==================== block 1
### Placement by cell class, block 1

The bar under the picture is 20 um long.
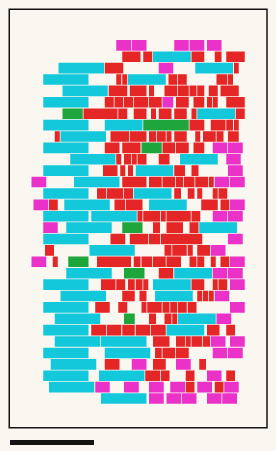

[src/rtl/icu_sequencer.sv]
// Program sequencer for the ICU: owns the program counter, fetches {opcode, operand} from
// an async-read ROM, and handles jump, call/return through a return stack, halt and run/step.
module icu_sequencer #(
  parameter int PC_W    = 8,
  parameter int IO_W    = 8,
  parameter int STACK_D = 4,
  localparam int SP_W   = $clog2(STACK_D + 1)
) (
  input  logic              clk,
  input  logic              rst,
  input  logic              start,
  input  logic              step,
  input  logic              halt_req,
  output logic [PC_W-1:0]   prog_addr,
  input  logic [IO_W+3:0]   prog_data,
  output logic [3:0]        i,
  output logic [IO_W-1:0]   io_addr,
  input  logic              jmp,
  input  logic              rtn,
  input  logic              flag_o,
  input  logic              flag_f,
  output logic              running,
  output logic              halted,
  output logic              err,
  output logic [SP_W-1:0]   sp
);

  localparam int         IDX_W   = (STACK_D > 1) ? $clog2(STACK_D) : 1;
  localparam logic [3:0] OP_NOPO = 4'h0;

  typedef enum logic [1:0] {
    S_IDLE,
    S_RUN,
    S_STEP,
    S_ERR
  } state_e;

  state_e            state_q, state_d;
  logic [PC_W-1:0]   pc_q, pc_d;
  logic [SP_W-1:0]   sp_q, sp_d;
  logic              call_pend_q, call_pend_d;
  logic              halted_q, halted_d;
  logic [PC_W-1:0]   stack_q [STACK_D];

  logic              exec;
  logic              push;
  logic [PC_W-1:0]   pc_inc;
  logic [PC_W-1:0]   target;
  logic [IDX_W-1:0]  push_idx;
  logic [IDX_W-1:0]  pop_idx;

  assign exec     = (state_q == S_RUN) || (state_q == S_STEP);
  assign pc_inc   = pc_q + 1'b1;
  assign target   = prog_data[PC_W-1:0];
  assign push_idx = sp_q[IDX_W-1:0];
  assign pop_idx  = IDX_W'(sp_q - 1'b1);

  always_comb begin
    // NOTE: every signal written here gets a default first, so no path can infer a latch.
    state_d     = state_q;
    pc_d        = pc_q;
    sp_d        = sp_q;
    call_pend_d = 1'b0;
    halted_d    = halted_q;
    push        = 1'b0;

    case (state_q)
      S_IDLE: begin
        if (!halt_req) begin
          if (start) begin
            state_d  = S_RUN;
            halted_d = 1'b0;
          end else if (step) begin
            state_d  = S_STEP;
            halted_d = 1'b0;
          end
        end
      end

      S_ERR: begin
        if (start) begin
          state_d  = S_RUN;
          pc_d     = '0;
          sp_d     = '0;
          halted_d = 1'b0;
        end
      end

      default: begin
        // A NOPO in this cycle turns a JMP in the next cycle into a call.
        call_pend_d = flag_o;
        if (state_q == S_STEP || halt_req) state_d = S_IDLE;

        if (rtn) begin
          if (sp_q == '0) begin
            state_d = S_ERR;
          end else begin
            pc_d = stack_q[pop_idx];
            sp_d = sp_q - 1'b1;
          end
        end else if (jmp && call_pend_q) begin
          if (sp_q == SP_W'(STACK_D)) begin
            state_d = S_ERR;
          end else begin
            push = 1'b1;
            sp_d = sp_q + 1'b1;
            pc_d = target;
          end
        end else if (jmp) begin
          pc_d = target;
        end else if (flag_f) begin
          pc_d     = pc_inc;
          state_d  = S_IDLE;
          halted_d = 1'b1;
        end else begin
          pc_d = pc_inc;
        end
      end
    endcase
  end

  // NOTE: state registers use non-blocking assignments so every flop samples pre-edge values.
  always_ff @(posedge clk or negedge rst) begin
    if (!rst) begin
      state_q     <= S_IDLE;
      pc_q        <= '0;
      sp_q        <= '0;
      call_pend_q <= 1'b0;
      halted_q    <= 1'b0;
    end else begin
      state_q     <= state_d;
      pc_q        <= pc_d;
      sp_q        <= sp_d;
      call_pend_q <= call_pend_d;
      halted_q    <= halted_d;
    end
  end

  // NOTE: the stack array has no reset; only entries below sp are ever read.
  always_ff @(posedge clk) begin
    if (push) stack_q[push_idx] <= pc_inc;
  end

  assign prog_addr = pc_q;
  assign i         = exec ? prog_data[IO_W+3:IO_W] : OP_NOPO;
  assign io_addr   = exec ? prog_data[IO_W-1:0] : '0;
  assign running   = exec;
  assign halted    = halted_q;
  assign err       = (state_q == S_ERR);
  assign sp        = sp_q;

endmodule

[config.mk]
export PLATFORM = sky130hd
export DESIGN_NAME = icu_sequencer
export DESIGN_NICKNAME = d
export VERILOG_FILES = /design/src/rtl/icu_sequencer.sv
export SDC_FILE = /design/constraint.sdc
export NUM_CORES = 1
export LEC_CHECK = 0
export CORE_ASPECT_RATIO = 1.75
export CORE_MARGIN = 5
export CORE_UTILIZATION = 57
export CTS_BUF_LIST = sky130_fd_sc_hd__clkbuf_4 sky130_fd_sc_hd__clkbuf_8 sky130_fd_sc_hd__clkbuf_16
export CTS_CLUSTER_DIAMETER = 50
export DETAILED_ROUTE_END_ITERATION = 10
export PLACE_DENSITY = 0.89
export REMOVE_ABC_BUFFERS = 1
export SYNTH_ARGS = -nofsm -noshare
export SYNTH_HDL_FRONTEND = slang
export SYNTH_SLANG_ARGS = --single-unit
[constraint.sdc]
create_clock -name clk -period 7.32 [get_ports clk]
set_clock_uncertainty 0.05 [all_clocks]
set_input_delay 1.098 -clock clk [delete_from_list [all_inputs] [get_ports clk]]
set_output_delay 1.098 -clock clk [all_outputs]
set_load 0.01 [all_outputs]
==================== block 2
==> src/rtl/sad_pkg.sv <==
// Shared types and width helpers for the parallel SAD block.
package sad_pkg;

  typedef enum logic [2:0] {
    S_IDLE,
    S_LOAD,
    S_CALC,
    S_CALC_END,
    S_DONE
  } state_e;

  function automatic int aw_f(input int n, input int depth);
    int steps;
    steps = depth / n;
    return (steps > 1) ? $clog2(steps) : 1;
  endfunction

  function automatic int sw_f(input int w, input int depth);
    return w + $clog2(depth);
  endfunction

endpackage

==> src/rtl/sad_ctrl.sv <==
// Sequencer and step-address counter for sad_par.
// SAD_PAR_ABORT_EN adds an abort input that returns a run to IDLE.
module sad_ctrl
  import sad_pkg::*;
#(
  parameter int N     = 4,
  parameter int DEPTH = 16,
  localparam int AW   = aw_f(N, DEPTH)
) (
  input  logic          clk,
  input  logic          rst,
  input  logic          init_i,
  input  logic          ack_i,
  input  logic          loaded_i,
`ifdef SAD_PAR_ABORT_EN
  input  logic          abort_i,
`endif
  output logic [AW-1:0] addr_o,
  output logic          rd_o,
  output logic          done_o,
  output logic          clr_o,
  output logic          cap_o,
  output logic          calc_o,
  output logic          latch_o
);

  localparam int STEPS = DEPTH / N;
  localparam logic [AW-1:0] LAST = AW'(STEPS - 1);

  state_e        state_q;
  logic [AW-1:0] addr_q;
  logic          rd_q;
  logic          done_q;
  logic          abort;

`ifdef SAD_PAR_ABORT_EN
  assign abort = abort_i &
    (state_q inside {S_LOAD, S_CALC, S_CALC_END});
`else
  assign abort = 1'b0;
`endif

  always_ff @(posedge clk or posedge rst) begin
    if (rst) begin
      state_q <= S_IDLE;
      addr_q  <= '0;
      rd_q    <= 1'b0;
      done_q  <= 1'b0;
    end else if (abort) begin
      state_q <= S_IDLE;
      addr_q  <= '0;
      rd_q    <= 1'b0;
      done_q  <= 1'b0;
    end else begin
      unique case (state_q)
        S_IDLE: begin
          addr_q <= '0;
          if (init_i) begin
            state_q <= S_LOAD;
            rd_q    <= 1'b1;
          end
        end
        S_LOAD: begin
          if (loaded_i) begin
            state_q <= S_CALC;
            rd_q    <= 1'b0;
          end
        end
        S_CALC: begin
          if (addr_q == LAST) begin
            state_q <= S_CALC_END;
          end else begin
            addr_q  <= addr_q + 1'b1;
            state_q <= S_LOAD;
            rd_q    <= 1'b1;
          end
        end
        S_CALC_END: begin
          state_q <= S_DONE;
          done_q  <= 1'b1;
        end
        S_DONE: begin
          if (ack_i) begin
            state_q <= S_IDLE;
            addr_q  <= '0;
            done_q  <= 1'b0;
          end
        end
        default: begin
          state_q <= S_IDLE;
          addr_q  <= '0;
          rd_q    <= 1'b0;
          done_q  <= 1'b0;
        end
      endcase
    end
  end

  assign addr_o  = addr_q;
  assign rd_o    = rd_q;
  assign done_o  = done_q;
  assign clr_o   = (state_q == S_IDLE);
  assign cap_o   = (state_q == S_LOAD) & loaded_i & ~abort;
  assign calc_o  = (state_q == S_CALC) & ~abort;
  assign latch_o = (state_q == S_CALC_END) & ~abort;

endmodule

==> src/rtl/sad_par.sv <==
// Block sum of absolute differences over N parallel pixel lanes.
// SAD_PAR_ABORT_EN adds an abort input that cancels a run in progress.
module sad_par
  import sad_pkg::*;
#(
  parameter int N     = 4,
  parameter int W     = 8,
  parameter int DEPTH = 16,
  localparam int AW   = aw_f(N, DEPTH),
  localparam int SW   = sw_f(W, DEPTH)
) (
  input  logic           clk,
  input  logic           rst,
  input  logic           init_i,
  input  logic           ack_i,
  input  logic           loaded_i,
`ifdef SAD_PAR_ABORT_EN
  input  logic           abort_i,
`endif
  input  logic [N*W-1:0] pa_i,
  input  logic [N*W-1:0] pb_i,
  output logic [AW-1:0]  addr_o,
  output logic           rd_o,
  output logic [SW-1:0]  sad_o,
  output logic           done_o
);

  logic           clr;
  logic           cap;
  logic           calc;
  logic           latch;
  logic [N*W-1:0] pa_q;
  logic [N*W-1:0] pb_q;
  logic [SW-1:0]  acc_q;
  logic [SW-1:0]  acc_d;
  logic [SW-1:0]  sad_q;
  logic [SW-1:0]  lane_sum;

  sad_ctrl #(
    .N     (N),
    .DEPTH (DEPTH)
  ) u_ctrl (
    .clk      (clk),
    .rst      (rst),
    .init_i   (init_i),
    .ack_i    (ack_i),
    .loaded_i (loaded_i),
`ifdef SAD_PAR_ABORT_EN
    .abort_i  (abort_i),
`endif
    .addr_o   (addr_o),
    .rd_o     (rd_o),
    .done_o   (done_o),
    .clr_o    (clr),
    .cap_o    (cap),
    .calc_o   (calc),
    .latch_o  (latch)
  );

  // One extra bit keeps the sign of a - b before folding.
  function automatic logic [W-1:0] absd(
    input logic [W-1:0] a,
    input logic [W-1:0] b
  );
    logic [W:0] d;
    logic [W:0] n;
    d = {1'b0, a} - {1'b0, b};
    n = -d;
    return d[W] ? n[W-1:0] : d[W-1:0];
  endfunction

  always_comb begin
    lane_sum = '0;
    for (int i = 0; i < N; i++) begin
      lane_sum = lane_sum +
        SW'(absd(pa_q[i*W +: W], pb_q[i*W +: W]));
    end
  end

  always_comb begin
    acc_d = acc_q;
    if (clr) begin
      acc_d = '0;
    end else if (calc) begin
      acc_d = acc_q + lane_sum;
    end
  end

  always_ff @(posedge clk or posedge rst) begin
    if (rst) begin
      pa_q  <= '0;
      pb_q  <= '0;
      acc_q <= '0;
      sad_q <= '0;
    end else begin
      acc_q <= acc_d;
      if (cap) begin
        pa_q <= pa_i;
        pb_q <= pb_i;
      end
      if (latch) begin
        sad_q <= acc_q;
      end
    end
  end

  assign sad_o = sad_q;

endmodule

==> config.mk <==
export PLATFORM = sky130hd
export DESIGN_NAME = sad_par
export DESIGN_NICKNAME = d
export VERILOG_FILES = /design/src/rtl/sad_pkg.sv /design/src/rtl/sad_ctrl.sv /design/src/rtl/sad_par.sv
export SDC_FILE = /design/constraint.sdc
export NUM_CORES = 1
export LEC_CHECK = 0
export CAP_MARGIN = 5
export CORE_ASPECT_RATIO = 1.25
export CORE_UTILIZATION = 51
export DETAILED_ROUTE_END_ITERATION = 12
export PLACE_DENSITY = 0.85
export SKIP_CTS_REPAIR_TIMING = 1
export SLEW_MARGIN = 20
export SYNTH_ARGS = -nofsm -noshare
export SYNTH_HDL_FRONTEND = slang
export SYNTH_SLANG_ARGS = --single-unit
==> constraint.sdc <==
create_clock -name clk -period 5.9 [get_ports clk]
set_clock_uncertainty 0.2 [all_clocks]
set_input_delay 0.59 -clock clk [delete_from_list [all_inputs] [get_ports clk]]
set_output_delay 0.59 -clock clk [all_outputs]
set_load 0.01 [all_outputs]
==================== block 3
===== src/rtl/hazard_destination_tracker.sv =====
// Carries destination register, write-enable and load flags from ID through EX/MEM/WB
// for the hazard/forwarding unit, injects bubbles into EX, and counts stall cycles.
module hazard_destination_tracker #(
  parameter int REG_ADDR_WIDTH = 5,
  parameter int COUNT_WIDTH    = 16
) (
  input  logic                      clk,
  input  logic                      reset_n,
  input  logic [REG_ADDR_WIDTH-1:0] id_destination,
  input  logic                      id_rf_enable,
  input  logic                      id_load_instruction,
  input  logic                      nop_signal,
  input  logic                      flush,
  input  logic                      stats_clear,
  output logic [REG_ADDR_WIDTH-1:0] ex_destination,
  output logic [REG_ADDR_WIDTH-1:0] mem_destination,
  output logic [REG_ADDR_WIDTH-1:0] wb_destination,
  output logic                      ex_rf_enable,
  output logic                      mem_rf_enable,
  output logic                      wb_rf_enable,
  output logic                      ex_load_instruction,
  output logic                      mem_load_instruction,
  output logic [COUNT_WIDTH-1:0]    stall_count
);

  logic id_rf_clean;
  logic id_load_clean;
  logic bubble;

  // A write to $zero must never forward or stall, so it is reduced to the bubble encoding.
  always_comb begin
    id_rf_clean   = id_rf_enable & (id_destination != '0);
    id_load_clean = id_load_instruction & id_rf_clean;
    bubble        = nop_signal | flush;
  end

  always_ff @(posedge clk or negedge reset_n) begin
    if (!reset_n) begin
      ex_destination       <= '0;
      ex_rf_enable         <= 1'b0;
      ex_load_instruction  <= 1'b0;
      mem_destination      <= '0;
      mem_rf_enable        <= 1'b0;
      mem_load_instruction <= 1'b0;
      wb_destination       <= '0;
      wb_rf_enable         <= 1'b0;
    end else begin
      if (bubble) begin
        ex_destination      <= '0;
        ex_rf_enable        <= 1'b0;
        ex_load_instruction <= 1'b0;
      end else begin
        ex_destination      <= id_destination;
        ex_rf_enable        <= id_rf_clean;
        ex_load_instruction <= id_load_clean;
      end
      mem_destination      <= ex_destination;
      mem_rf_enable        <= ex_rf_enable;
      mem_load_instruction <= ex_load_instruction;
      wb_destination       <= mem_destination;
      wb_rf_enable         <= mem_rf_enable;
    end
  end

  // Clear has priority over a same-edge increment; the count saturates instead of wrapping.
  always_ff @(posedge clk or negedge reset_n) begin
    if (!reset_n) begin
      stall_count <= '0;
    end else if (stats_clear) begin
      stall_count <= '0;
    end else if (nop_signal && (stall_count != '1)) begin
      stall_count <= stall_count + 1'b1;
    end
  end

endmodule


===== config.mk =====
export PLATFORM = sky130hd
export DESIGN_NAME = hazard_destination_tracker
export DESIGN_NICKNAME = d
export VERILOG_FILES = /design/src/rtl/hazard_destination_tracker.sv
export SDC_FILE = /design/constraint.sdc
export NUM_CORES = 1
export LEC_CHECK = 0
export CORE_MARGIN = 3
export CORE_UTILIZATION = 48
export DETAILED_ROUTE_END_ITERATION = 8
export PLACE_DENSITY_LB_ADDON = 0.08
export SYNTH_ARGS = -nofsm -noshare
export SYNTH_HDL_FRONTEND = slang
export SYNTH_SLANG_ARGS = --single-unit

===== constraint.sdc =====
create_clock -name clk -period 5.1 [get_ports clk]
set_clock_uncertainty 0.15 [all_clocks]
set_input_delay 1.02 -clock clk [delete_from_list [all_inputs] [get_ports clk]]
set_output_delay 1.02 -clock clk [all_outputs]
set_load 0.01 [all_outputs]

### Track usage over the die, block 1

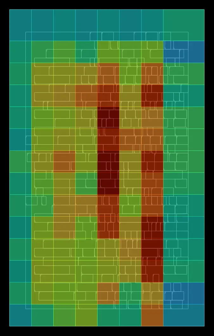
met2 usage: 35.1%
global route hottest layer: met2
met1 track demand over resource: 25.5%

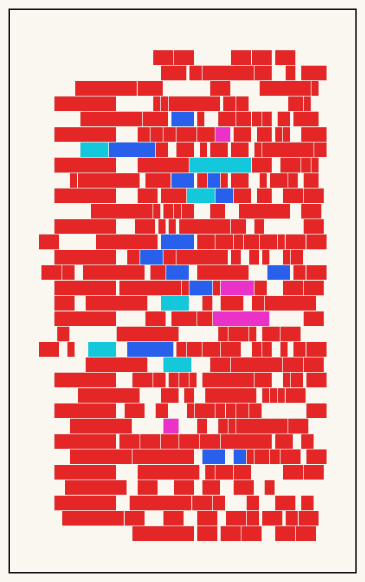
*Cell sizes after repair, block 1*
[cyan] _6 and larger | cells: 6 | share: 2.2% | most used: clkbuf_8
[red] _0 and _1 cells | cells: 244 | share: 91% | most used: clkdlybuf4s50_1
[blue] _2 cells | cells: 13 | share: 4.9% | most used: mux2_2
[magenta] _3 and _4 cells | cells: 4 | share: 1.5%
Area Overhead vs Synth: 22.8%
setup slack after layout: 3920 ps
post-route cell area: 3210 um^2
Signal buffers: 47

About 'Placement by cell class' of block 1:
[red] combinational and other logic | cells: 166
[magenta] other buffers and delay cells | cells: 47
[cyan] flops | cells: 47
[green] clock drivers and dummy loads | cells: 7
final core occ: 72.2%
core area: 4440 um^2
Seq/total area: 41.7%
Rows: 32

==> flow_summary.toml, block 1 <==
# synthesis and place-and-route metrics
[run_status]
status = "complete, no violations"

[job]
cap_violations = 0
tool_warnings = 31

[synth]
synth_chip_area_um2 = 2610
largest_area_cell = "edfxtp_1"
fa_ha_area_share_pct = 4.31
synth_top_cell_by_count = "edfxtp_1"
netlist_instances = 223
syn_area_um2 = 2610
enable_flop_cells = 32
ys_sh_simple_pct = 15.8

[layout]
ff_latch_area_um2 = 1340
lay_top_cells = "clkdlybuf4s50_1, edfxtp_1, and2_1"
num-clock-buffers = 5
drive_above_1_share_pct = 8.61
design.final.nets = 297

[timing]
period_used_pct = 46.5
worstMarginPinSlew_ps = 718
drv_slew = 0

[global_route]
met3_usage_pct = 2.99
grt_pass1_wl_um = 9310

[clock_network]
post_cts_buffers = 0
clock-sinks = 47
clock_path_buffers = 2

[setup_path]
path_delay_family = "buffers and inverters"
end_kind = "output port"
cp-endpoint = "io_addr[1]"
r2r-end = "sp[2]$_DFFE_PN0P_"

[floorplanning]
initCoreUtil_pct = 58.8

[placed_design]
place_area_um2 = 3100
gp_congestion = 0.804

[routing]
via_per_inst = 6.15
wl_met3_um = 365

[min_path]
hold_path_startpoint = "halted$_DFFE_PN0P_"
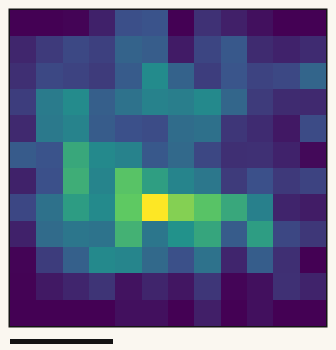
*Routed metal per tile, block 3*
The bar under the picture is 20 um long. The die is cut into 12 by 12 equal tiles; dark purple is low, yellow is high, scaled to the fullest tile. Values are wire area over tile area, all layers added.
emptiest ninth of the die: bottom right
densest ninth of the die: middle
mean over tiles: 0.14
tiles over half the peak: 9.7%
fullest tile: 0.56
nearly empty tiles: 13%

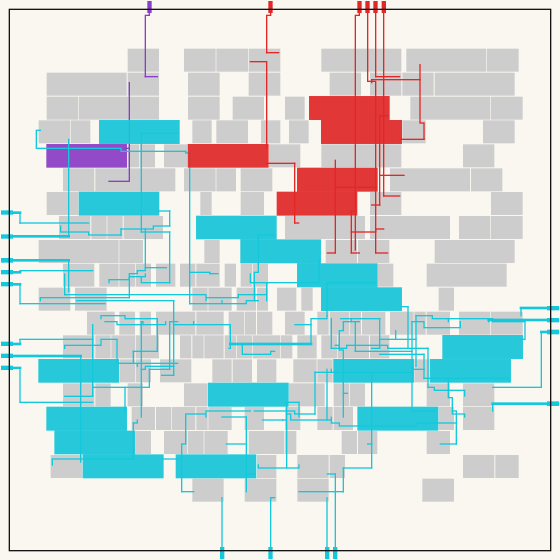
*Wires at chosen ports, followed through buffers, block 3*
[cyan] stall_count | bits: 16 | direction: output | edge: 8 left, 4 right, 4 bottom | end cells: 16 | buffers: 16 | wire: 762 um
[purple] ex_load_instruction | bits: 1 | direction: output | edge: top | end cells: 1 | buffers: 1 | wire: 23.2 um
[red] ex_destination | bits: 5 | direction: output | edge: top | end cells: 5 | buffers: 5 | wire: 177 um

==> flow_summary.toml, block 3 <==
# synthesis and place-and-route metrics
[routing]
wl_met2_um = 1640
dr.max_layer_used = "met4"

[synth]
ys_top_cells_by_area = "dfrtp_1, a21oi_1, nand3_1, o31ai_1, or4_1"
flop_cell = "dfrtp_1"
netlist_instances = 133
async_flop_share_pct = 100

[global_route]
overflow = 0
grt.total_usage_pct = 19.3
grt_use_met2_pct = 30.3

[timing]
drv_slew = 0
setup_slack_ps = 2330

[run_status]
status = "complete, no violations"

[layout]
clkCellAreaFrac_pct = 2.76
fillCellCount = 228
sh_comb_area_pct = 26.8
bufAreaShareNonClock_pct = 23.5
ff_latch_area_um2 = 901

[setup_path]
path_class = "primary input to flop"

[min_path]
hold_path_startpoint = "mem_destination[2]$_DFF_PN0_"
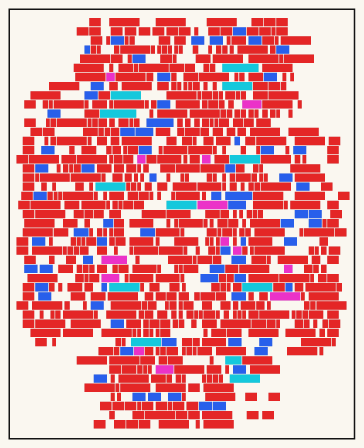
*Cell sizes after repair, block 2*
[red] _0 and _1 cells | cells: 646 | share: 87% | most used: dfrtp_1
[blue] _2 cells | cells: 70 | share: 9.4% | most used: mux2_2
[magenta] _3 and _4 cells | cells: 13 | share: 1.8% | most used: buf_4
[cyan] _6 and larger | cells: 12 | share: 1.6% | most used: clkbuf_16
setup slack after layout: 132 ps
post-route cell area: 7850 um^2
Signal buffers: 90
Area Overhead vs Synth: 22.4%

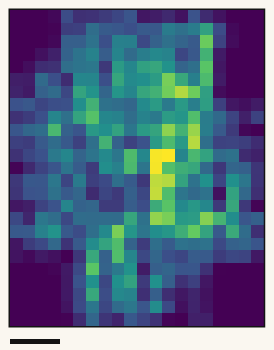
*Routed metal per tile, block 2*
The bar under the picture is 20 um long. The die is cut into 20 by 25 equal tiles; dark purple is low, yellow is high, scaled to the fullest tile. Values are wire area over tile area, all layers added.
fullest tile: 0.55
densest ninth of the die: middle
emptiest ninth of the die: bottom left
nearly empty tiles: 16%
mean over tiles: 0.16

==> flow_summary.toml, block 2 <==
# synthesis and place-and-route metrics
[run_status]
status = "complete, no violations"

[clock_network]
cts_max_level = 3
cts_buffers = 9

[floorplanning]
io_pins = 85

[global_route]
grt_max_degree = 98
grt.total_usage_pct = 21.4

[placed_design]
place_area_um2 = 7430

[layout]
logic_gates = 465
mi_logic_area_um2 = 3780
bufAreaShareNonClock_pct = 11.3

[synth]
synth_nets = 800
netlist_instances = 652

[job]
cap_violations = 0

[min_path]
hold_class = "flop to flop"
min_to = "sad_o[0]$_DFFE_PP0P_"

[timing]
period_used_pct = 97.8
fmax_mhz = 173

==================== block 4
[src/rtl/operand_capture_queue.sv]
// In-order operand capture queue: holds issued instructions until both source
// operands are valid, snooping writeback forwarding ports for pending operands.
module operand_capture_queue #(
  parameter int unsigned XLEN   = 32,
  parameter int unsigned DEPTH  = 4,
  parameter int unsigned NFWD   = 2,
  parameter int unsigned CTRL_W = 14
) (
  input  logic                       clk,
  input  logic                       rst_n,
  input  logic                       flush,
  input  logic                       in_valid,
  output logic                       in_ready,
  input  logic                       in_fp,
  input  logic [4:0]                 in_rd,
  input  logic [CTRL_W-1:0]          in_ctrl,
  input  logic [4:0]                 in_rs1,
  input  logic [4:0]                 in_rs2,
  input  logic [XLEN-1:0]            in_s1,
  input  logic [XLEN-1:0]            in_s2,
  input  logic                       in_s1_valid,
  input  logic                       in_s2_valid,
  input  logic [NFWD-1:0]            fwd_valid,
  input  logic [NFWD-1:0]            fwd_fp,
  input  logic [5*NFWD-1:0]          fwd_addr,
  input  logic [XLEN*NFWD-1:0]       fwd_data,
  output logic                       out_valid,
  input  logic                       out_ready,
  output logic                       out_fp,
  output logic [4:0]                 out_rd,
  output logic [CTRL_W-1:0]          out_ctrl,
  output logic [XLEN-1:0]            out_s1,
  output logic [XLEN-1:0]            out_s2,
  output logic [$clog2(DEPTH):0]     count,
  output logic                       full,
  output logic                       empty
);

  localparam int unsigned PW = $clog2(DEPTH);
  localparam int unsigned CW = PW + 1;

  logic              r_fp   [DEPTH];
  logic [4:0]        r_rd   [DEPTH];
  logic [CTRL_W-1:0] r_ctrl [DEPTH];
  logic [4:0]        r_rs1  [DEPTH];
  logic [4:0]        r_rs2  [DEPTH];
  logic [XLEN-1:0]   r_s1   [DEPTH];
  logic [XLEN-1:0]   r_s2   [DEPTH];
  logic              r_v1   [DEPTH];
  logic              r_v2   [DEPTH];
  logic              r_occ  [DEPTH];
  logic [PW-1:0]     r_head;
  logic [PW-1:0]     r_tail;
  logic [CW-1:0]     r_count;

  logic [XLEN:0]     w_snp1 [DEPTH];
  logic [XLEN:0]     w_snp2 [DEPTH];
  logic [XLEN:0]     w_in_op1;
  logic [XLEN:0]     w_in_op2;
  logic              w_full;
  logic              w_enq;
  logic              w_deq;

  // Returns {hit, data}; lowest-index port wins, integer x0 never matches.
  function automatic logic [XLEN:0] snoop(input logic fp, input logic [4:0] addr);
    logic            hit;
    logic [XLEN-1:0] data;
    hit  = 1'b0;
    data = '0;
    for (int unsigned k = 0; k < NFWD; k++) begin
      if (!hit && fwd_valid[k] && (fwd_fp[k] == fp) &&
          (fwd_addr[5*k +: 5] == addr) && (fp || (addr != 5'd0))) begin
        hit  = 1'b1;
        data = fwd_data[XLEN*k +: XLEN];
      end
    end
    return {hit, data};
  endfunction

  // Integer x0 reads as zero regardless of the supplied value.
  function automatic logic [XLEN:0] enq_operand(input logic fp, input logic [4:0] rs,
                                                input logic [XLEN-1:0] s, input logic sv);
    logic [XLEN:0] w_hit;
    w_hit = snoop(fp, rs);
    if (!fp && (rs == 5'd0)) return {1'b1, {XLEN{1'b0}}};
    else if (sv)             return {1'b1, s};
    else if (w_hit[XLEN])    return w_hit;
    else                     return '0;
  endfunction

  always_comb begin
    for (int unsigned i = 0; i < DEPTH; i++) begin
      w_snp1[i] = snoop(r_fp[i], r_rs1[i]);
      w_snp2[i] = snoop(r_fp[i], r_rs2[i]);
    end
    w_in_op1 = enq_operand(in_fp, in_rs1, in_s1, in_s1_valid);
    w_in_op2 = enq_operand(in_fp, in_rs2, in_s2, in_s2_valid);
  end

  assign w_full    = (r_count == CW'(DEPTH));
  assign full      = w_full;
  assign empty     = (r_count == '0);
  assign count     = r_count;
  assign in_ready  = !w_full;
  assign out_valid = r_occ[r_head] & r_v1[r_head] & r_v2[r_head];
  assign out_fp    = r_fp[r_head];
  assign out_rd    = r_rd[r_head];
  assign out_ctrl  = r_ctrl[r_head];
  assign out_s1    = r_s1[r_head];
  assign out_s2    = r_s2[r_head];
  assign w_enq     = in_valid & !w_full;
  assign w_deq     = out_valid & out_ready;

  always_ff @(posedge clk) begin
    if (!rst_n) begin
      r_head  <= '0;
      r_tail  <= '0;
      r_count <= '0;
      for (int unsigned i = 0; i < DEPTH; i++) begin
        r_fp[i]   <= 1'b0;
        r_rd[i]   <= '0;
        r_ctrl[i] <= '0;
        r_rs1[i]  <= '0;
        r_rs2[i]  <= '0;
        r_s1[i]   <= '0;
        r_s2[i]   <= '0;
        r_v1[i]   <= 1'b0;
        r_v2[i]   <= 1'b0;
        r_occ[i]  <= 1'b0;
      end
    end else if (flush) begin
      r_head  <= '0;
      r_tail  <= '0;
      r_count <= '0;
      for (int unsigned i = 0; i < DEPTH; i++) begin
        r_v1[i]  <= 1'b0;
        r_v2[i]  <= 1'b0;
        r_occ[i] <= 1'b0;
      end
    end else begin
      // Snoop never touches the dequeuing head (both valid) or the enqueue slot (unoccupied).
      for (int unsigned i = 0; i < DEPTH; i++) begin
        if (r_occ[i] && !r_v1[i] && w_snp1[i][XLEN]) begin
          r_s1[i] <= w_snp1[i][XLEN-1:0];
          r_v1[i] <= 1'b1;
        end
        if (r_occ[i] && !r_v2[i] && w_snp2[i][XLEN]) begin
          r_s2[i] <= w_snp2[i][XLEN-1:0];
          r_v2[i] <= 1'b1;
        end
      end
      if (w_deq) begin
        r_occ[r_head] <= 1'b0;
        r_v1[r_head]  <= 1'b0;
        r_v2[r_head]  <= 1'b0;
        r_head        <= r_head + PW'(1);
      end
      if (w_enq) begin
        r_fp[r_tail]   <= in_fp;
        r_rd[r_tail]   <= in_rd;
        r_ctrl[r_tail] <= in_ctrl;
        r_rs1[r_tail]  <= in_rs1;
        r_rs2[r_tail]  <= in_rs2;
        r_s1[r_tail]   <= w_in_op1[XLEN-1:0];
        r_s2[r_tail]   <= w_in_op2[XLEN-1:0];
        r_v1[r_tail]   <= w_in_op1[XLEN];
        r_v2[r_tail]   <= w_in_op2[XLEN];
        r_occ[r_tail]  <= 1'b1;
        r_tail         <= r_tail + PW'(1);
      end
      case ({w_enq, w_deq})
        2'b10:   r_count <= r_count + CW'(1);
        2'b01:   r_count <= r_count - CW'(1);
        default: r_count <= r_count;
      endcase
    end
  end

endmodule

[config.mk]
export PLATFORM = sky130hd
export DESIGN_NAME = operand_capture_queue
export DESIGN_NICKNAME = d
export VERILOG_FILES = /design/src/rtl/operand_capture_queue.sv
export SDC_FILE = /design/constraint.sdc
export NUM_CORES = 1
export LEC_CHECK = 0
export CORE_ASPECT_RATIO = 1.1
export CORE_MARGIN = 2
export CORE_UTILIZATION = 40
export CTS_BUF_LIST = sky130_fd_sc_hd__clkbuf_8
export DETAILED_ROUTE_END_ITERATION = 7
export PLACE_DENSITY_LB_ADDON = 0.25
export REMOVE_ABC_BUFFERS = 1
export SYNTH_ARGS = -nofsm -noshare
export SYNTH_HDL_FRONTEND = slang
export SYNTH_SLANG_ARGS = --single-unit
[constraint.sdc]
create_clock -name clk -period 8.35 [get_ports clk]
set_clock_uncertainty 0.15 [all_clocks]
set_input_delay 1.67 -clock clk [delete_from_list [all_inputs] [get_ports clk]]
set_output_delay 1.67 -clock clk [all_outputs]
set_load 0.05 [all_outputs]
==================== block 5
File: src/rtl/cache_bus_arbiter_pkg.sv
// Shared types for the cache bus arbiter: request/response structs and FSM state encoding.
package cache_bus_arbiter_pkg;

  typedef struct packed {
    logic        valid;
    logic        wr;
    logic [2:0]  size;
    logic [31:0] addr;
    logic [3:0]  w_strb;
    logic [31:0] w_data;
  } cache_bus_req_t;

  typedef struct packed {
    logic        ready;
    logic        data_ok;
    logic        data_last;
    logic [31:0] r_data;
  } cache_bus_resp_t;

  localparam logic [2:0] ARB_STATE_IDLE = 3'b001;
  localparam logic [2:0] ARB_STATE_ADDR = 3'b010;
  localparam logic [2:0] ARB_STATE_DATA = 3'b100;

  typedef enum logic [2:0] {
    ST_IDLE = ARB_STATE_IDLE,
    ST_ADDR = ARB_STATE_ADDR,
    ST_DATA = ARB_STATE_DATA
  } arb_state_e;

endpackage

File: src/rtl/cache_bus_arbiter_if.sv
// Bundles the per-requester ports and the bridge-side port of the cache bus arbiter.
interface cache_bus_arbiter_if #(
  parameter int N_REQ = 2
);
  import cache_bus_arbiter_pkg::*;

  cache_bus_req_t  [N_REQ-1:0] req_i;
  cache_bus_resp_t [N_REQ-1:0] resp_o;
  cache_bus_req_t              bus_req_o;
  cache_bus_resp_t             bus_resp_i;

  // master: the environment (cache masters + bridge); slave: the arbiter itself
  modport master (output req_i, output bus_resp_i, input resp_o, input bus_req_o);
  modport slave  (input req_i, input bus_resp_i, output resp_o, output bus_req_o);

endinterface

File: src/rtl/cache_bus_arbiter_grant_picker.sv
// Combinational winner search over a request vector, starting at i_start and wrapping modulo N_REQ.
module bus_grant_picker #(
  parameter  int N_REQ = 2,
  localparam int IDX_W = $clog2(N_REQ)
) (
  input  logic [N_REQ-1:0] i_req,
  input  logic [IDX_W-1:0] i_start,
  output logic [IDX_W-1:0] o_winner,
  output logic             o_any
);

  int w_idx;

  always_comb begin
    o_winner = '0;
    o_any    = 1'b0;
    w_idx    = 0;
    for (int i = 0; i < N_REQ; i++) begin
      w_idx = int'(i_start) + i;
      if (w_idx >= N_REQ) w_idx = w_idx - N_REQ;
      // Only in-range indices are ever compared, so non power-of-two N_REQ is safe
      for (int j = 0; j < N_REQ; j++) begin
        if (!o_any && (j == w_idx) && i_req[j]) begin
          o_any    = 1'b1;
          o_winner = IDX_W'(j);
        end
      end
    end
  end

endmodule

File: src/rtl/cache_bus_arbiter.sv
// Grants the external cache bus to one requester for a whole transaction (address through last beat).
// Define CACHE_ARB_RR_EN for round-robin selection; fixed lowest-index priority otherwise.
module cache_bus_arbiter #(
  parameter  int N_REQ = 2,
  localparam int IDX_W = $clog2(N_REQ)
) (
  input  logic                    clk,
  input  logic                    rst,
  cache_bus_arbiter_if.slave      bus_if,
  output logic [IDX_W-1:0]        owner_o,
  output logic                    busy_o
);
  import cache_bus_arbiter_pkg::*;

  arb_state_e       r_state;
  arb_state_e       w_state_nxt;
  logic [IDX_W-1:0] r_owner;
  logic [IDX_W-1:0] w_winner;
  logic [IDX_W-1:0] w_start;
  logic [N_REQ-1:0] w_req_valid;
  logic             w_any;

  always_comb begin
    w_req_valid = '0;
    for (int k = 0; k < N_REQ; k++) w_req_valid[k] = bus_if.req_i[k].valid;
  end

`ifdef CACHE_ARB_RR_EN
  logic [IDX_W-1:0] r_rr_ptr;

  always_ff @(posedge clk) begin
    if (rst) begin
      r_rr_ptr <= '0;
    end else if (r_state == ST_IDLE && w_any) begin
      r_rr_ptr <= (int'(w_winner) == N_REQ - 1) ? '0 : w_winner + IDX_W'(1);
    end
  end

  assign w_start = r_rr_ptr;
`else
  assign w_start = '0;
`endif

  bus_grant_picker #(.N_REQ(N_REQ)) u_picker (
    .i_req    (w_req_valid),
    .i_start  (w_start),
    .o_winner (w_winner),
    .o_any    (w_any)
  );

  // NOTE: registers update with non-blocking (<=); the combinational block below uses blocking (=).
  always_ff @(posedge clk) begin
    if (rst) begin
      r_state <= ST_IDLE;
      r_owner <= '0;
    end else begin
      r_state <= w_state_nxt;
      if (r_state == ST_IDLE && w_any) r_owner <= w_winner;
    end
  end

  // NOTE: every signal driven here gets a default first, so no branch can infer a latch.
  always_comb begin
    w_state_nxt      = r_state;
    bus_if.bus_req_o = '0;
    for (int k = 0; k < N_REQ; k++) begin
      bus_if.resp_o[k]        = '0;
      bus_if.resp_o[k].r_data = bus_if.bus_resp_i.r_data;
    end

    case (r_state)
      ST_IDLE: begin
        if (w_any) w_state_nxt = ST_ADDR;
      end
      ST_ADDR: begin
        bus_if.bus_req_o        = bus_if.req_i[r_owner];
        bus_if.resp_o[r_owner]  = bus_if.bus_resp_i;
        if (bus_if.bus_resp_i.ready) begin
          // A single-beat response may complete in the address cycle itself
          if (bus_if.bus_resp_i.data_ok && bus_if.bus_resp_i.data_last) w_state_nxt = ST_IDLE;
          else                                                          w_state_nxt = ST_DATA;
        end
      end
      ST_DATA: begin
        bus_if.bus_req_o       = bus_if.req_i[r_owner];
        bus_if.bus_req_o.valid = 1'b0;
        bus_if.resp_o[r_owner] = bus_if.bus_resp_i;
        if (bus_if.bus_resp_i.data_ok && bus_if.bus_resp_i.data_last) w_state_nxt = ST_IDLE;
      end
      default: w_state_nxt = ST_IDLE;
    endcase
  end

  assign owner_o = r_owner;
  assign busy_o  = (r_state != ST_IDLE);

endmodule

File: src/flat_wrapper.sv
// flat-port wrapper written by rule: the top's interface ports become plain ports
module cache_bus_arbiter_flat import cache_bus_arbiter_pkg::*;
#(
  parameter  int N_REQ = 2,
  localparam int IDX_W = $clog2(N_REQ)
)
  (clk, rst, owner_o, busy_o, bus_if_req_i, bus_if_bus_resp_i, bus_if_resp_o, bus_if_bus_req_o);
  cache_bus_arbiter_if #(.N_REQ(N_REQ)) bus_if_i ();
  input  logic clk;
  input  logic rst;
  output logic [IDX_W-1:0] owner_o;
  output logic busy_o;
  input wire logic [$bits(bus_if_i.req_i)-1:0] bus_if_req_i;
  input wire logic [$bits(bus_if_i.bus_resp_i)-1:0] bus_if_bus_resp_i;
  output wire logic [$bits(bus_if_i.resp_o)-1:0] bus_if_resp_o;
  output wire logic [$bits(bus_if_i.bus_req_o)-1:0] bus_if_bus_req_o;
  assign bus_if_i.req_i = bus_if_req_i;
  assign bus_if_i.bus_resp_i = bus_if_bus_resp_i;
  assign bus_if_resp_o = bus_if_i.resp_o;
  assign bus_if_bus_req_o = bus_if_i.bus_req_o;
  cache_bus_arbiter #(.N_REQ(N_REQ)) u_core (.clk(clk), .rst(rst), .bus_if(bus_if_i), .owner_o(owner_o), .busy_o(busy_o));
endmodule
File: config.mk
export PLATFORM = sky130hd
export DESIGN_NAME = cache_bus_arbiter_flat
export DESIGN_NICKNAME = d
export VERILOG_FILES = /design/src/rtl/cache_bus_arbiter_pkg.sv /design/src/rtl/cache_bus_arbiter_if.sv /design/src/rtl/cache_bus_arbiter_grant_picker.sv /design/src/rtl/cache_bus_arbiter.sv /design/src/flat_wrapper.sv
export SDC_FILE = /design/constraint.sdc
export NUM_CORES = 1
export LEC_CHECK = 0
export CORE_AREA = 2 2 128 130
export CTS_BUF_LIST = sky130_fd_sc_hd__clkbuf_8
export DETAILED_ROUTE_END_ITERATION = 16
export DIE_AREA = 0 0 130 132
export PLACE_DENSITY_LB_ADDON = 0.05
export SLEW_MARGIN = 20
export SYNTH_ARGS = -nofsm -noshare
export SYNTH_HDL_FRONTEND = slang
export SYNTH_SLANG_ARGS = --single-unit
File: constraint.sdc
create_clock -name clk -period 1.6 [get_ports clk]
set_clock_uncertainty 0.1 [all_clocks]
set_input_delay 0.4 -clock clk [delete_from_list [all_inputs] [get_ports clk]]
set_output_delay 0.4 -clock clk [all_outputs]
set_load 0.03 [all_outputs]
### Placement by cell class, block 4

The bar under the picture is 50 um long.
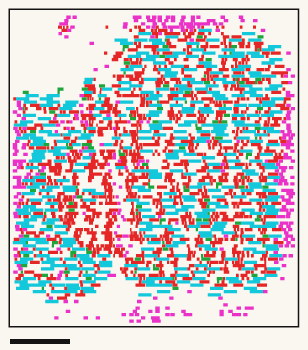
[cyan] flops | cells: 397
[green] clock drivers and dummy loads | cells: 127
[red] combinational and other logic | cells: 1538
[magenta] other buffers and delay cells | cells: 332
final core occ: 47.7%
post-route cell area: 28700 um^2
Rows: 94
Seq/total area: 40.9%

==> flow_summary.toml, block 4 <==
# synthesis and place-and-route metrics
[setup_path]
cp.depth = 3
cpPeakStageDelay_ps = 930
cp-endpoint = "out_s1[26]"
ff2ff_setup_slack_ps = 4190

[timing]
setup_slack_ps = 2770
worstMarginPinSlew_ps = 1170
finalHoldViolCount = 0
slew_headroom_pct = 22.2

[layout]
lay_top_cells = "edfxtp_1, clkdlybuf4s50_1, o22ai_1"
diodes = 1
mi_logic_area_um2 = 11500
syn_to_final_growth_pct = 17.5
top_area_cell_class = "registers"

[min_path]
hold_path_startpoint = "r_v1[0]$_DFF_P_"
hold_depth = 2

[power_and_ir_drop]
sw_frac_of_total_pct = 29.0
p_int_mw = 3.31
ir_drop_mv = 0.109
power_density_nw_per_um2 = 163

[clock_network]
postCtsHoldBufs = 0
clock_path_buffers = 3
path_clk_slew_ps = 60

[run_status]
status = "complete, no violations"

[floorplanning]
io_pins = 270
n_tap_cell = 816
die_area_um2 = 63000
die_w_um = 240
initCoreUtil_pct = 40.6

[synth]
netlist_instances = 2194
netlist.area_leader.share_pct = 46.4
async_flop_share_pct = 0
ys.flops = 397

[placed_design]
place_ws_ps = 2660

[routing]
wire_per_inst_um = 29.7
firstDrtPassIters = 8

[global_route]
busiest_layer = "met2"
grt_antenna_before_repair = 5

[job]
cap_violations = 0
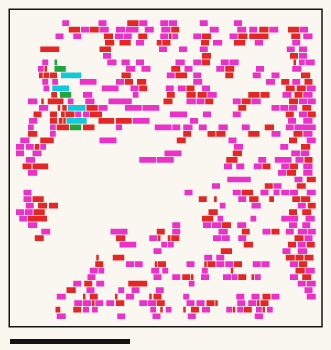
*Placement by cell class, block 5*
The bar under the picture is 50 um long.
[magenta] other buffers and delay cells | cells: 265
[green] clock drivers and dummy loads | cells: 4
[red] combinational and other logic | cells: 172
[cyan] flops | cells: 4

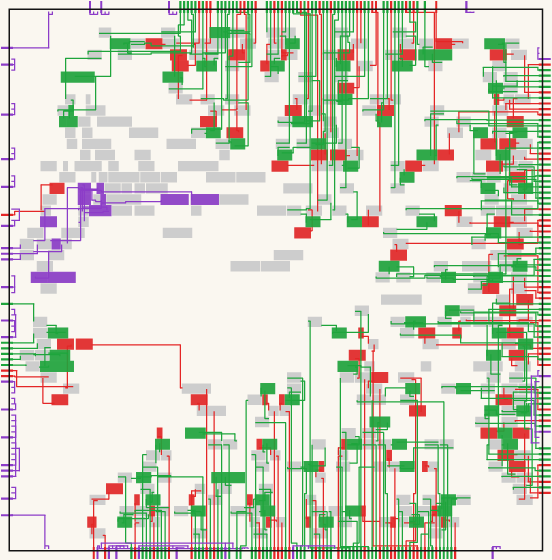
*Wires at chosen ports, followed through buffers, block 5*
[red] bus_if_bus_req_o | bits: 73 | direction: output | edge: 26 bottom, 24 right, 20 top, 3 left | end cells: 73 | buffers: 73 | wire: 1700 um
[purple] bus_if_bus_resp_i | bits: 35 | direction: input | edge: 20 left, 8 bottom, 4 top, 3 right | end cells: 11 | buffers: 6 | wire: 494 um
[green] bus_if_req_i | bits: 146 | direction: input | edge: 50 bottom, 48 right, 42 top, 6 left | end cells: 76 | buffers: 148 | wire: 4290 um

==> flow_summary.toml, block 5 <==
# synthesis and place-and-route metrics
[setup_path]
crit_chain = "nand2b_4 -> a21o_4 -> buf_12 -> clkbuf_16 -> nor2_4 -> buf_6"
cp.depth = 6
crit_start = "u_core.r_state[2]$_SDFFE_PP0P_"
required_ps = 1100
r2r_cells = 8
cp_num_buf_inv = 3
r2r_start = "u_core.r_state[2]$_SDFFE_PP0P_"
critical_path.startpoint_type = "flop"

[timing]
setup_violations = 79
period_used_pct = 127
worstMarginPinSlew_ps = 276
rsz0062_at_grt = "yes"
whs_ps = 516
fin_setup_tns_ps = -28640
finalHoldViolCount = 0
setup_slack_ps = -438

[synth]
ys_seq_share_pct = 4.36
ys_sh_xor_pct = 0
synth_top_cell_by_count = "nor2_1"
netlist_instances = 258
syn_area_um2 = 1840
synth_nets = 441
ys_top_cells_by_area = "mux2i_1, buf_4, nor2_1, dfxtp_1, buf_2"

[routing]
routed_wirelength_um = 10100
firstDrtPassIters = 4
postRouteAntennaNets = 0
dr.max_layer_used = "met4"

[floorplanning]
core_um2 = 15700
die_y_um = 132

[layout]
largest_register_ff_count = 3
logic_gates = 170
seq_cells = 4
inverters = 2
seq_area_share_pct = 1.78

[global_route]
grtUsageMet1_pct = 11.1
grt.total_usage_pct = 10.7

[placed_design]
port_buffers = 231

[clock_network]
ctsResizeCount = 73

[job]
cap_violations = 0
tool_warnings = 29

[power_and_ir_drop]
power_mw = 2.38
ir_drop_mv = 0.385

[run_status]
violations = "negative setup slack"
status = "finished with violations"

==================== block 6
### Cell sizes after repair, block 6

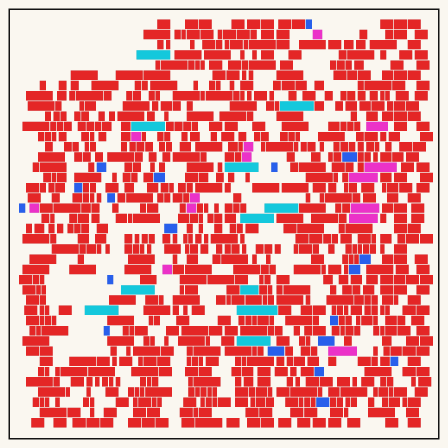

File: src/rtl/fetch_unit.sv
// Instruction-fetch stage: owns the PC, fetches over a req/ack imem port
// and holds the fetched word for the control unit until it is consumed.
module fetch_unit #(
  parameter int unsigned DATA_WIDTH = 32,
  parameter int unsigned ADDR_WIDTH = 32,
  parameter logic [ADDR_WIDTH-1:0] RESET_PC = '0,
  parameter int unsigned TIMEOUT_CYCLES = 255
) (
  input  logic                  clk,
  input  logic                  rst,
  input  logic                  stall,
  input  logic                  pc_src,
  input  logic [ADDR_WIDTH-1:0] pc_target,
  output logic                  imem_req,
  output logic [ADDR_WIDTH-1:0] imem_addr,
  input  logic                  imem_ack,
  input  logic [DATA_WIDTH-1:0] imem_rdata,
  output logic [DATA_WIDTH-1:0] instr,
  output logic                  instr_valid,
  output logic [ADDR_WIDTH-1:0] pc,
  output logic [ADDR_WIDTH-1:0] pc_plus4,
  output logic                  fetch_err
);

  typedef enum logic [1:0] {
    FETCH,
    ISSUE,
    ERROR
  } state_t;

  localparam logic [DATA_WIDTH-1:0] NOP = DATA_WIDTH'(32'h0000_0013);
  localparam bit TO_EN = (TIMEOUT_CYCLES != 0);
  localparam logic [31:0] TO_LAST = 32'(TIMEOUT_CYCLES - 1);

  state_t                state_q, state_d;
  logic [ADDR_WIDTH-1:0] pc_q, pc_d;
  logic [DATA_WIDTH-1:0] instr_q, instr_d;
  logic                  err_q, err_d;
  logic [31:0]           cnt_q, cnt_d;

  always_comb begin
    state_d = state_q;
    pc_d    = pc_q;
    instr_d = instr_q;
    err_d   = err_q;
    cnt_d   = cnt_q;
    unique case (state_q)
      FETCH: begin
        // an ack on the timeout cycle still wins
        if (imem_ack) begin
          instr_d = imem_rdata;
          cnt_d   = '0;
          state_d = ISSUE;
        end else if (TO_EN && cnt_q == TO_LAST) begin
          err_d   = 1'b1;
          state_d = ERROR;
        end else begin
          cnt_d = cnt_q + 32'd1;
        end
      end
      ISSUE: begin
        if (!stall) begin
          if (pc_src && (pc_target[1:0] != 2'b00)) begin
            err_d   = 1'b1;
            state_d = ERROR;
          end else begin
            pc_d    = pc_src ? pc_target : pc_plus4;
            cnt_d   = '0;
            state_d = FETCH;
          end
        end
      end
      ERROR: begin
      end
      default: state_d = ERROR;
    endcase
  end

  always_ff @(posedge clk) begin
    if (rst) begin
      state_q <= FETCH;
      pc_q    <= RESET_PC;
      instr_q <= NOP;
      err_q   <= 1'b0;
      cnt_q   <= '0;
    end else begin
      state_q <= state_d;
      pc_q    <= pc_d;
      instr_q <= instr_d;
      err_q   <= err_d;
      cnt_q   <= cnt_d;
    end
  end

  assign imem_req    = (state_q == FETCH) && !rst;
  assign imem_addr   = pc_q;
  assign instr       = instr_q;
  assign instr_valid = (state_q == ISSUE);
  assign pc          = pc_q;
  assign pc_plus4    = pc_q + ADDR_WIDTH'(4);
  assign fetch_err   = err_q;

endmodule

File: config.mk
export PLATFORM = sky130hd
export DESIGN_NAME = fetch_unit
export DESIGN_NICKNAME = d
export VERILOG_FILES = /design/src/rtl/fetch_unit.sv
export SDC_FILE = /design/constraint.sdc
export NUM_CORES = 1
export LEC_CHECK = 0
export CAP_MARGIN = 10
export CORE_UTILIZATION = 45
export DETAILED_ROUTE_END_ITERATION = 10
export PLACE_DENSITY_LB_ADDON = 0.3
export SLEW_MARGIN = 20
export SYNTH_ARGS = -nofsm -noshare
export SYNTH_HDL_FRONTEND = slang
export SYNTH_SLANG_ARGS = --single-unit
File: constraint.sdc
create_clock -name clk -period 5.7 [get_ports clk]
set_input_delay 1.14 -clock clk [delete_from_list [all_inputs] [get_ports clk]]
set_output_delay 1.14 -clock clk [all_outputs]
set_load 0.005 [all_outputs]
==================== block 7
$ cat src/rtl/issue_buffer.sv
// rtl/issue_buffer.sv - Out-of-order issue buffer with CDB wakeup and ALU/MULT select.
// Optional same-cycle CDB forwarding into issue is enabled by defining ISSUE_CDB_BYPASS_EN.
module issue_buffer #(
    parameter  int DEPTH   = 8,
    parameter  int N_CDB   = 2,
    parameter  int NUM_ALU = 2,
    parameter  int TAG_W   = 6,
    parameter  int DATA_W  = 32,
    parameter  int OP_W    = 4,
    localparam int PKT_W   = OP_W + TAG_W + 2 * DATA_W,
    localparam int CNT_W   = $clog2(DEPTH + 1)
) (
    input  logic                      clock,
    input  logic                      reset,
    input  logic                      flush,
    input  logic                      in_valid,
    output logic                      in_ready,
    input  logic                      in_class,
    input  logic [OP_W-1:0]           in_op,
    input  logic [TAG_W-1:0]          in_dest,
    input  logic [1:0]                in_src_ready,
    input  logic [2*TAG_W-1:0]        in_src_tag,
    input  logic [2*DATA_W-1:0]       in_src_val,
    input  logic [N_CDB-1:0]          cdb_valid,
    input  logic [N_CDB*TAG_W-1:0]    cdb_tag,
    input  logic [N_CDB*DATA_W-1:0]   cdb_val,
    input  logic [NUM_ALU-1:0]        alu_avail,
    input  logic                      mult_avail,
    output logic [NUM_ALU-1:0]        alu_issue_valid,
    output logic [NUM_ALU*PKT_W-1:0]  alu_issue_pkt,
    output logic                      mult_issue_valid,
    output logic [PKT_W-1:0]          mult_issue_pkt,
    output logic [CNT_W-1:0]          count
);

    typedef struct packed {
        logic                        valid;
        logic                        cls;
        logic [OP_W-1:0]             op;
        logic [TAG_W-1:0]            dest;
        logic [1:0]                  rdy;
        logic [1:0][TAG_W-1:0]       tag;
        logic [1:0][DATA_W-1:0]      val;
    } entry_t;

    entry_t           ent_q [DEPTH];
    entry_t           ent_d [DEPTH];
    logic [CNT_W-1:0] count_q, count_d;

    logic [DEPTH-1:0][1:0]              wk_hit;
    logic [DEPTH-1:0][1:0][DATA_W-1:0]  wk_val;
    logic [DEPTH-1:0][1:0]              eff_rdy;
    logic [DEPTH-1:0][1:0][DATA_W-1:0]  eff_val;
    logic [DEPTH-1:0][PKT_W-1:0]        ent_pkt;
    logic [1:0]                         in_hit;
    logic [1:0][DATA_W-1:0]             in_cval;
    logic [DEPTH-1:0]                   alu_cand, mult_cand;
    logic [NUM_ALU-1:0][DEPTH-1:0]      alu_sel;
    logic [DEPTH-1:0]                   mult_sel, issued;
    logic [CNT_W-1:0]                   issued_total;
    logic [DEPTH-1:0]                   free_oh;
    logic                               do_insert;

    // Returns {hit, value}; lanes are scanned high to low so the lowest matching lane wins.
    function automatic logic [DATA_W:0] cdb_lookup(
        input logic [TAG_W-1:0]        tag,
        input logic [N_CDB-1:0]        vld,
        input logic [N_CDB*TAG_W-1:0]  tags,
        input logic [N_CDB*DATA_W-1:0] vals
    );
        logic [DATA_W:0] res;
        res = '0;
        for (int l = N_CDB - 1; l >= 0; l--) begin
            if (vld[l] && (tags[l*TAG_W +: TAG_W] == tag)) begin
                res = {1'b1, vals[l*DATA_W +: DATA_W]};
            end
        end
        return res;
    endfunction

    always_comb begin : wakeup
        logic [DATA_W:0] lk;
        lk        = '0;
        wk_hit    = '0;
        wk_val    = '0;
        eff_rdy   = '0;
        eff_val   = '0;
        ent_pkt   = '0;
        in_hit    = '0;
        in_cval   = '0;
        alu_cand  = '0;
        mult_cand = '0;
        for (int i = 0; i < DEPTH; i++) begin
            for (int o = 0; o < 2; o++) begin
                lk           = cdb_lookup(ent_q[i].tag[o], cdb_valid, cdb_tag, cdb_val);
                wk_hit[i][o] = lk[DATA_W];
                wk_val[i][o] = lk[DATA_W-1:0];
`ifdef ISSUE_CDB_BYPASS_EN
                eff_rdy[i][o] = ent_q[i].rdy[o] | wk_hit[i][o];
                eff_val[i][o] = ent_q[i].rdy[o] ? ent_q[i].val[o] : wk_val[i][o];
`else
                eff_rdy[i][o] = ent_q[i].rdy[o];
                eff_val[i][o] = ent_q[i].val[o];
`endif
            end
            ent_pkt[i]   = {ent_q[i].op, ent_q[i].dest, eff_val[i][0], eff_val[i][1]};
            alu_cand[i]  = ent_q[i].valid && (&eff_rdy[i]) && !ent_q[i].cls;
            mult_cand[i] = ent_q[i].valid && (&eff_rdy[i]) &&  ent_q[i].cls;
        end
        for (int o = 0; o < 2; o++) begin
            lk         = cdb_lookup(in_src_tag[o*TAG_W +: TAG_W], cdb_valid, cdb_tag, cdb_val);
            in_hit[o]  = lk[DATA_W];
            in_cval[o] = lk[DATA_W-1:0];
        end
    end

    // Free ALU ports take the oldest-index ready ALU entries in port order.
    always_comb begin : select
        logic [DEPTH-1:0] taken;
        logic             found;
        alu_sel      = '0;
        mult_sel     = '0;
        taken        = '0;
        found        = 1'b0;
        issued_total = '0;
        for (int k = 0; k < NUM_ALU; k++) begin
            found = 1'b0;
            if (alu_avail[k]) begin
                for (int i = 0; i < DEPTH; i++) begin
                    if (!found && alu_cand[i] && !taken[i]) begin
                        alu_sel[k][i] = 1'b1;
                        taken[i]      = 1'b1;
                        found         = 1'b1;
                    end
                end
            end
        end
        found = 1'b0;
        if (mult_avail) begin
            for (int i = 0; i < DEPTH; i++) begin
                if (!found && mult_cand[i]) begin
                    mult_sel[i] = 1'b1;
                    found       = 1'b1;
                end
            end
        end
        issued = taken | mult_sel;
        for (int i = 0; i < DEPTH; i++) begin
            issued_total = issued_total + CNT_W'(issued[i]);
        end
    end

    always_comb begin : outputs
        alu_issue_valid  = '0;
        alu_issue_pkt    = '0;
        mult_issue_valid = |mult_sel;
        mult_issue_pkt   = '0;
        for (int k = 0; k < NUM_ALU; k++) begin
            alu_issue_valid[k] = |alu_sel[k];
            for (int i = 0; i < DEPTH; i++) begin
                alu_issue_pkt[k*PKT_W +: PKT_W] = alu_issue_pkt[k*PKT_W +: PKT_W]
                                                | (alu_sel[k][i] ? ent_pkt[i] : '0);
            end
        end
        for (int i = 0; i < DEPTH; i++) begin
            mult_issue_pkt = mult_issue_pkt | (mult_sel[i] ? ent_pkt[i] : '0);
        end
    end

    // Only registered occupancy gates insertion; slots freed by issue reopen next cycle.
    assign in_ready = (count_q < CNT_W'(DEPTH));
    assign count    = count_q;

    always_comb begin : next_state
        logic found;
        found     = 1'b0;
        free_oh   = '0;
        do_insert = in_valid && in_ready && !flush;
        for (int i = 0; i < DEPTH; i++) begin
            if (!found && !ent_q[i].valid) begin
                free_oh[i] = 1'b1;
                found      = 1'b1;
            end
        end
        count_d = flush ? '0 : (count_q + CNT_W'(do_insert) - issued_total);
        for (int i = 0; i < DEPTH; i++) begin
            ent_d[i] = ent_q[i];
            if (issued[i]) begin
                ent_d[i].valid = 1'b0;
            end
            for (int o = 0; o < 2; o++) begin
                if (!ent_q[i].rdy[o] && wk_hit[i][o]) begin
                    ent_d[i].rdy[o] = 1'b1;
                    ent_d[i].val[o] = wk_val[i][o];
                end
            end
            if (do_insert && free_oh[i]) begin
                ent_d[i].valid = 1'b1;
                ent_d[i].cls   = in_class;
                ent_d[i].op    = in_op;
                ent_d[i].dest  = in_dest;
                for (int o = 0; o < 2; o++) begin
                    ent_d[i].tag[o] = in_src_tag[o*TAG_W +: TAG_W];
                    if (in_src_ready[o]) begin
                        ent_d[i].rdy[o] = 1'b1;
                        ent_d[i].val[o] = in_src_val[o*DATA_W +: DATA_W];
                    end else if (in_hit[o]) begin
                        ent_d[i].rdy[o] = 1'b1;
                        ent_d[i].val[o] = in_cval[o];
                    end else begin
                        ent_d[i].rdy[o] = 1'b0;
                        ent_d[i].val[o] = '0;
                    end
                end
            end
            if (flush) begin
                ent_d[i].valid = 1'b0;
            end
        end
    end

    always_ff @(posedge clock or negedge reset) begin
        if (!reset) begin
            count_q <= '0;
            for (int i = 0; i < DEPTH; i++) begin
                ent_q[i] <= '0;
            end
        end else begin
            count_q <= count_d;
            for (int i = 0; i < DEPTH; i++) begin
                ent_q[i] <= ent_d[i];
            end
        end
    end

endmodule

$ cat config.mk
export PLATFORM = sky130hd
export DESIGN_NAME = issue_buffer
export DESIGN_NICKNAME = d
export VERILOG_FILES = /design/src/rtl/issue_buffer.sv
export SDC_FILE = /design/constraint.sdc
export NUM_CORES = 2
export LEC_CHECK = 0
export ABC_AREA = 0
export CAP_MARGIN = 20
export CORE_MARGIN = 10
export CORE_UTILIZATION = 30
export CTS_CLUSTER_SIZE = 10
export DETAILED_ROUTE_END_ITERATION = 12
export GPL_ROUTABILITY_DRIVEN = 0
export SLEW_MARGIN = 20
export SYNTH_ARGS = -nofsm -noshare
export SYNTH_HDL_FRONTEND = slang
export SYNTH_SLANG_ARGS = --single-unit
$ cat constraint.sdc
create_clock -name clock -period 7 [get_ports clock]
set_clock_uncertainty 0.05 [all_clocks]
set_input_delay 1.4 -clock clock [delete_from_list [all_inputs] [get_ports clock]]
set_output_delay 1.4 -clock clock [all_outputs]
set_load 0.1 [all_outputs]
==================== block 8
==> src/rtl/charram_write_sequencer_pkg.sv <==
// -----------------------------------------------------------------------------
// charram_write_sequencer_pkg
//  Shared constants for the character-RAM write path of the HDMI 720p block:
//  RAM geometry and the fill-engine FSM state encodings.
// -----------------------------------------------------------------------------
package charram_write_sequencer_pkg;

   localparam int CHARRAM_ADDR_WIDTH = 12;
   localparam int CHARRAM_DEPTH      = 4096;
   localparam int CHARRAM_DATA_WIDTH = 8;

   // Fill FSM encodings (kept as plain constants for compatibility with the
   // existing HDMI common include).
   localparam logic [1:0] FILL_IDLE = 2'd0;
   localparam logic [1:0] FILL_RUN  = 2'd1;
   localparam logic [1:0] FILL_DONE = 2'd2;

endpackage

==> src/rtl/charram_write_sequencer_fill.sv <==
// -----------------------------------------------------------------------------
// charram_fill_engine
//  Walks an address range writing one byte value, one address per grant.
//  Ports:
//   clock, reset  : system clock, synchronous active-high reset
//   i_start       : start pulse, honoured only in IDLE
//   i_base        : first address of the range
//   i_count       : byte count, saturated to the RAM depth
//   i_value       : fill byte
//   i_grant       : arbiter granted this cycle's write slot to the fill
//   o_req         : fill wants a write slot (state RUN)
//   o_addr/o_data : address/data to write when granted
//   o_busy        : fill in progress
//   o_done        : one-cycle pulse after the last write is issued
// -----------------------------------------------------------------------------
module charram_fill_engine
   import charram_write_sequencer_pkg::*;
#(
   parameter int ADDR_WIDTH = CHARRAM_ADDR_WIDTH,
   parameter int DATA_WIDTH = CHARRAM_DATA_WIDTH
) (
   input  logic                  clock,
   input  logic                  reset,
   input  logic                  i_start,
   input  logic [ADDR_WIDTH-1:0] i_base,
   input  logic [ADDR_WIDTH:0]   i_count,
   input  logic [DATA_WIDTH-1:0] i_value,
   input  logic                  i_grant,
   output logic                  o_req,
   output logic [ADDR_WIDTH-1:0] o_addr,
   output logic [DATA_WIDTH-1:0] o_data,
   output logic                  o_busy,
   output logic                  o_done
);

   localparam int              CW    = ADDR_WIDTH + 1;
   localparam logic [CW-1:0]   DEPTH = CW'(1) << ADDR_WIDTH;

   logic [1:0]            r_state;
   logic [ADDR_WIDTH-1:0] r_addr;
   logic [CW-1:0]         r_remaining;
   logic [DATA_WIDTH-1:0] r_value;
   logic                  r_busy;
   logic                  r_done;
   logic [CW-1:0]         w_count_sat;

   assign w_count_sat = (i_count > DEPTH) ? DEPTH : i_count;

   always_ff @(posedge clock) begin
      if (reset) begin
         r_state     <= FILL_IDLE;
         r_addr      <= '0;
         r_remaining <= '0;
         r_value     <= '0;
         r_busy      <= 1'b0;
         r_done      <= 1'b0;
      end else begin
         r_done <= 1'b0;
         case (r_state)
            FILL_IDLE: begin
               if (i_start) begin
                  r_addr      <= i_base;
                  r_value     <= i_value;
                  r_remaining <= w_count_sat;
                  if (w_count_sat == '0) begin
                     // Empty fill: report completion without touching the RAM.
                     r_state <= FILL_DONE;
                     r_done  <= 1'b1;
                  end else begin
                     r_state <= FILL_RUN;
                     r_busy  <= 1'b1;
                  end
               end
            end
            FILL_RUN: begin
               if (i_grant) begin
                  // Address wraps naturally at the RAM depth.
                  r_addr      <= r_addr + ADDR_WIDTH'(1);
                  r_remaining <= r_remaining - CW'(1);
                  if (r_remaining == CW'(1)) begin
                     r_state <= FILL_DONE;
                     r_busy  <= 1'b0;
                     r_done  <= 1'b1;
                  end
               end
            end
            FILL_DONE: r_state <= FILL_IDLE;
            default:   r_state <= FILL_IDLE;
         endcase
      end
   end

   assign o_req  = (r_state == FILL_RUN);
   assign o_addr = r_addr;
   assign o_data = r_value;
   assign o_busy = r_busy;
   assign o_done = r_done;

endmodule

==> src/rtl/charram_write_sequencer.sv <==
// -----------------------------------------------------------------------------
// charram_write_sequencer
//  Sole writer of character-RAM port 1. Arbitrates between single-byte CPU
//  writes and the range-fill engine, one write per cycle, with registered
//  RAM-side outputs.
//  Ports:
//   clock, reset                   : system clock, synchronous active-high reset
//   cpuReq/cpuAddress/cpuData      : CPU write request, held until cpuAck
//   cpuAck                         : one-cycle pulse when the CPU write issued
//   fillStart/fillBase/fillCount/fillValue : fill command
//   fillBusy, fillDone             : fill status
//   ramAddress/ramData/ramWriteEnable : RAM port 1 drive
// -----------------------------------------------------------------------------
module charram_write_sequencer
   import charram_write_sequencer_pkg::*;
#(
   parameter int ADDR_WIDTH   = CHARRAM_ADDR_WIDTH,
   parameter int DATA_WIDTH   = CHARRAM_DATA_WIDTH,
   parameter int STARVE_LIMIT = 3
) (
   input  logic                  clock,
   input  logic                  reset,
   input  logic                  cpuReq,
   input  logic [ADDR_WIDTH-1:0] cpuAddress,
   input  logic [DATA_WIDTH-1:0] cpuData,
   output logic                  cpuAck,
   input  logic                  fillStart,
   input  logic [ADDR_WIDTH-1:0] fillBase,
   input  logic [ADDR_WIDTH:0]   fillCount,
   input  logic [DATA_WIDTH-1:0] fillValue,
   output logic                  fillBusy,
   output logic                  fillDone,
   output logic [ADDR_WIDTH-1:0] ramAddress,
   output logic [DATA_WIDTH-1:0] ramData,
   output logic                  ramWriteEnable
);

   localparam int SW = (STARVE_LIMIT < 1) ? 1 : $clog2(STARVE_LIMIT + 1);

   logic [SW-1:0]         r_starve;
   logic                  r_cpu_ack;
   logic                  r_ram_we;
   logic [ADDR_WIDTH-1:0] r_ram_addr;
   logic [DATA_WIDTH-1:0] r_ram_data;

   logic                  w_cpu_elig;
   logic                  w_fill_elig;
   logic                  w_fill_win;
   logic                  w_cpu_win;
   logic [ADDR_WIDTH-1:0] w_fill_addr;
   logic [DATA_WIDTH-1:0] w_fill_data;

   charram_fill_engine #(
      .ADDR_WIDTH (ADDR_WIDTH),
      .DATA_WIDTH (DATA_WIDTH)
   ) u_fill (
      .clock   (clock),
      .reset   (reset),
      .i_start (fillStart),
      .i_base  (fillBase),
      .i_count (fillCount),
      .i_value (fillValue),
      .i_grant (w_fill_win),
      .o_req   (w_fill_elig),
      .o_addr  (w_fill_addr),
      .o_data  (w_fill_data),
      .o_busy  (fillBusy),
      .o_done  (fillDone)
   );

   // Masking with the registered ack blocks a second issue of the same
   // request while the requester is still dropping cpuReq.
   assign w_cpu_elig = cpuReq & ~r_cpu_ack;

   // CPU has priority until the fill has lost STARVE_LIMIT cycles in a row.
   assign w_fill_win = w_fill_elig & (~w_cpu_elig | (r_starve == SW'(STARVE_LIMIT)));
   assign w_cpu_win  = w_cpu_elig & ~w_fill_win;

   always_ff @(posedge clock) begin
      if (reset) begin
         r_starve   <= '0;
         r_cpu_ack  <= 1'b0;
         r_ram_we   <= 1'b0;
         r_ram_addr <= '0;
         r_ram_data <= '0;
      end else begin
         r_cpu_ack <= w_cpu_win;
         r_ram_we  <= w_cpu_win | w_fill_win;
         // Address/data hold their last value on idle cycles.
         if (w_cpu_win) begin
            r_ram_addr <= cpuAddress;
            r_ram_data <= cpuData;
         end else if (w_fill_win) begin
            r_ram_addr <= w_fill_addr;
            r_ram_data <= w_fill_data;
         end
         if (w_fill_elig && !w_fill_win)
            r_starve <= r_starve + SW'(1);
         else
            r_starve <= '0;
      end
   end

   assign cpuAck         = r_cpu_ack;
   assign ramWriteEnable = r_ram_we;
   assign ramAddress     = r_ram_addr;
   assign ramData        = r_ram_data;

endmodule

==> config.mk <==
export PLATFORM = sky130hd
export DESIGN_NAME = charram_write_sequencer
export DESIGN_NICKNAME = d
export VERILOG_FILES = /design/src/rtl/charram_write_sequencer_pkg.sv /design/src/rtl/charram_write_sequencer_fill.sv /design/src/rtl/charram_write_sequencer.sv
export SDC_FILE = /design/constraint.sdc
export NUM_CORES = 1
export LEC_CHECK = 0
export CAP_MARGIN = 20
export CORE_AREA = 3 3 84 86
export DETAILED_ROUTE_END_ITERATION = 8
export DIE_AREA = 0 0 87 89
export PLACE_DENSITY = 0.86
export SYNTH_ARGS = -nofsm -noshare
export SYNTH_HDL_FRONTEND = slang
export SYNTH_HIERARCHICAL = 1
export SYNTH_SLANG_ARGS = --single-unit
==> constraint.sdc <==
create_clock -name clock -period 2.9 [get_ports clock]
set_input_delay 0.87 -clock clock [delete_from_list [all_inputs] [get_ports clock]]
set_output_delay 0.87 -clock clock [all_outputs]
set_load 0.01 [all_outputs]
==================== block 9
<file path="config.mk">
export PLATFORM = sky130hd
export DESIGN_NAME = apb_req_master
export DESIGN_NICKNAME = d
export VERILOG_FILES = /design/src/rtl/apb_req_master.sv
export SDC_FILE = /design/constraint.sdc
export NUM_CORES = 1
export LEC_CHECK = 0
export ABC_AREA = 1
export ABC_CLOCK_PERIOD_IN_PS = 3500
export CAP_MARGIN = 20
export CORE_ASPECT_RATIO = 1.25
export CORE_UTILIZATION = 44
export CTS_CLUSTER_SIZE = 14
export DETAILED_ROUTE_END_ITERATION = 8
export GPL_TIMING_DRIVEN = 0
export PLACE_DENSITY = 0.9
export SLEW_MARGIN = 20
export SYNTH_ARGS = -nofsm -noshare
export SYNTH_HDL_FRONTEND = slang
export SYNTH_SLANG_ARGS = --single-unit
</file>
<file path="constraint.sdc">
create_clock -name clk_i -period 3.5 [get_ports clk_i]
set_input_delay 0.7 -clock clk_i [delete_from_list [all_inputs] [get_ports clk_i]]
set_output_delay 0.7 -clock clk_i [all_outputs]
set_load 0.03 [all_outputs]
</file>
<file path="src/rtl/apb_req_master.sv">
// rtl/apb_req_master.sv - valid/ready request port to APB3 initiator bridge
//
// Purpose:
//   Converts single request/response handshakes into APB3 transfers through
//   an IDLE/SETUP/ACCESS/RESP state machine. Gives local logic (debug module,
//   DMA config engine, boot loader) access to the peripheral space.
//
// Optional feature (macro APB_REQ_MASTER_TIMEOUT_EN):
//   When defined, an ACCESS phase with PREADY low for TIMEOUT_CYCLES cycles
//   is aborted and answered with rsp_err_o=1, rsp_timeout_o=1, rsp_rdata_o=0.
//   When undefined, ACCESS waits indefinitely and rsp_timeout_o is 0.
//
// Ports:
//   clk_i, rst_i          clock, synchronous active-high reset
//   req_valid_i/ready_o   request handshake (ready only in IDLE)
//   req_write_i/addr_i/wdata_i  request fields, captured on acceptance
//   rsp_valid_o/ready_i   response handshake (valid only in RESP)
//   rsp_rdata_o/err_o/timeout_o  response fields, stable while rsp_valid_o
//   busy_o                state is not IDLE
//   PSEL..PSLVERR         APB3 master port

module apb_req_master #(
  parameter int APB_ADDR_WIDTH = 32,
  parameter int APB_DATA_WIDTH = 32,
  parameter int TIMEOUT_CYCLES = 255
) (
  input  logic                      clk_i,
  input  logic                      rst_i,
  input  logic                      req_valid_i,
  output logic                      req_ready_o,
  input  logic                      req_write_i,
  input  logic [APB_ADDR_WIDTH-1:0] req_addr_i,
  input  logic [APB_DATA_WIDTH-1:0] req_wdata_i,
  output logic                      rsp_valid_o,
  input  logic                      rsp_ready_i,
  output logic [APB_DATA_WIDTH-1:0] rsp_rdata_o,
  output logic                      rsp_err_o,
  output logic                      rsp_timeout_o,
  output logic                      busy_o,
  output logic                      PSEL,
  output logic                      PENABLE,
  output logic                      PWRITE,
  output logic [APB_ADDR_WIDTH-1:0] PADDR,
  output logic [APB_DATA_WIDTH-1:0] PWDATA,
  input  logic [APB_DATA_WIDTH-1:0] PRDATA,
  input  logic                      PREADY,
  input  logic                      PSLVERR
);

  if (TIMEOUT_CYCLES < 1) begin : g_bad_timeout
    $error("TIMEOUT_CYCLES must be >= 1");
  end

  typedef enum logic [1:0] {
    S_IDLE   = 2'd0,
    S_SETUP  = 2'd1,
    S_ACCESS = 2'd2,
    S_RESP   = 2'd3
  } state_t;

  state_t r_state;
  state_t w_state_next;
  logic   w_done;
  logic   w_timeout;
  logic   w_to_hit;

  logic                      r_psel;
  logic                      r_penable;
  logic                      r_pwrite;
  logic [APB_ADDR_WIDTH-1:0] r_paddr;
  logic [APB_DATA_WIDTH-1:0] r_pwdata;
  logic [APB_DATA_WIDTH-1:0] r_rsp_rdata;
  logic                      r_rsp_err;

`ifdef APB_REQ_MASTER_TIMEOUT_EN
  localparam int CNT_W = $clog2(TIMEOUT_CYCLES + 1);

  logic [CNT_W-1:0] r_to_cnt;
  logic [CNT_W-1:0] w_cnt_inc;
  logic             r_rsp_timeout;

  // The limit is judged on the count including the current wait cycle, so
  // the abort lands exactly after TIMEOUT_CYCLES ACCESS cycles.
  assign w_cnt_inc = r_to_cnt + 1'b1;
  assign w_to_hit  = !PREADY && (w_cnt_inc == CNT_W'(TIMEOUT_CYCLES));

  always_ff @(posedge clk_i) begin
    if (rst_i) begin
      r_to_cnt <= '0;
    end else if (r_state != S_ACCESS && w_state_next == S_ACCESS) begin
      r_to_cnt <= '0;
    end else if (r_state == S_ACCESS && !PREADY) begin
      r_to_cnt <= w_cnt_inc;
    end
  end

  always_ff @(posedge clk_i) begin
    if (rst_i) begin
      r_rsp_timeout <= 1'b0;
    end else if (w_done) begin
      r_rsp_timeout <= 1'b0;
    end else if (w_timeout) begin
      r_rsp_timeout <= 1'b1;
    end
  end

  assign rsp_timeout_o = r_rsp_timeout;
`else
  assign w_to_hit      = 1'b0;
  assign rsp_timeout_o = 1'b0;
`endif

  always_ff @(posedge clk_i) begin
    if (rst_i) begin
      r_state <= S_IDLE;
    end else begin
      r_state <= w_state_next;
    end
  end

  always_comb begin
    w_state_next = r_state;
    w_done       = 1'b0;
    w_timeout    = 1'b0;
    case (r_state)
      S_IDLE: begin
        if (req_valid_i) w_state_next = S_SETUP;
      end
      S_SETUP: begin
        w_state_next = S_ACCESS;
      end
      S_ACCESS: begin
        // A PREADY on the limit cycle is a normal completion.
        if (PREADY) begin
          w_done       = 1'b1;
          w_state_next = S_RESP;
        end else if (w_to_hit) begin
          w_timeout    = 1'b1;
          w_state_next = S_RESP;
        end
      end
      S_RESP: begin
        if (rsp_ready_i) w_state_next = S_IDLE;
      end
      default: w_state_next = S_IDLE;
    endcase
  end

  // APB strobes are registered from the next state so they change on the
  // same edge as the state without a decode after the flops.
  always_ff @(posedge clk_i) begin
    if (rst_i) begin
      r_psel      <= 1'b0;
      r_penable   <= 1'b0;
      r_pwrite    <= 1'b0;
      r_paddr     <= '0;
      r_pwdata    <= '0;
      r_rsp_rdata <= '0;
      r_rsp_err   <= 1'b0;
    end else begin
      r_psel    <= (w_state_next == S_SETUP) || (w_state_next == S_ACCESS);
      r_penable <= (w_state_next == S_ACCESS);
      if (r_state == S_IDLE && req_valid_i) begin
        r_pwrite <= req_write_i;
        r_paddr  <= req_addr_i;
        r_pwdata <= req_wdata_i;
      end
      if (w_done) begin
        r_rsp_rdata <= r_pwrite ? '0 : PRDATA;
        r_rsp_err   <= PSLVERR;
      end else if (w_timeout) begin
        r_rsp_rdata <= '0;
        r_rsp_err   <= 1'b1;
      end
    end
  end

  assign req_ready_o = (r_state == S_IDLE);
  assign rsp_valid_o = (r_state == S_RESP);
  assign busy_o      = (r_state != S_IDLE);
  assign PSEL        = r_psel;
  assign PENABLE     = r_penable;
  assign PWRITE      = r_pwrite;
  assign PADDR       = r_paddr;
  assign PWDATA      = r_pwdata;
  assign rsp_rdata_o = r_rsp_rdata;
  assign rsp_err_o   = r_rsp_err;

endmodule
</file>

==> screenshots <==
Placement by cell class.
(a)
The bar under the picture is 20 um long.
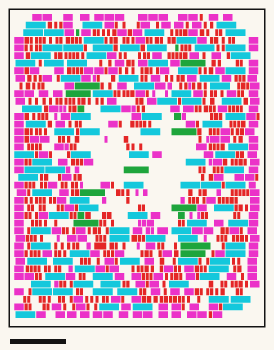
(b)
The bar under the picture is 20 um long.
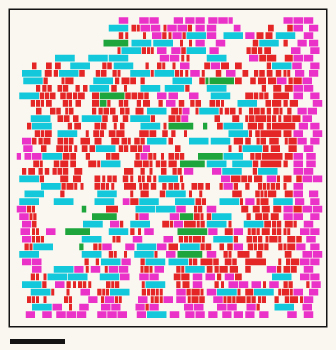
(c)
The bar under the picture is 20 um long.
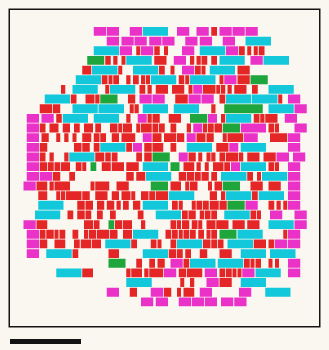
(d)
The bar under the picture is 100 um long.
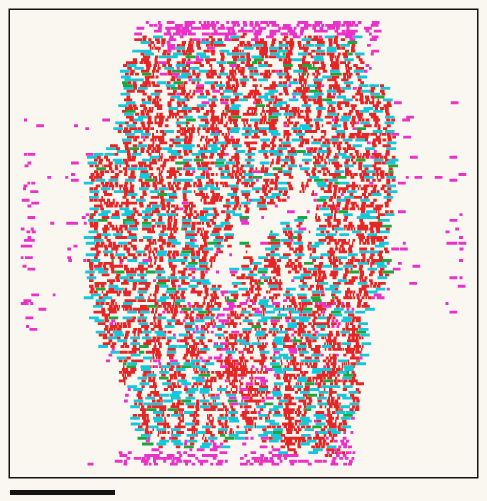
(c) comes from block 8.
(a) comes from block 9.
(d) comes from block 7.
(b) comes from block 6.

Key to (a):
[green] clock drivers and dummy loads | cells: 16
[magenta] other buffers and delay cells | cells: 246
[cyan] flops | cells: 102
[red] combinational and other logic | cells: 518

### Track usage over the die, block 9

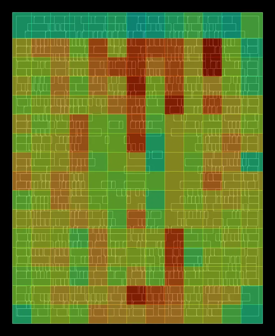
met1 track demand over resource: 25.8%
final core occ: 71.4%

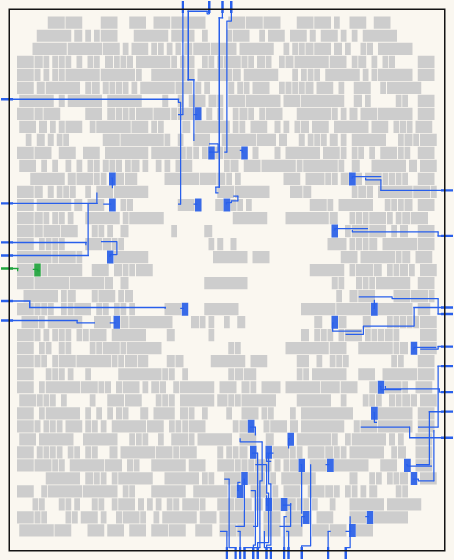
*Wires at chosen ports, followed through buffers, block 9*
[green] PSLVERR | bits: 1 | direction: input | edge: left | end cells: 1 | buffers: 1 | wire: 3.40 um
[blue] req_addr_i | bits: 32 | direction: input | edge: 13 bottom, 9 right, 6 left, 4 top | end cells: 32 | buffers: 32 | wire: 766 um
PortBufs: 205
I/O pin cnt: 207

==> flow_summary.toml, block 9 <==
# synthesis and place-and-route metrics
[run_status]
status = "complete, no violations"

[layout]
diodes = 0
seq_cells = 102

[min_path]
hold_path_startpoint = "PADDR[23]$_SDFFE_PP0P_"
min_to = "PADDR[23]$_SDFFE_PP0P_"

[setup_path]
cp.depth = 3
crit_start = "r_state[1]$_SDFF_PP0_"
cp_slowest_cell = "clkdlybuf4s50_1"
cp.arrival_ps = 1990
end_kind = "output port"

[synth]
ys_top_cells_by_area = "dfxtp_1, nor2_1, nand2_1, nand3_1, inv_1"
ys_sh_aoi_pct = 1.85
synth_top_cell_by_count = "nor2_1"
flop_cell = "dfxtp_1"
ys_cells = 661
enable_flop_cells = 0

[clock_network]
cts-root-buf = "clkbuf_16"
cts_max_level = 3
clock_path_buffers = 2
postCtsHoldBufs = 0

[power_and_ir_drop]
p_switching_mw = 1.14
ir_drop_mv = 0.282
sw_frac_of_total_pct = 32.9

[routing]
wl_met1_um = 4830
wl_met3_um = 938
drc = 0
dr.max_layer_used = "met4"

[global_route]
overflow = 0

[timing]
whs_ps = 466
fin_crit_ps = 2690
period_used_pct = 76.8
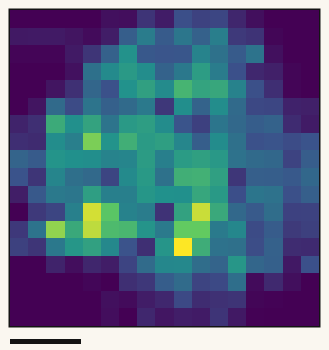
*Routed metal per tile, block 8*
The bar under the picture is 20 um long. The die is cut into 17 by 18 equal tiles; dark purple is low, yellow is high, scaled to the fullest tile. Values are wire area over tile area, all layers added.
fullest tile: 0.67
nearly empty tiles: 18%
tiles over half the peak: 16%

==> flow_summary.toml, block 8 <==
# synthesis and place-and-route metrics
[global_route]
met3_usage_pct = 5.53

[min_path]
hold_depth = 2

[layout]
logic_gates = 285
diodes = 0
largest_register = "u_fill/r_remaining"
seq_cells = 61

[timing]
setup_slack_ps = 221
fmax_mhz = 373

[synth]
ys_sh_simple_pct = 24.5
ys_top_cells_by_area = "dfxtp_1, mux2i_1, nand2_1, a21oi_1, o21ai_1"
syn_area_um2 = 3090
synthTopLogicFamily = "simple AND/OR/NAND/NOR gates"

[floorplanning]
core_um2 = 6350

[placed_design]
dp_hpwl_um = 6270
placed_cells = 528

[job]
cap_violations = 0
tool_warnings = 27

[power_and_ir_drop]
seq_cell_power_uw = 971
pwr-share-seq_pct = 43.3
power_leader = "sequential cells"
sw_frac_of_total_pct = 28.9

[clock_network]
cts_buffers = 9
cts_max_level = 3
clock-sinks = 61

[run_status]
status = "complete, no violations"

[routing]
postRouteAntennaNets = 0
wl_met2_um = 4400

[setup_path]
ff2ff_setup_slack_ps = 500
crit_start = "cpuReq"
cp_slowest_cell = "mux2i_1"
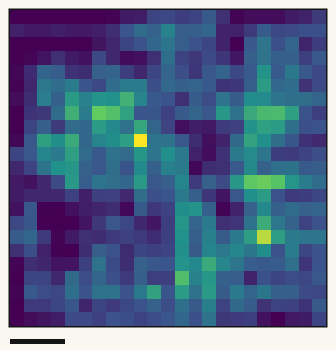
*Routed metal per tile, block 6*
The bar under the picture is 20 um long. The die is cut into 23 by 23 equal tiles; dark purple is low, yellow is high, scaled to the fullest tile. Values are wire area over tile area, all layers added.
densest ninth of the die: right middle
nearly empty tiles: 7.4%
tiles over half the peak: 9.5%
DR vias: 5986
WL final: 17300 um
Avg WL per Cell: 16.6 um

## Picture notes: 'Cell sizes after repair' of block 6
[cyan] _6 and larger | cells: 11 | share: 1.3% | most used: clkbuf_16
[magenta] _3 and _4 cells | cells: 14 | share: 1.6% | most used: buf_4
[red] _0 and _1 cells | cells: 828 | share: 95% | most used: clkdlybuf4s50_1
[blue] _2 cells | cells: 19 | share: 2.2%

==> flow_summary.toml, block 6 <==
# synthesis and place-and-route metrics
[placed_design]
place_area_um2 = 7410

[layout]
fillCellCount = 1083
sh_comb_area_pct = 40.7

[global_route]
met3_usage_pct = 4.41
grtUsageMet1_pct = 32.0

[synth]
ys_sh_xor_pct = 4.66
ys_warn_count = 0
ys_top_cells_by_area = "dfxtp_1, nand2_1, a21oi_1, buf_4, o21ai_0"
synth_chip_area_um2 = 5640
mux_share_pct = 1.09

[setup_path]
r2r_start = "imem_addr[9]$_SDFFE_PP0P_"
critical_path.startpoint_type = "flop"
path_delay_family = "simple AND/OR/NAND/NOR gates"
ff2ff_setup_slack_ps = 3070
cpPeakStageDelay_ps = 800

[clock_network]
post_cts_buffers = 0
cts_tree = "yes"
cts_max_level = 3

[power_and_ir_drop]
powerClk_uw = 612
pwr-share-seq_pct = 45.6

[run_status]
status = "complete, no violations"

[routing]
dr.max_layer_used = "met4"

[timing]
worstMarginPinSlew_ps = 956

[job]
cap_violations = 0

[min_path]
hold_path_startpoint = "instr[20]$_SDFFE_PP0P_"
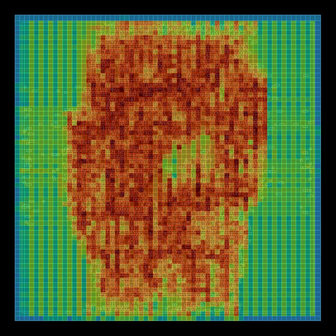
*Track usage over the die, block 7*
global route hottest layer: met2
Avg WL per Cell: 36.5 um
final core occ: 36.1%
met1 track demand over resource: 31.1%

==> flow_summary.toml, block 7 <==
# synthesis and place-and-route metrics
[min_path]
hold_class = "flop to flop"
hold_path_startpoint = "ent_q[178]$_DFFE_PN0P_"

[setup_path]
cp.depth = 9
cp_slowest_cell = "and4b_4"
cp.arrival_ps = 5230
required_ps = 5550
path_common_cell = "buf_4"
r2r-end = "count[3]$_DFF_PN0_"
path_class = "flop to output port"
cp-endpoint = "alu_issue_pkt[30]"

[layout]
logic_gates = 3901
fin_area_um2 = 64400
inverters = 118
syn_to_final_growth_pct = 20.0
design.final.nets = 5618
largest_register_ff_count = 512

[global_route]
grt_pass1_wl_um = 401000
grt.total_usage_pct = 27.6
grt_use_met2_pct = 41.8

[synth]
synth_top_cell_by_count = "mux2i_1"
ys.flops = 724
flop_cell = "dfrtp_1"
yosys-top-cells-count = "mux2i_1, dfrtp_1, mux2_2"
fa_ha_area_share_pct = 0.443

[timing]
slew_headroom_pct = 12.6
fin_crit_ps = 6680
worstMarginPinSlew_ps = 1310
rsz0062_at_grt = "no"

[routing]
drtIter0Drc = 8546
firstDrtPassIters = 11
via_per_inst = 6.68

[placed_design]
placed_cells = 7696
place_area_um2 = 61700
dp_hpwl_um = 169000

[floorplanning]
n_tap_cell = 2355

[job]
tool_warnings = 35

[power_and_ir_drop]
p_int_mw = 9.57

[clock_network]
postCtsHoldBufs = 0
path_clk_slew_ps = 60

[run_status]
status = "complete, no violations"

==================== block 10
==> config.mk <==
export PLATFORM = sky130hd
export DESIGN_NAME = sram_ctrl_flat
export DESIGN_NICKNAME = d
export VERILOG_FILES = /design/src/rtl/sram_ctrl_if.sv /design/src/rtl/sram_ctrl.sv /design/src/flat_wrapper.sv
export SDC_FILE = /design/constraint.sdc
export NUM_CORES = 2
export LEC_CHECK = 0
export CORE_MARGIN = 1
export CORE_UTILIZATION = 60
export CTS_CLUSTER_DIAMETER = 100
export DETAILED_ROUTE_END_ITERATION = 8
export GPL_TIMING_DRIVEN = 1
export PLACE_DENSITY = 0.8
export SYNTH_ARGS = -nofsm -noshare
export SYNTH_HDL_FRONTEND = slang
export SYNTH_SLANG_ARGS = --single-unit
==> constraint.sdc <==
create_clock -name clk -period 10 [get_ports clk]
set_input_delay 2 -clock clk [delete_from_list [all_inputs] [get_ports clk]]
set_output_delay 2 -clock clk [all_outputs]
set_load 0.01 [all_outputs]
==> src/rtl/sram_ctrl_if.sv <==
// SRAM request/acknowledge bus between a bus master and sram_ctrl.
interface sram_ctrl_if #(
  parameter int ADDR_W = 8,
  parameter int DATA_W = 16
);
  logic [ADDR_W-1:0] addr;
  logic [DATA_W-1:0] wr_data;
  logic              wr_rd;
  logic              valid;
  logic              ready;
  logic [DATA_W-1:0] rd_data;

  modport master (
    output addr, wr_data, wr_rd, valid,
    input  ready, rd_data
  );

  modport slave (
    input  addr, wr_data, wr_rd, valid,
    output ready, rd_data
  );
endinterface

==> src/rtl/sram_ctrl.sv <==
// Single-port SRAM controller: one outstanding request, fixed write/read
// latency, one-cycle ready pulse on completion.
//
// state | meaning
// IDLE  | waiting for a request
// BUSY  | latency down-counter running
// RESP  | ready high for one cycle
module sram_ctrl #(
  parameter int ADDR_W = 8,
  parameter int DATA_W = 16,
  parameter int WR_LAT = 1,
  parameter int RD_LAT = 2
) (
  input  logic        clk,
  input  logic        rst,
  sram_ctrl_if.slave  bus
);

  if (WR_LAT < 1 || WR_LAT > 15) begin : g_bad_wr_lat
    $error("sram_ctrl: WR_LAT must be in 1..15");
  end
  if (RD_LAT < 1 || RD_LAT > 15) begin : g_bad_rd_lat
    $error("sram_ctrl: RD_LAT must be in 1..15");
  end

  localparam logic [3:0] WR_LOAD = 4'(WR_LAT - 1);
  localparam logic [3:0] RD_LOAD = 4'(RD_LAT - 1);

  typedef enum logic [1:0] {IDLE, BUSY, RESP} state_t;

  state_t            state, state_nxt;
  logic [3:0]        cnt, cnt_nxt;
  logic              capture;
  logic              commit;
  logic [ADDR_W-1:0] addr_q;
  logic [DATA_W-1:0] wdata_q;
  logic              wr_q;
  logic              ready_q;
  logic [DATA_W-1:0] rd_data_q;

  logic [DATA_W-1:0] mem [2**ADDR_W];

  // Next-state, counter and strobe decode.
  always_comb begin
    state_nxt = state;
    cnt_nxt   = cnt;
    capture   = 1'b0;
    commit    = 1'b0;
    case (state)
      IDLE: begin
        if (bus.valid) begin
          capture   = 1'b1;
          state_nxt = BUSY;
          cnt_nxt   = bus.wr_rd ? WR_LOAD : RD_LOAD;
        end
      end
      BUSY: begin
        if (cnt != 4'd0) begin
          cnt_nxt = cnt - 4'd1;
        end else begin
          commit    = 1'b1;
          state_nxt = RESP;
        end
      end
      RESP: begin
        // valid seen here still belongs to the completing transaction
        state_nxt = IDLE;
      end
      default: state_nxt = IDLE;
    endcase
  end

  // State, counter and request holding registers.
  always_ff @(posedge clk or negedge rst) begin
    if (!rst) begin
      state   <= IDLE;
      cnt     <= 4'd0;
      addr_q  <= '0;
      wdata_q <= '0;
      wr_q    <= 1'b0;
    end else begin
      state <= state_nxt;
      cnt   <= cnt_nxt;
      if (capture) begin
        addr_q  <= bus.addr;
        wdata_q <= bus.wr_data;
        wr_q    <= bus.wr_rd;
      end
    end
  end

  // Registered ready pulse and read data; rd_data moves only on read completion.
  always_ff @(posedge clk or negedge rst) begin
    if (!rst) begin
      ready_q   <= 1'b0;
      rd_data_q <= '0;
    end else begin
      ready_q <= commit;
      if (commit && !wr_q) begin
        rd_data_q <= mem[addr_q];
      end
    end
  end

  // Storage array, intentionally not reset.
  always_ff @(posedge clk) begin
    if (commit && wr_q) begin
      mem[addr_q] <= wdata_q;
    end
  end

  assign bus.ready   = ready_q;
  assign bus.rd_data = rd_data_q;

endmodule

==> src/flat_wrapper.sv <==
// flat-port wrapper written by rule: the top's interface ports become plain ports
module sram_ctrl_flat 
#(
  parameter int ADDR_W = 8,
  parameter int DATA_W = 16,
  parameter int WR_LAT = 1,
  parameter int RD_LAT = 2
)
  (clk, rst, bus_addr, bus_wr_data, bus_wr_rd, bus_valid, bus_ready, bus_rd_data);
  sram_ctrl_if #(.ADDR_W(ADDR_W), .DATA_W(DATA_W)) bus_i ();
  input  logic clk;
  input  logic rst;
  input wire logic [$bits(bus_i.addr)-1:0] bus_addr;
  input wire logic [$bits(bus_i.wr_data)-1:0] bus_wr_data;
  input wire logic [$bits(bus_i.wr_rd)-1:0] bus_wr_rd;
  input wire logic [$bits(bus_i.valid)-1:0] bus_valid;
  output wire logic [$bits(bus_i.ready)-1:0] bus_ready;
  output wire logic [$bits(bus_i.rd_data)-1:0] bus_rd_data;
  assign bus_i.addr = bus_addr;
  assign bus_i.wr_data = bus_wr_data;
  assign bus_i.wr_rd = bus_wr_rd;
  assign bus_i.valid = bus_valid;
  assign bus_ready = bus_i.ready;
  assign bus_rd_data = bus_i.rd_data;
  sram_ctrl #(.ADDR_W(ADDR_W), .DATA_W(DATA_W), .WR_LAT(WR_LAT), .RD_LAT(RD_LAT)) u_core (.clk(clk), .rst(rst), .bus(bus_i));
endmodule
==================== block 11
**src/rtl/pic_pkg.sv**
```systemverilog
// Shared definitions for the 8259-style interrupt controller: handshake states,
// IR count and the fully-nested priority helper used by resolver and ISR logic.
`timescale 1ns/1ps
package pic_pkg;

   localparam int         NUM_IR       = 8;
   localparam logic [2:0] SPURIOUS_LVL = 3'd7;

   typedef enum logic [2:0] {
      IDLE,
      ACK1,
      WAIT1,
      WAIT2,
      ACK2
   } pic_state_t;

   // Lowest set index wins; 8 means nothing is set.
   function automatic logic [3:0] hp_index(input logic [NUM_IR-1:0] bits);
      hp_index = 4'd8;
      for (int i = NUM_IR - 1; i >= 0; i--) begin
         if (bits[i]) hp_index = 4'(i);
      end
   endfunction

endpackage

```
**src/rtl/pic_sync_edge.sv**
```systemverilog
// Synchronises the asynchronous inta_n strobe into clk and flags its edges.
`timescale 1ns/1ps
module pic_sync_edge #(
   parameter int STAGES = 2
) (
   input  logic clk,
   input  logic rst_n,
   input  logic async_n,
   output logic fall,
   output logic rise
);

   logic [STAGES-1:0] sync_q;
   logic              prev_q;

   // NOTE: clocked state uses non-blocking assignments so every stage samples the
   // value from before the edge; blocking here would collapse the chain to one flop.
   always_ff @(posedge clk or negedge rst_n) begin
      if (!rst_n) begin
         sync_q <= '1;
         prev_q <= 1'b1;
      end else begin
         sync_q[0] <= async_n;
         for (int i = 1; i < STAGES; i++) sync_q[i] <= sync_q[i-1];
         prev_q <= sync_q[STAGES-1];
      end
   end

   assign fall = prev_q & ~sync_q[STAGES-1];
   assign rise = ~prev_q & sync_q[STAGES-1];

endmodule

```
**src/rtl/isr_inta_controller.sv**
```systemverilog
// In-Service Register, INT output and 8086-mode two-pulse INTA handshake with
// vector drive; handles specific, non-specific and automatic EOI.
`timescale 1ns/1ps
module isr_inta_controller
   import pic_pkg::*;
#(
   parameter int INTA_SYNC = 2
) (
   input  logic        clk,
   input  logic        rst_n,
   input  logic [7:0]  irr_pending,
   input  logic [2:0]  chosen_interrupt,
   input  logic        inta_n,
   input  logic [4:0]  vector_base,
   input  logic        aeoi_en,
   input  logic        eoi_valid,
   input  logic        eoi_specific,
   input  logic [2:0]  eoi_level,
   output logic        int_out,
   output logic [7:0]  isr,
   output logic        clear_irr,
   output logic [2:0]  clear_irr_idx,
   output logic [7:0]  data_out,
   output logic        data_out_en
);

   pic_state_t state, state_nxt;
   logic       fall, rise;
   logic [2:0] lvl;
   logic       spurious;
   logic [3:0] hp_isr;
   logic       ack_hit;
   logic [7:0] isr_nxt;

   pic_sync_edge #(.STAGES(INTA_SYNC)) u_sync (
      .clk     (clk),
      .rst_n   (rst_n),
      .async_n (inta_n),
      .fall    (fall),
      .rise    (rise)
   );

   assign hp_isr  = hp_index(isr);
   assign ack_hit = irr_pending[chosen_interrupt];

   always_ff @(posedge clk or negedge rst_n) begin
      if (!rst_n) state <= IDLE;
      else        state <= state_nxt;
   end

   // NOTE: every comb output gets a default first so no path leaves it unassigned
   // (an unassigned path would infer a latch).
   always_comb begin
      state_nxt = state;
      unique case (state)
         IDLE:    if (fall) state_nxt = ACK1;
         ACK1:    state_nxt = WAIT1;
         WAIT1:   if (rise) state_nxt = WAIT2;
         WAIT2:   if (fall) state_nxt = ACK2;
         ACK2:    if (rise) state_nxt = IDLE;
         default: state_nxt = IDLE;
      endcase
   end

   always_comb begin
      clear_irr     = (state == ACK1) && ack_hit;
      clear_irr_idx = clear_irr ? chosen_interrupt : 3'd0;
      data_out_en   = (state == ACK2) && !rise;
      data_out      = data_out_en ? {vector_base, lvl} : 8'h00;
   end

   // EOI clears are applied before the acknowledge set, so a set of the same bit wins.
   always_comb begin
      isr_nxt = isr;
      if (eoi_valid) begin
         if (eoi_specific)  isr_nxt[eoi_level]   = 1'b0;
         else if (!hp_isr[3]) isr_nxt[hp_isr[2:0]] = 1'b0;
      end
      if ((state == ACK2) && rise && aeoi_en && !spurious) isr_nxt[lvl] = 1'b0;
      if ((state == ACK1) && ack_hit) isr_nxt[chosen_interrupt] = 1'b1;
   end

   always_ff @(posedge clk or negedge rst_n) begin
      if (!rst_n) begin
         isr      <= 8'h00;
         int_out  <= 1'b0;
         lvl      <= 3'd0;
         spurious <= 1'b0;
      end else begin
         isr     <= isr_nxt;
         int_out <= (irr_pending != 8'h00) && ({1'b0, chosen_interrupt} < hp_isr)
                    && (state == IDLE) && !fall;
         if (state == ACK1) begin
            lvl      <= ack_hit ? chosen_interrupt : SPURIOUS_LVL;
            spurious <= !ack_hit;
         end
      end
   end

endmodule

```
**config.mk**
```make
export PLATFORM = sky130hd
export DESIGN_NAME = isr_inta_controller
export DESIGN_NICKNAME = d
export VERILOG_FILES = /design/src/rtl/pic_pkg.sv /design/src/rtl/pic_sync_edge.sv /design/src/rtl/isr_inta_controller.sv
export SDC_FILE = /design/constraint.sdc
export NUM_CORES = 1
export LEC_CHECK = 0
export ABC_AREA = 1
export CORE_MARGIN = 3
export CORE_UTILIZATION = 41
export CTS_CLUSTER_DIAMETER = 60
export DETAILED_ROUTE_END_ITERATION = 16
export PLACE_DENSITY_LB_ADDON = 0.2
export SETUP_SLACK_MARGIN = 0.02
export SLEW_MARGIN = 0
export SYNTH_ARGS = -nofsm -noshare
export SYNTH_HDL_FRONTEND = slang
export SYNTH_SLANG_ARGS = --single-unit
```
**constraint.sdc**
```tcl
create_clock -name clk -period 1.9 [get_ports clk]
set_clock_uncertainty 0.15 [all_clocks]
set_input_delay 0.19 -clock clk [delete_from_list [all_inputs] [get_ports clk]]
set_output_delay 0.19 -clock clk [all_outputs]
set_load 0.01 [all_outputs]
```
### Cell sizes after repair, block 11

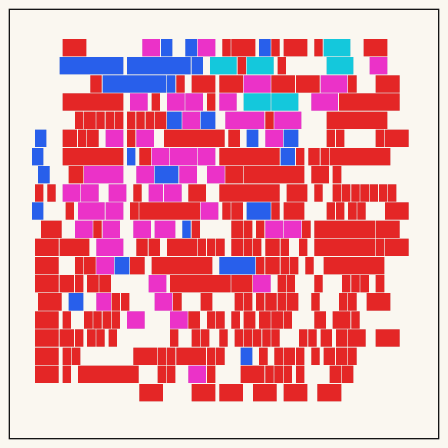
[red] _0 and _1 cells | cells: 220 | share: 74% | most used: nand2_1
[blue] _2 cells | cells: 25 | share: 8.4% | most used: buf_2
[magenta] _3 and _4 cells | cells: 46 | share: 15% | most used: buf_4
[cyan] _6 and larger | cells: 6 | share: 2.0% | most used: buf_6
Area Overhead vs Synth: 59.1%
Signal buffers: 79
setup slack after layout: -8.09 ps
post-route cell area: 2200 um^2

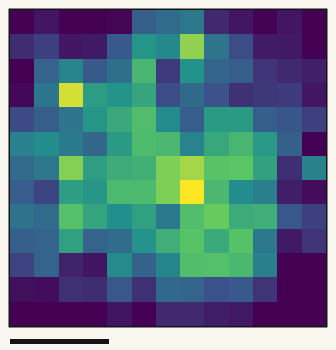
*Routed metal per tile, block 11*
The bar under the picture is 20 um long. The die is cut into 13 by 13 equal tiles; dark purple is low, yellow is high, scaled to the fullest tile. Values are wire area over tile area, all layers added.
mean over tiles: 0.15
nearly empty tiles: 12%
emptiest ninth of the die: top right
tiles over half the peak: 30%
fullest tile: 0.43
densest ninth of the die: middle
WL final: 3880 um
DR vias: 1610
Avg WL per Cell: 11.4 um
Tot GR Track Use: 20.5%

==> flow_summary.toml, block 11 <==
# synthesis and place-and-route metrics
[run_status]
violations = "negative setup slack"
status = "finished with violations"

[timing]
setup_slack_ps = -8.09
setup_violations = 4

[synth]
syn_area_um2 = 1390
enable_flop_cells = 0
flop_cell = "dfrtp_1"
ys_seq_share_pct = 34.6

[layout]
bufAreaShareNonClock_pct = 30.7
logic_gates = 152
seq_cells = 19
largest_register = "isr"
sh_comb_area_pct = 36.0

[setup_path]
path_common_cell = "inv_2"
cp_num_buf_inv = 5

[power_and_ir_drop]
powerComb_mw = 1.45
p_leak_nw = 1.19
sw_frac_of_total_pct = 46.4
p_comb_share_pct = 63.0

[routing]
firstDrtPassIters = 4
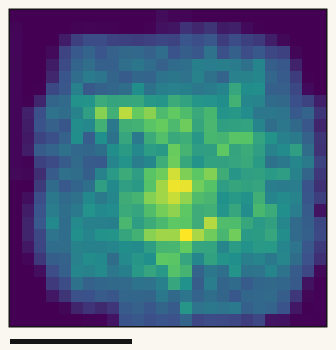
*Routed metal per tile, block 10*
The bar under the picture is 200 um long. The die is cut into 26 by 26 equal tiles; dark purple is low, yellow is high, scaled to the fullest tile. Values are wire area over tile area, all layers added.
nearly empty tiles: 17%
tiles over half the peak: 26%
mean over tiles: 0.32
fullest tile: 0.91
WL final: 460000 um
Tot GR Track Use: 34.5%
Avg WL per Cell: 40.1 um
DR vias: 85300

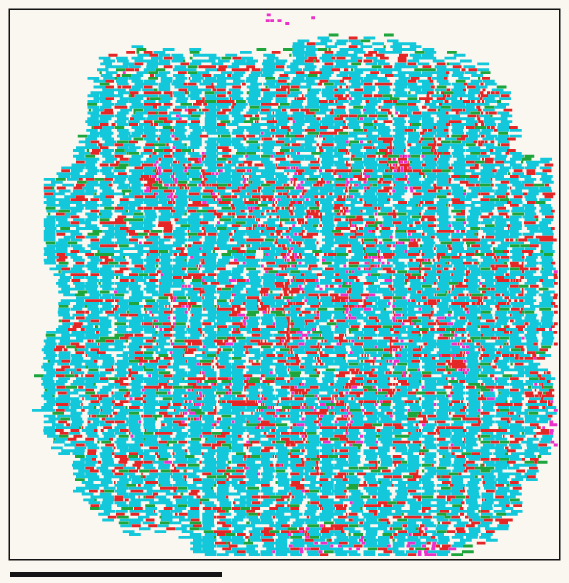
*Placement by cell class, block 10*
The bar under the picture is 200 um long.
[green] clock drivers and dummy loads | cells: 718
[red] combinational and other logic | cells: 2617
[cyan] flops | cells: 4144
[magenta] other buffers and delay cells | cells: 444

==> flow_summary.toml, block 10 <==
# synthesis and place-and-route metrics
[layout]
sh_comb_area_pct = 18.4
largest_register_ff_count = 4096
signal_buffers = 444
mi_logic_area_um2 = 32800
clkCellAreaFrac_pct = 7.21
utilization_pct = 67.6
fin_area_um2 = 178000
design.final.nets = 7641
seq_area_share_pct = 69.8
logic_gates = 2609

[power_and_ir_drop]
ir_drop_mv = 0.381
power_mw = 53.5
p_leak_nw = 55.6
powerClk_mw = 15.1

[timing]
drv_slew = 0
finalHoldViolCount = 0

[clock_network]
clock-sinks = 4144
cts-root-buf = "clkbuf_16"
cts_buffers = 405
post_cts_buffers = 0

[global_route]
grt_pass1_wl_um = 636000
grt_antenna_before_repair = 42
grt_pass1_vias = 84100
grt_use_met2_pct = 52.3
busiest_layer = "met2"

[setup_path]
cp-endpoint = "u_core.bus.rd_data[7]$_DFFE_PN0P_"
worst-path-max-fanout = 140
path_class = "flop to flop"
critical_path.startpoint_type = "flop"
cp.depth = 9
cp_slowest_cell = "nor3_1"

[synth]
netlist_instances = 7184
ys_sh_xor_pct = 0.00550
ys_cells = 7184
flop_cell = "edfxtp_1"
mux_share_pct = 16.0
synth_nets = 7213

[routing]
drc = 9

[floorplanning]
rows = 188
die_y_um = 517
io_pins = 45

[job]
cap_violations = 1

[run_status]
status = "finished with violations"
violations = "design-rule violations, max-capacitance violations"

==================== block 12
### Placement by cell class, block 12

The bar under the picture is 50 um long.
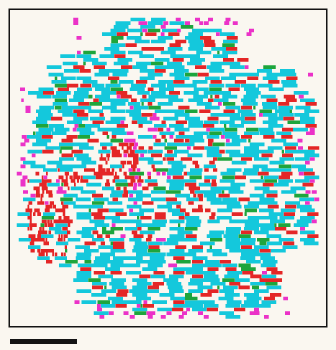

===== config.mk =====
export PLATFORM = sky130hd
export DESIGN_NAME = mcc_run_ctrl
export DESIGN_NICKNAME = d
export VERILOG_FILES = /design/src/rtl/mcc_run_pkg.sv /design/src/rtl/mcc_trace_fifo.sv /design/src/rtl/mcc_run_ctrl.sv
export SDC_FILE = /design/constraint.sdc
export NUM_CORES = 1
export LEC_CHECK = 0
export CAP_MARGIN = 10
export CORE_MARGIN = 5
export CORE_UTILIZATION = 45
export DETAILED_ROUTE_END_ITERATION = 10
export SYNTH_ARGS = -nofsm -noshare
export SYNTH_HDL_FRONTEND = slang
export SYNTH_SLANG_ARGS = --single-unit

===== constraint.sdc =====
create_clock -name clock -period 5.7 [get_ports clock]
set_clock_uncertainty 0.15 [all_clocks]
set_input_delay 1.14 -clock clock [delete_from_list [all_inputs] [get_ports clock]]
set_output_delay 1.14 -clock clock [all_outputs]
set_load 0.01 [all_outputs]

===== src/rtl/mcc_run_pkg.sv =====
// rtl/mcc_run_pkg.sv - shared state type and default constants for the run controller
//
// Shared by mcc_run_ctrl and its testbench. Holds the controller state
// enumeration and the default values of the top-level parameters.
package mcc_run_pkg;

  typedef enum logic [1:0] {
    IDLE = 2'd0,
    HOLD = 2'd1,
    RUN  = 2'd2,
    DONE = 2'd3
  } run_state_e;

  localparam int DEF_DATA_BUS_WIDTH = 32;
  localparam int DEF_RESET_CYCLES   = 5;
  localparam int DEF_RUN_CYCLES     = 401;
  localparam int DEF_TRACE_DEPTH    = 16;
  localparam int DEF_CYC_W          = 16;

endpackage


===== src/rtl/mcc_trace_fifo.sv =====
// rtl/mcc_trace_fifo.sv - trace FIFO with sticky drop flag and zero-latency head
//
// Ports:
//   clock, reset  : clock, asynchronous active-low reset
//   clear         : synchronous flush (pointers and overflow)
//   push/push_data: write request; dropped when full unless a pop happens too
//   pop           : remove head entry (ignored when empty)
//   head_data     : current head entry, read combinationally from storage
//   full, empty   : occupancy status
//   overflow      : sticky, set when a push is dropped; cleared by clear/reset
module mcc_trace_fifo #(
  parameter int WIDTH = 32,
  parameter int DEPTH = 16
) (
  input  logic             clock,
  input  logic             reset,
  input  logic             clear,
  input  logic             push,
  input  logic [WIDTH-1:0] push_data,
  input  logic             pop,
  output logic [WIDTH-1:0] head_data,
  output logic             full,
  output logic             empty,
  output logic             overflow
);

  localparam int AW = $clog2(DEPTH);

  // One extra pointer bit separates full from empty; DEPTH is a power of
  // two, so the low bits wrap modulo DEPTH on their own.
  logic [AW:0]      wr_ptr;
  logic [AW:0]      rd_ptr;
  logic [WIDTH-1:0] mem [DEPTH];
  logic             do_pop;
  logic             do_push;
  logic             drop;

  assign empty = (wr_ptr == rd_ptr);
  assign full  = (wr_ptr[AW] != rd_ptr[AW]) && (wr_ptr[AW-1:0] == rd_ptr[AW-1:0]);

  // A pop frees the slot in the same edge, so a full FIFO still accepts
  // a push when it is also being popped.
  assign do_pop  = pop && !empty;
  assign do_push = push && (!full || do_pop);
  assign drop    = push && full && !do_pop;

  assign head_data = mem[rd_ptr[AW-1:0]];

  always_ff @(posedge clock or negedge reset) begin
    if (!reset) begin
      wr_ptr   <= '0;
      rd_ptr   <= '0;
      overflow <= 1'b0;
    end else if (clear) begin
      wr_ptr   <= '0;
      rd_ptr   <= '0;
      overflow <= 1'b0;
    end else begin
      if (do_push) wr_ptr <= wr_ptr + (AW+1)'(1);
      if (do_pop)  rd_ptr <= rd_ptr + (AW+1)'(1);
      if (drop)    overflow <= 1'b1;
    end
  end

  always_ff @(posedge clock) begin
    if (do_push && !clear) mem[wr_ptr[AW-1:0]] <= push_data;
  end

endmodule


===== src/rtl/mcc_run_ctrl.sv =====
// rtl/mcc_run_ctrl.sv - computer run sequencer with change-only output trace
//
// Holds the computer in reset for RESET_CYCLES, releases it for RUN_CYCLES,
// then parks in DONE. During RUN, program_out is traced into a FIFO on the
// first cycle and whenever it changes.
// Optional feature macro: MCC_RUN_CTRL_TIMESTAMP_EN prefixes each trace
// entry with the RUN-cycle index.
//
// Ports:
//   clock, reset  : clock, asynchronous active-low reset
//   start         : one-cycle run request (honoured in IDLE/DONE only)
//   program_out   : computer output being traced
//   cpu_reset     : active-high reset to the computer (low only in RUN)
//   running, done : state indicators
//   overflow      : sticky trace-drop flag
//   trace_valid/trace_data/trace_ready : trace stream to the consumer
module mcc_run_ctrl
  import mcc_run_pkg::*;
#(
  parameter int DATA_BUS_WIDTH = DEF_DATA_BUS_WIDTH,
  parameter int RESET_CYCLES   = DEF_RESET_CYCLES,
  parameter int RUN_CYCLES     = DEF_RUN_CYCLES,
  parameter int TRACE_DEPTH    = DEF_TRACE_DEPTH,
  parameter int CYC_W          = DEF_CYC_W
) (
  input  logic                      clock,
  input  logic                      reset,
  input  logic                      start,
  input  logic [DATA_BUS_WIDTH-1:0] program_out,
  output logic                      cpu_reset,
  output logic                      running,
  output logic                      done,
  output logic                      overflow,
  output logic                      trace_valid,
`ifdef MCC_RUN_CTRL_TIMESTAMP_EN
  output logic [CYC_W+DATA_BUS_WIDTH-1:0] trace_data,
`else
  output logic [DATA_BUS_WIDTH-1:0]       trace_data,
`endif
  input  logic                      trace_ready
);

`ifdef MCC_RUN_CTRL_TIMESTAMP_EN
  localparam int TW = CYC_W + DATA_BUS_WIDTH;
`else
  localparam int TW = DATA_BUS_WIDTH;
`endif

  localparam logic [CYC_W-1:0] HOLD_LAST = CYC_W'(RESET_CYCLES - 1);
  localparam logic [CYC_W-1:0] RUN_LAST  = CYC_W'(RUN_CYCLES - 1);

  run_state_e                state;
  run_state_e                state_nxt;
  logic [CYC_W-1:0]          cyc_cnt;
  logic [CYC_W-1:0]          cyc_nxt;
  logic [DATA_BUS_WIDTH-1:0] prev_sample;
  logic                      trace_clear;
  logic                      trace_push;
  logic                      trace_pop;
  logic [TW-1:0]             trace_entry;
  logic                      fifo_empty;
  logic                      unused_fifo_full;

  always_ff @(posedge clock or negedge reset) begin
    if (!reset) begin
      state       <= IDLE;
      cyc_cnt     <= '0;
      prev_sample <= '0;
    end else begin
      state   <= state_nxt;
      cyc_cnt <= cyc_nxt;
      if (state == RUN) prev_sample <= program_out;
    end
  end

  // cyc_cnt restarts at 0 on every state entry, so in RUN it is the
  // 0-based RUN-cycle index used for the first-cycle push and timestamp.
  always_comb begin
    state_nxt   = state;
    cyc_nxt     = cyc_cnt;
    trace_clear = 1'b0;
    cpu_reset   = 1'b1;
    running     = 1'b0;
    done        = 1'b0;
    case (state)
      IDLE, DONE: begin
        done = (state == DONE);
        if (start) begin
          state_nxt   = HOLD;
          cyc_nxt     = '0;
          trace_clear = 1'b1;
        end
      end
      HOLD: begin
        if (cyc_cnt == HOLD_LAST) begin
          state_nxt = RUN;
          cyc_nxt   = '0;
        end else begin
          cyc_nxt = cyc_cnt + CYC_W'(1);
        end
      end
      RUN: begin
        cpu_reset = 1'b0;
        running   = 1'b1;
        if (cyc_cnt == RUN_LAST) begin
          state_nxt = DONE;
          cyc_nxt   = '0;
        end else begin
          cyc_nxt = cyc_cnt + CYC_W'(1);
        end
      end
      default: state_nxt = IDLE;
    endcase
  end

  assign trace_push  = (state == RUN) && ((cyc_cnt == '0) || (program_out != prev_sample));
  assign trace_pop   = trace_valid && trace_ready;
  assign trace_valid = !fifo_empty;

`ifdef MCC_RUN_CTRL_TIMESTAMP_EN
  assign trace_entry = {cyc_cnt, program_out};
`else
  assign trace_entry = program_out;
`endif

  mcc_trace_fifo #(
    .WIDTH (TW),
    .DEPTH (TRACE_DEPTH)
  ) u_trace_fifo (
    .clock     (clock),
    .reset     (reset),
    .clear     (trace_clear),
    .push      (trace_push),
    .push_data (trace_entry),
    .pop       (trace_pop),
    .head_data (trace_data),
    .full      (unused_fifo_full),
    .empty     (fifo_empty),
    .overflow  (overflow)
  );

endmodule


==================== block 13
### src/rtl/chess_display_pkg.sv
// Shared display types and constants for the chess board LCD path.
// Used by the region scheduler and its bounds decoder.
package chess_display_pkg;

    localparam int LCD_WIDTH     = 240;
    localparam int LCD_HEIGHT    = 320;
    localparam int BANNER_HEIGHT = 40;
    localparam int SQUARE_SIZE   = 30;

    typedef enum logic [1:0] {
        REG_FULL,
        REG_TOP,
        REG_BOT,
        REG_SQ
    } regionSel_t;

    typedef enum logic {
        IDLE,
        RUN
    } state_t;

    typedef struct packed {
        logic [7:0] x0;
        logic [7:0] x1;
        logic [8:0] y0;
        logic [8:0] y1;
    } regionBounds_t;

endpackage

### src/rtl/lcd_region_decode.sv
// Maps a region select (and square index) to inclusive pixel bounds.
// Squares sit below the top banner: x0 = 30*col, y0 = 40 + 30*row.
module lcd_region_decode
    import chess_display_pkg::*;
(
    input  regionSel_t    regionSel,
    input  logic [5:0]    squareIdx,
    output regionBounds_t bounds
);

    logic [7:0] sqX0;
    logic [8:0] sqY0;

    assign sqX0 = 8'(SQUARE_SIZE) * {5'd0, squareIdx[2:0]};
    assign sqY0 = 9'(BANNER_HEIGHT) + 9'(SQUARE_SIZE) * {6'd0, squareIdx[5:3]};

    // NOTE: every always_comb output gets a default first so no latch can be inferred.
    always_comb begin
        bounds.x0 = '0;
        bounds.x1 = 8'(LCD_WIDTH - 1);
        bounds.y0 = '0;
        bounds.y1 = 9'(LCD_HEIGHT - 1);
        case (regionSel)
            REG_TOP: bounds.y1 = 9'(BANNER_HEIGHT - 1);
            REG_BOT: bounds.y0 = 9'(LCD_HEIGHT - BANNER_HEIGHT);
            REG_SQ: begin
                bounds.x0 = sqX0;
                bounds.x1 = sqX0 + 8'(SQUARE_SIZE - 1);
                bounds.y0 = sqY0;
                bounds.y1 = sqY0 + 9'(SQUARE_SIZE - 1);
            end
            default: ;
        endcase
    end

endmodule

### src/rtl/lcd_region_scheduler.sv
// Shares the LT24 pixel port among full-frame, banner and square redraws:
// latches requests, picks one region by fixed priority and raster-scans it.
module lcd_region_scheduler
    import chess_display_pkg::*;
(
    input  logic        clock,
    input  logic        resetApp,
    input  logic        fullReq,
    input  logic [1:0]  bannerReq,
    input  logic        squareReq,
    input  logic [5:0]  squareIdx,
    input  logic [15:0] pixelIn,
    input  logic        pixelReady,
    output logic [7:0]  scanX,
    output logic [8:0]  scanY,
    output logic [7:0]  xAddr,
    output logic [8:0]  yAddr,
    output logic [15:0] pixelData,
    output logic        pixelWrite,
    output logic        busy,
    output logic        regionDone
);

    state_t        state, stateNext;
    logic          fullPend;
    logic [1:0]    bannerPend;
    logic [63:0]   squarePend;
    regionSel_t    curSel, nextSel, decSel;
    logic [5:0]    curSq, nextSq, decSq;
    logic          anyPend, lastLoaded;
    logic          selectNow, loadNow, doneNow;
    logic          fullClr;
    logic [1:0]    bannerClr;
    logic [63:0]   squareClr;
    regionBounds_t bounds;

    assign anyPend = fullPend | (|bannerPend) | (|squarePend);
    assign busy    = (state == RUN);

    // Scanning downward leaves the lowest pending square index selected.
    always_comb begin
        nextSq = '0;
        for (int i = 63; i >= 0; i--) begin
            if (squarePend[i]) nextSq = 6'(i);
        end
        if (fullPend)           nextSel = REG_FULL;
        else if (bannerPend[0]) nextSel = REG_TOP;
        else if (bannerPend[1]) nextSel = REG_BOT;
        else                    nextSel = REG_SQ;
    end

    // The decoder supplies the origin of the region being chosen while idle,
    // and the bounds of the active region while scanning.
    assign decSel = (state == IDLE) ? nextSel : curSel;
    assign decSq  = (state == IDLE) ? nextSq  : curSq;

    lcd_region_decode uDecode (
        .regionSel (decSel),
        .squareIdx (decSq),
        .bounds    (bounds)
    );

    always_comb begin
        stateNext = state;
        selectNow = 1'b0;
        loadNow   = 1'b0;
        doneNow   = 1'b0;
        case (state)
            IDLE: if (anyPend) begin
                selectNow = 1'b1;
                stateNext = RUN;
            end
            RUN: begin
                if (lastLoaded) begin
                    if (pixelWrite && pixelReady) begin
                        doneNow   = 1'b1;
                        stateNext = IDLE;
                    end
                end else if (!pixelWrite || pixelReady) begin
                    loadNow = 1'b1;
                end
            end
            default: stateNext = IDLE;
        endcase
    end

    always_comb begin
        fullClr   = selectNow && (nextSel == REG_FULL);
        bannerClr = '0;
        squareClr = '0;
        if (selectNow) begin
            case (nextSel)
                REG_FULL: begin
                    bannerClr = '1;
                    squareClr = '1;
                end
                REG_TOP: bannerClr[0] = 1'b1;
                REG_BOT: bannerClr[1] = 1'b1;
                default: squareClr = 64'd1 << nextSq;
            endcase
        end
    end

    // NOTE: sequential state uses non-blocking assignments only, so every
    // register sees pre-edge values regardless of statement order.
    always_ff @(posedge clock or posedge resetApp) begin
        if (resetApp) state <= IDLE;
        else          state <= stateNext;
    end

    // Set is applied after clear so a request arriving on its own selection cycle survives.
    always_ff @(posedge clock or posedge resetApp) begin
        if (resetApp) begin
            fullPend   <= 1'b1;
            bannerPend <= '0;
            squarePend <= '0;
        end else begin
            fullPend   <= (fullPend & ~fullClr) | fullReq;
            bannerPend <= (bannerPend & ~bannerClr) | bannerReq;
            squarePend <= (squarePend & ~squareClr) | (squareReq ? (64'd1 << squareIdx) : 64'd0);
        end
    end

    always_ff @(posedge clock or posedge resetApp) begin
        if (resetApp) begin
            curSel     <= REG_FULL;
            curSq      <= '0;
            scanX      <= '0;
            scanY      <= '0;
            xAddr      <= '0;
            yAddr      <= '0;
            pixelData  <= '0;
            pixelWrite <= 1'b0;
            regionDone <= 1'b0;
            lastLoaded <= 1'b0;
        end else begin
            regionDone <= doneNow;
            if (selectNow) begin
                curSel     <= nextSel;
                curSq      <= nextSq;
                scanX      <= bounds.x0;
                scanY      <= bounds.y0;
                lastLoaded <= 1'b0;
            end
            if (loadNow) begin
                xAddr      <= scanX;
                yAddr      <= scanY;
                pixelData  <= pixelIn;
                pixelWrite <= 1'b1;
                if (scanX != bounds.x1) begin
                    scanX <= scanX + 8'd1;
                end else if (scanY != bounds.y1) begin
                    scanX <= bounds.x0;
                    scanY <= scanY + 9'd1;
                end else begin
                    lastLoaded <= 1'b1;
                end
            end
            if (doneNow) pixelWrite <= 1'b0;
        end
    end

endmodule
### config.mk
export PLATFORM = sky130hd
export DESIGN_NAME = lcd_region_scheduler
export DESIGN_NICKNAME = d
export VERILOG_FILES = /design/src/rtl/chess_display_pkg.sv /design/src/rtl/lcd_region_decode.sv /design/src/rtl/lcd_region_scheduler.sv
export SDC_FILE = /design/constraint.sdc
export NUM_CORES = 1
export LEC_CHECK = 0
export ABC_AREA = 1
export CAP_MARGIN = 20
export CORE_MARGIN = 2
export CORE_UTILIZATION = 29
export DETAILED_ROUTE_END_ITERATION = 10
export SLEW_MARGIN = 10
export SYNTH_ARGS = -nofsm -noshare
export SYNTH_HDL_FRONTEND = slang
export SYNTH_SLANG_ARGS = --single-unit
export TNS_END_PERCENT = 20
### constraint.sdc
create_clock -name clock -period 6.7 [get_ports clock]
set_input_delay 1.005 -clock clock [delete_from_list [all_inputs] [get_ports clock]]
set_output_delay 1.005 -clock clock [all_outputs]
set_load 0.01 [all_outputs]
### Wires at chosen ports, followed through buffers, block 13

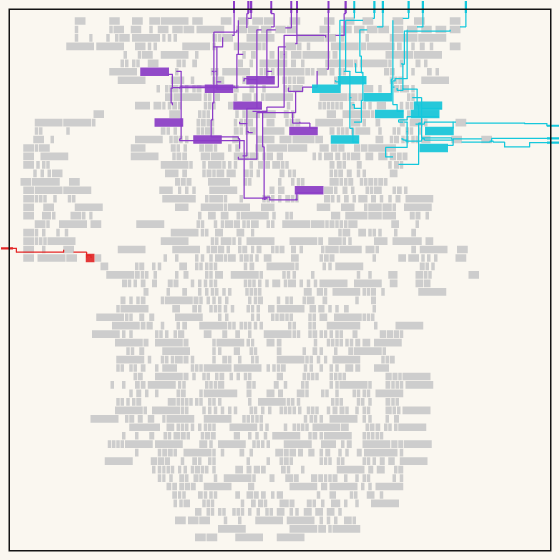
[red] squareReq | bits: 1 | direction: input | edge: left | end cells: 2 | buffers: 1 | wire: 26.7 um
[purple] scanX | bits: 8 | direction: output | edge: top | end cells: 8 | buffers: 8 | wire: 582 um
[cyan] scanY | bits: 9 | direction: output | edge: 6 top, 3 right | end cells: 9 | buffers: 9 | wire: 477 um
PortBufs: 81
I/O pin cnt: 82

==> flow_summary.toml, block 13 <==
# synthesis and place-and-route metrics
[synth]
ys_top_cells_by_area = "dfrtp_1, nand2_1, inv_1, o21ai_0, nor2_1"
ys_warn_count = 0
synth_chip_area_um2 = 8340
ys_cells = 1246
mux_share_pct = 0.120
synthTopLogicFamily = "simple AND/OR/NAND/NOR gates"
enable_flop_cells = 0

[global_route]
overflow = 0
grt_pass1_wl_um = 41200
grt_max_degree = 80

[floorplanning]
rows = 62
core_um2 = 28500

[layout]
clkCellAreaFrac_pct = 6.31
fin_cells = 1730
lay_top_cells = "nand2_1, inv_1, dfrtp_1"
logic_gates = 914
design.final.nets = 1385
bufAreaShareNonClock_pct = 10.6
utilization_pct = 36.7
seq_cells = 129

[power_and_ir_drop]
seq_cell_power_mw = 1.26
p_leak_nw = 5.30
pwr-share-seq_pct = 21.3
ir_drop_mv = 0.319

[job]
cap_violations = 0

[run_status]
status = "complete, no violations"

[placed_design]
gp_congestion = 0.892

[routing]
drtIter0Drc = 582
wire_per_inst_um = 14.6
wl_met2_um = 11800

[clock_network]
cts_max_level = 4
cts_buffers = 17

[setup_path]
worst-path-max-fanout = 9
cp.depth = 82
end_kind = "flop"

[timing]
fin_crit_ps = 6600
fmax_mhz = 151
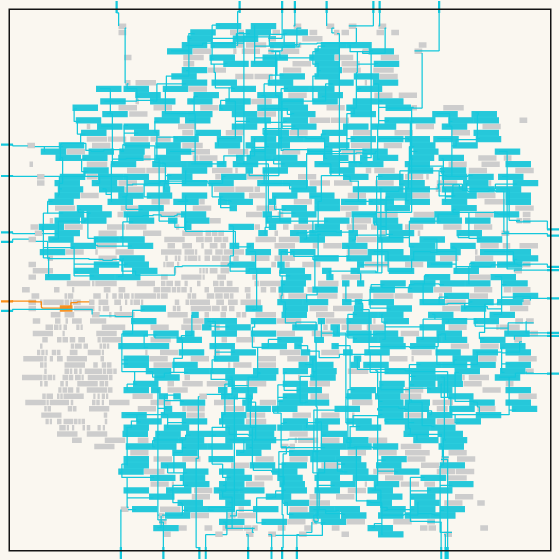
*Wires at chosen ports, followed through buffers, block 12*
[orange] running | bits: 1 | direction: output | edge: left | end cells: 1 | buffers: 1 | wire: 42.6 um
[cyan] program_out | bits: 32 | direction: input | edge: 11 bottom, 8 right, 8 top, 5 left | end cells: 576 | buffers: 47 | wire: 7120 um
PortBufs: 72
I/O pin cnt: 73

About 'Placement by cell class' of block 12:
[magenta] other buffers and delay cells | cells: 131
[green] clock drivers and dummy loads | cells: 103
[cyan] flops | cells: 573
[red] combinational and other logic | cells: 420

==> flow_summary.toml, block 12 <==
# synthesis and place-and-route metrics
[setup_path]
required_ps = 4410
r2r_start = "u_trace_fifo.rd_ptr[1]$_DFFE_PN0P_"
cpPeakStageDelay_ps = 840
r2r-end = "u_trace_fifo.mem[15][12]$_DFFE_PP_"
ff2ff_setup_slack_ps = 1750

[global_route]
busiest_layer = "met2"
grtUsageMet1_pct = 27.2

[layout]
utilization_pct = 52.6
num-clock-buffers = 78
bufAreaShareNonClock_pct = 4.62
largest_register_ff_count = 512
diodes = 0
sh_comb_area_pct = 20.8

[synth]
synth_nets = 1091
ys_cells = 1044
flop_cell = "edfxtp_1"
syn_area_um2 = 22600
enable_flop_cells = 512
yosys-top-cells-count = "edfxtp_1, mux4_2, dfrtp_1"
fa_ha_area_share_pct = 0.609
mux_share_pct = 17.7

[floorplanning]
initCoreUtil_pct = 45.2

[timing]
rsz0062_at_grt = "no"
whs_ps = 372
period_used_pct = 83.4

[power_and_ir_drop]
seq_cell_power_mw = 5.71
p_int_mw = 9.49
power_leader = "sequential cells"
ir_drop_mv = 0.215

[clock_network]
post_cts_buffers = 0

[routing]
firstDrtPassIters = 5
drc = 0
via_per_inst = 5.67

[run_status]
status = "complete, no violations"

[placed_design]
place_ws_ps = 763

[min_path]
hold_path_startpoint = "u_trace_fifo.overflow$_DFFE_PN0P_"

## Gallery

Cell sizes after repair.
shot_01.png
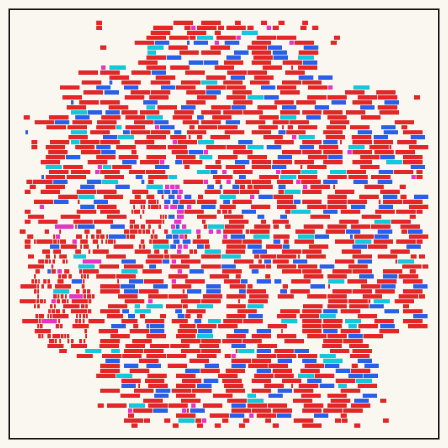
shot_02.png
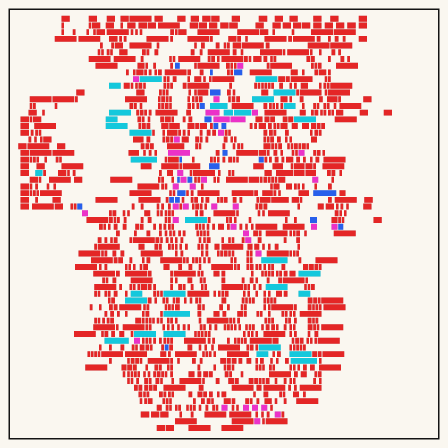
Block 12 is shot_01.png.
Block 13 is shot_02.png.



==> gallery <==
Placement by cell class.
Plate I
The bar under the picture is 50 um long.
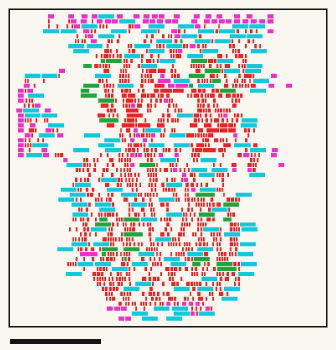
Plate II
The bar under the picture is 20 um long.
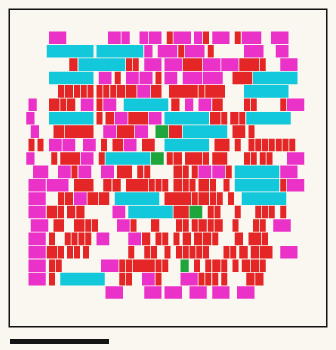
Plate III
The bar under the picture is 20 um long.
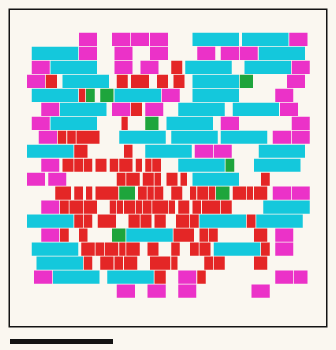
Plate IV
The bar under the picture is 20 um long.
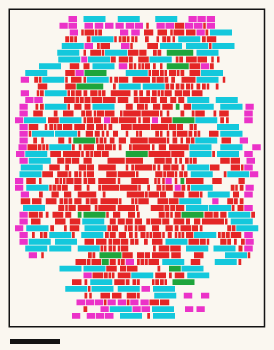
Plate IV: block 2
Plate II: block 11
Plate III: block 3
Plate I: block 13

Key to Plate IV:
[cyan] flops | cells: 95
[magenta] other buffers and delay cells | cells: 90
[green] clock drivers and dummy loads | cells: 16
[red] combinational and other logic | cells: 540


==> layout pictures side by side <==
Cell sizes after repair.
panel A
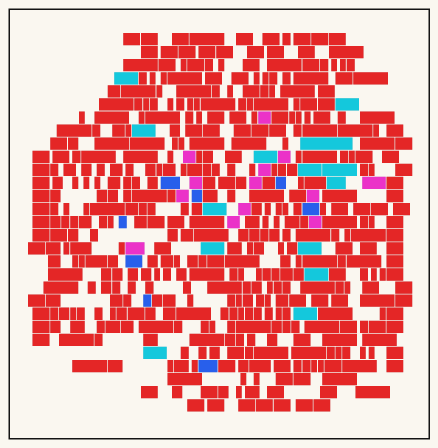
panel B
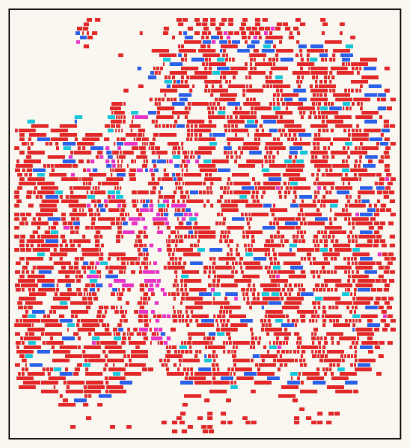
panel C
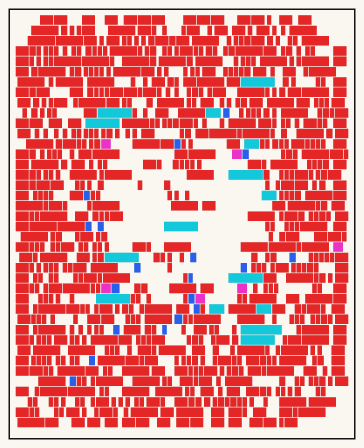
panel D
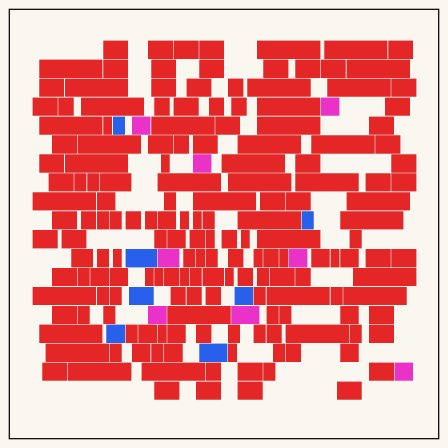
panel E
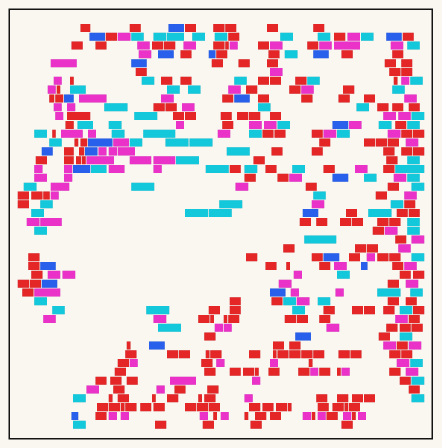
Panel B comes from block 4.
Panel E comes from block 5.
Panel D comes from block 3.
Panel C comes from block 9.
Panel A comes from block 8.
Of these, fewest cells: panel D

No activity file was given, so power comes from the tool's default toggle rates.
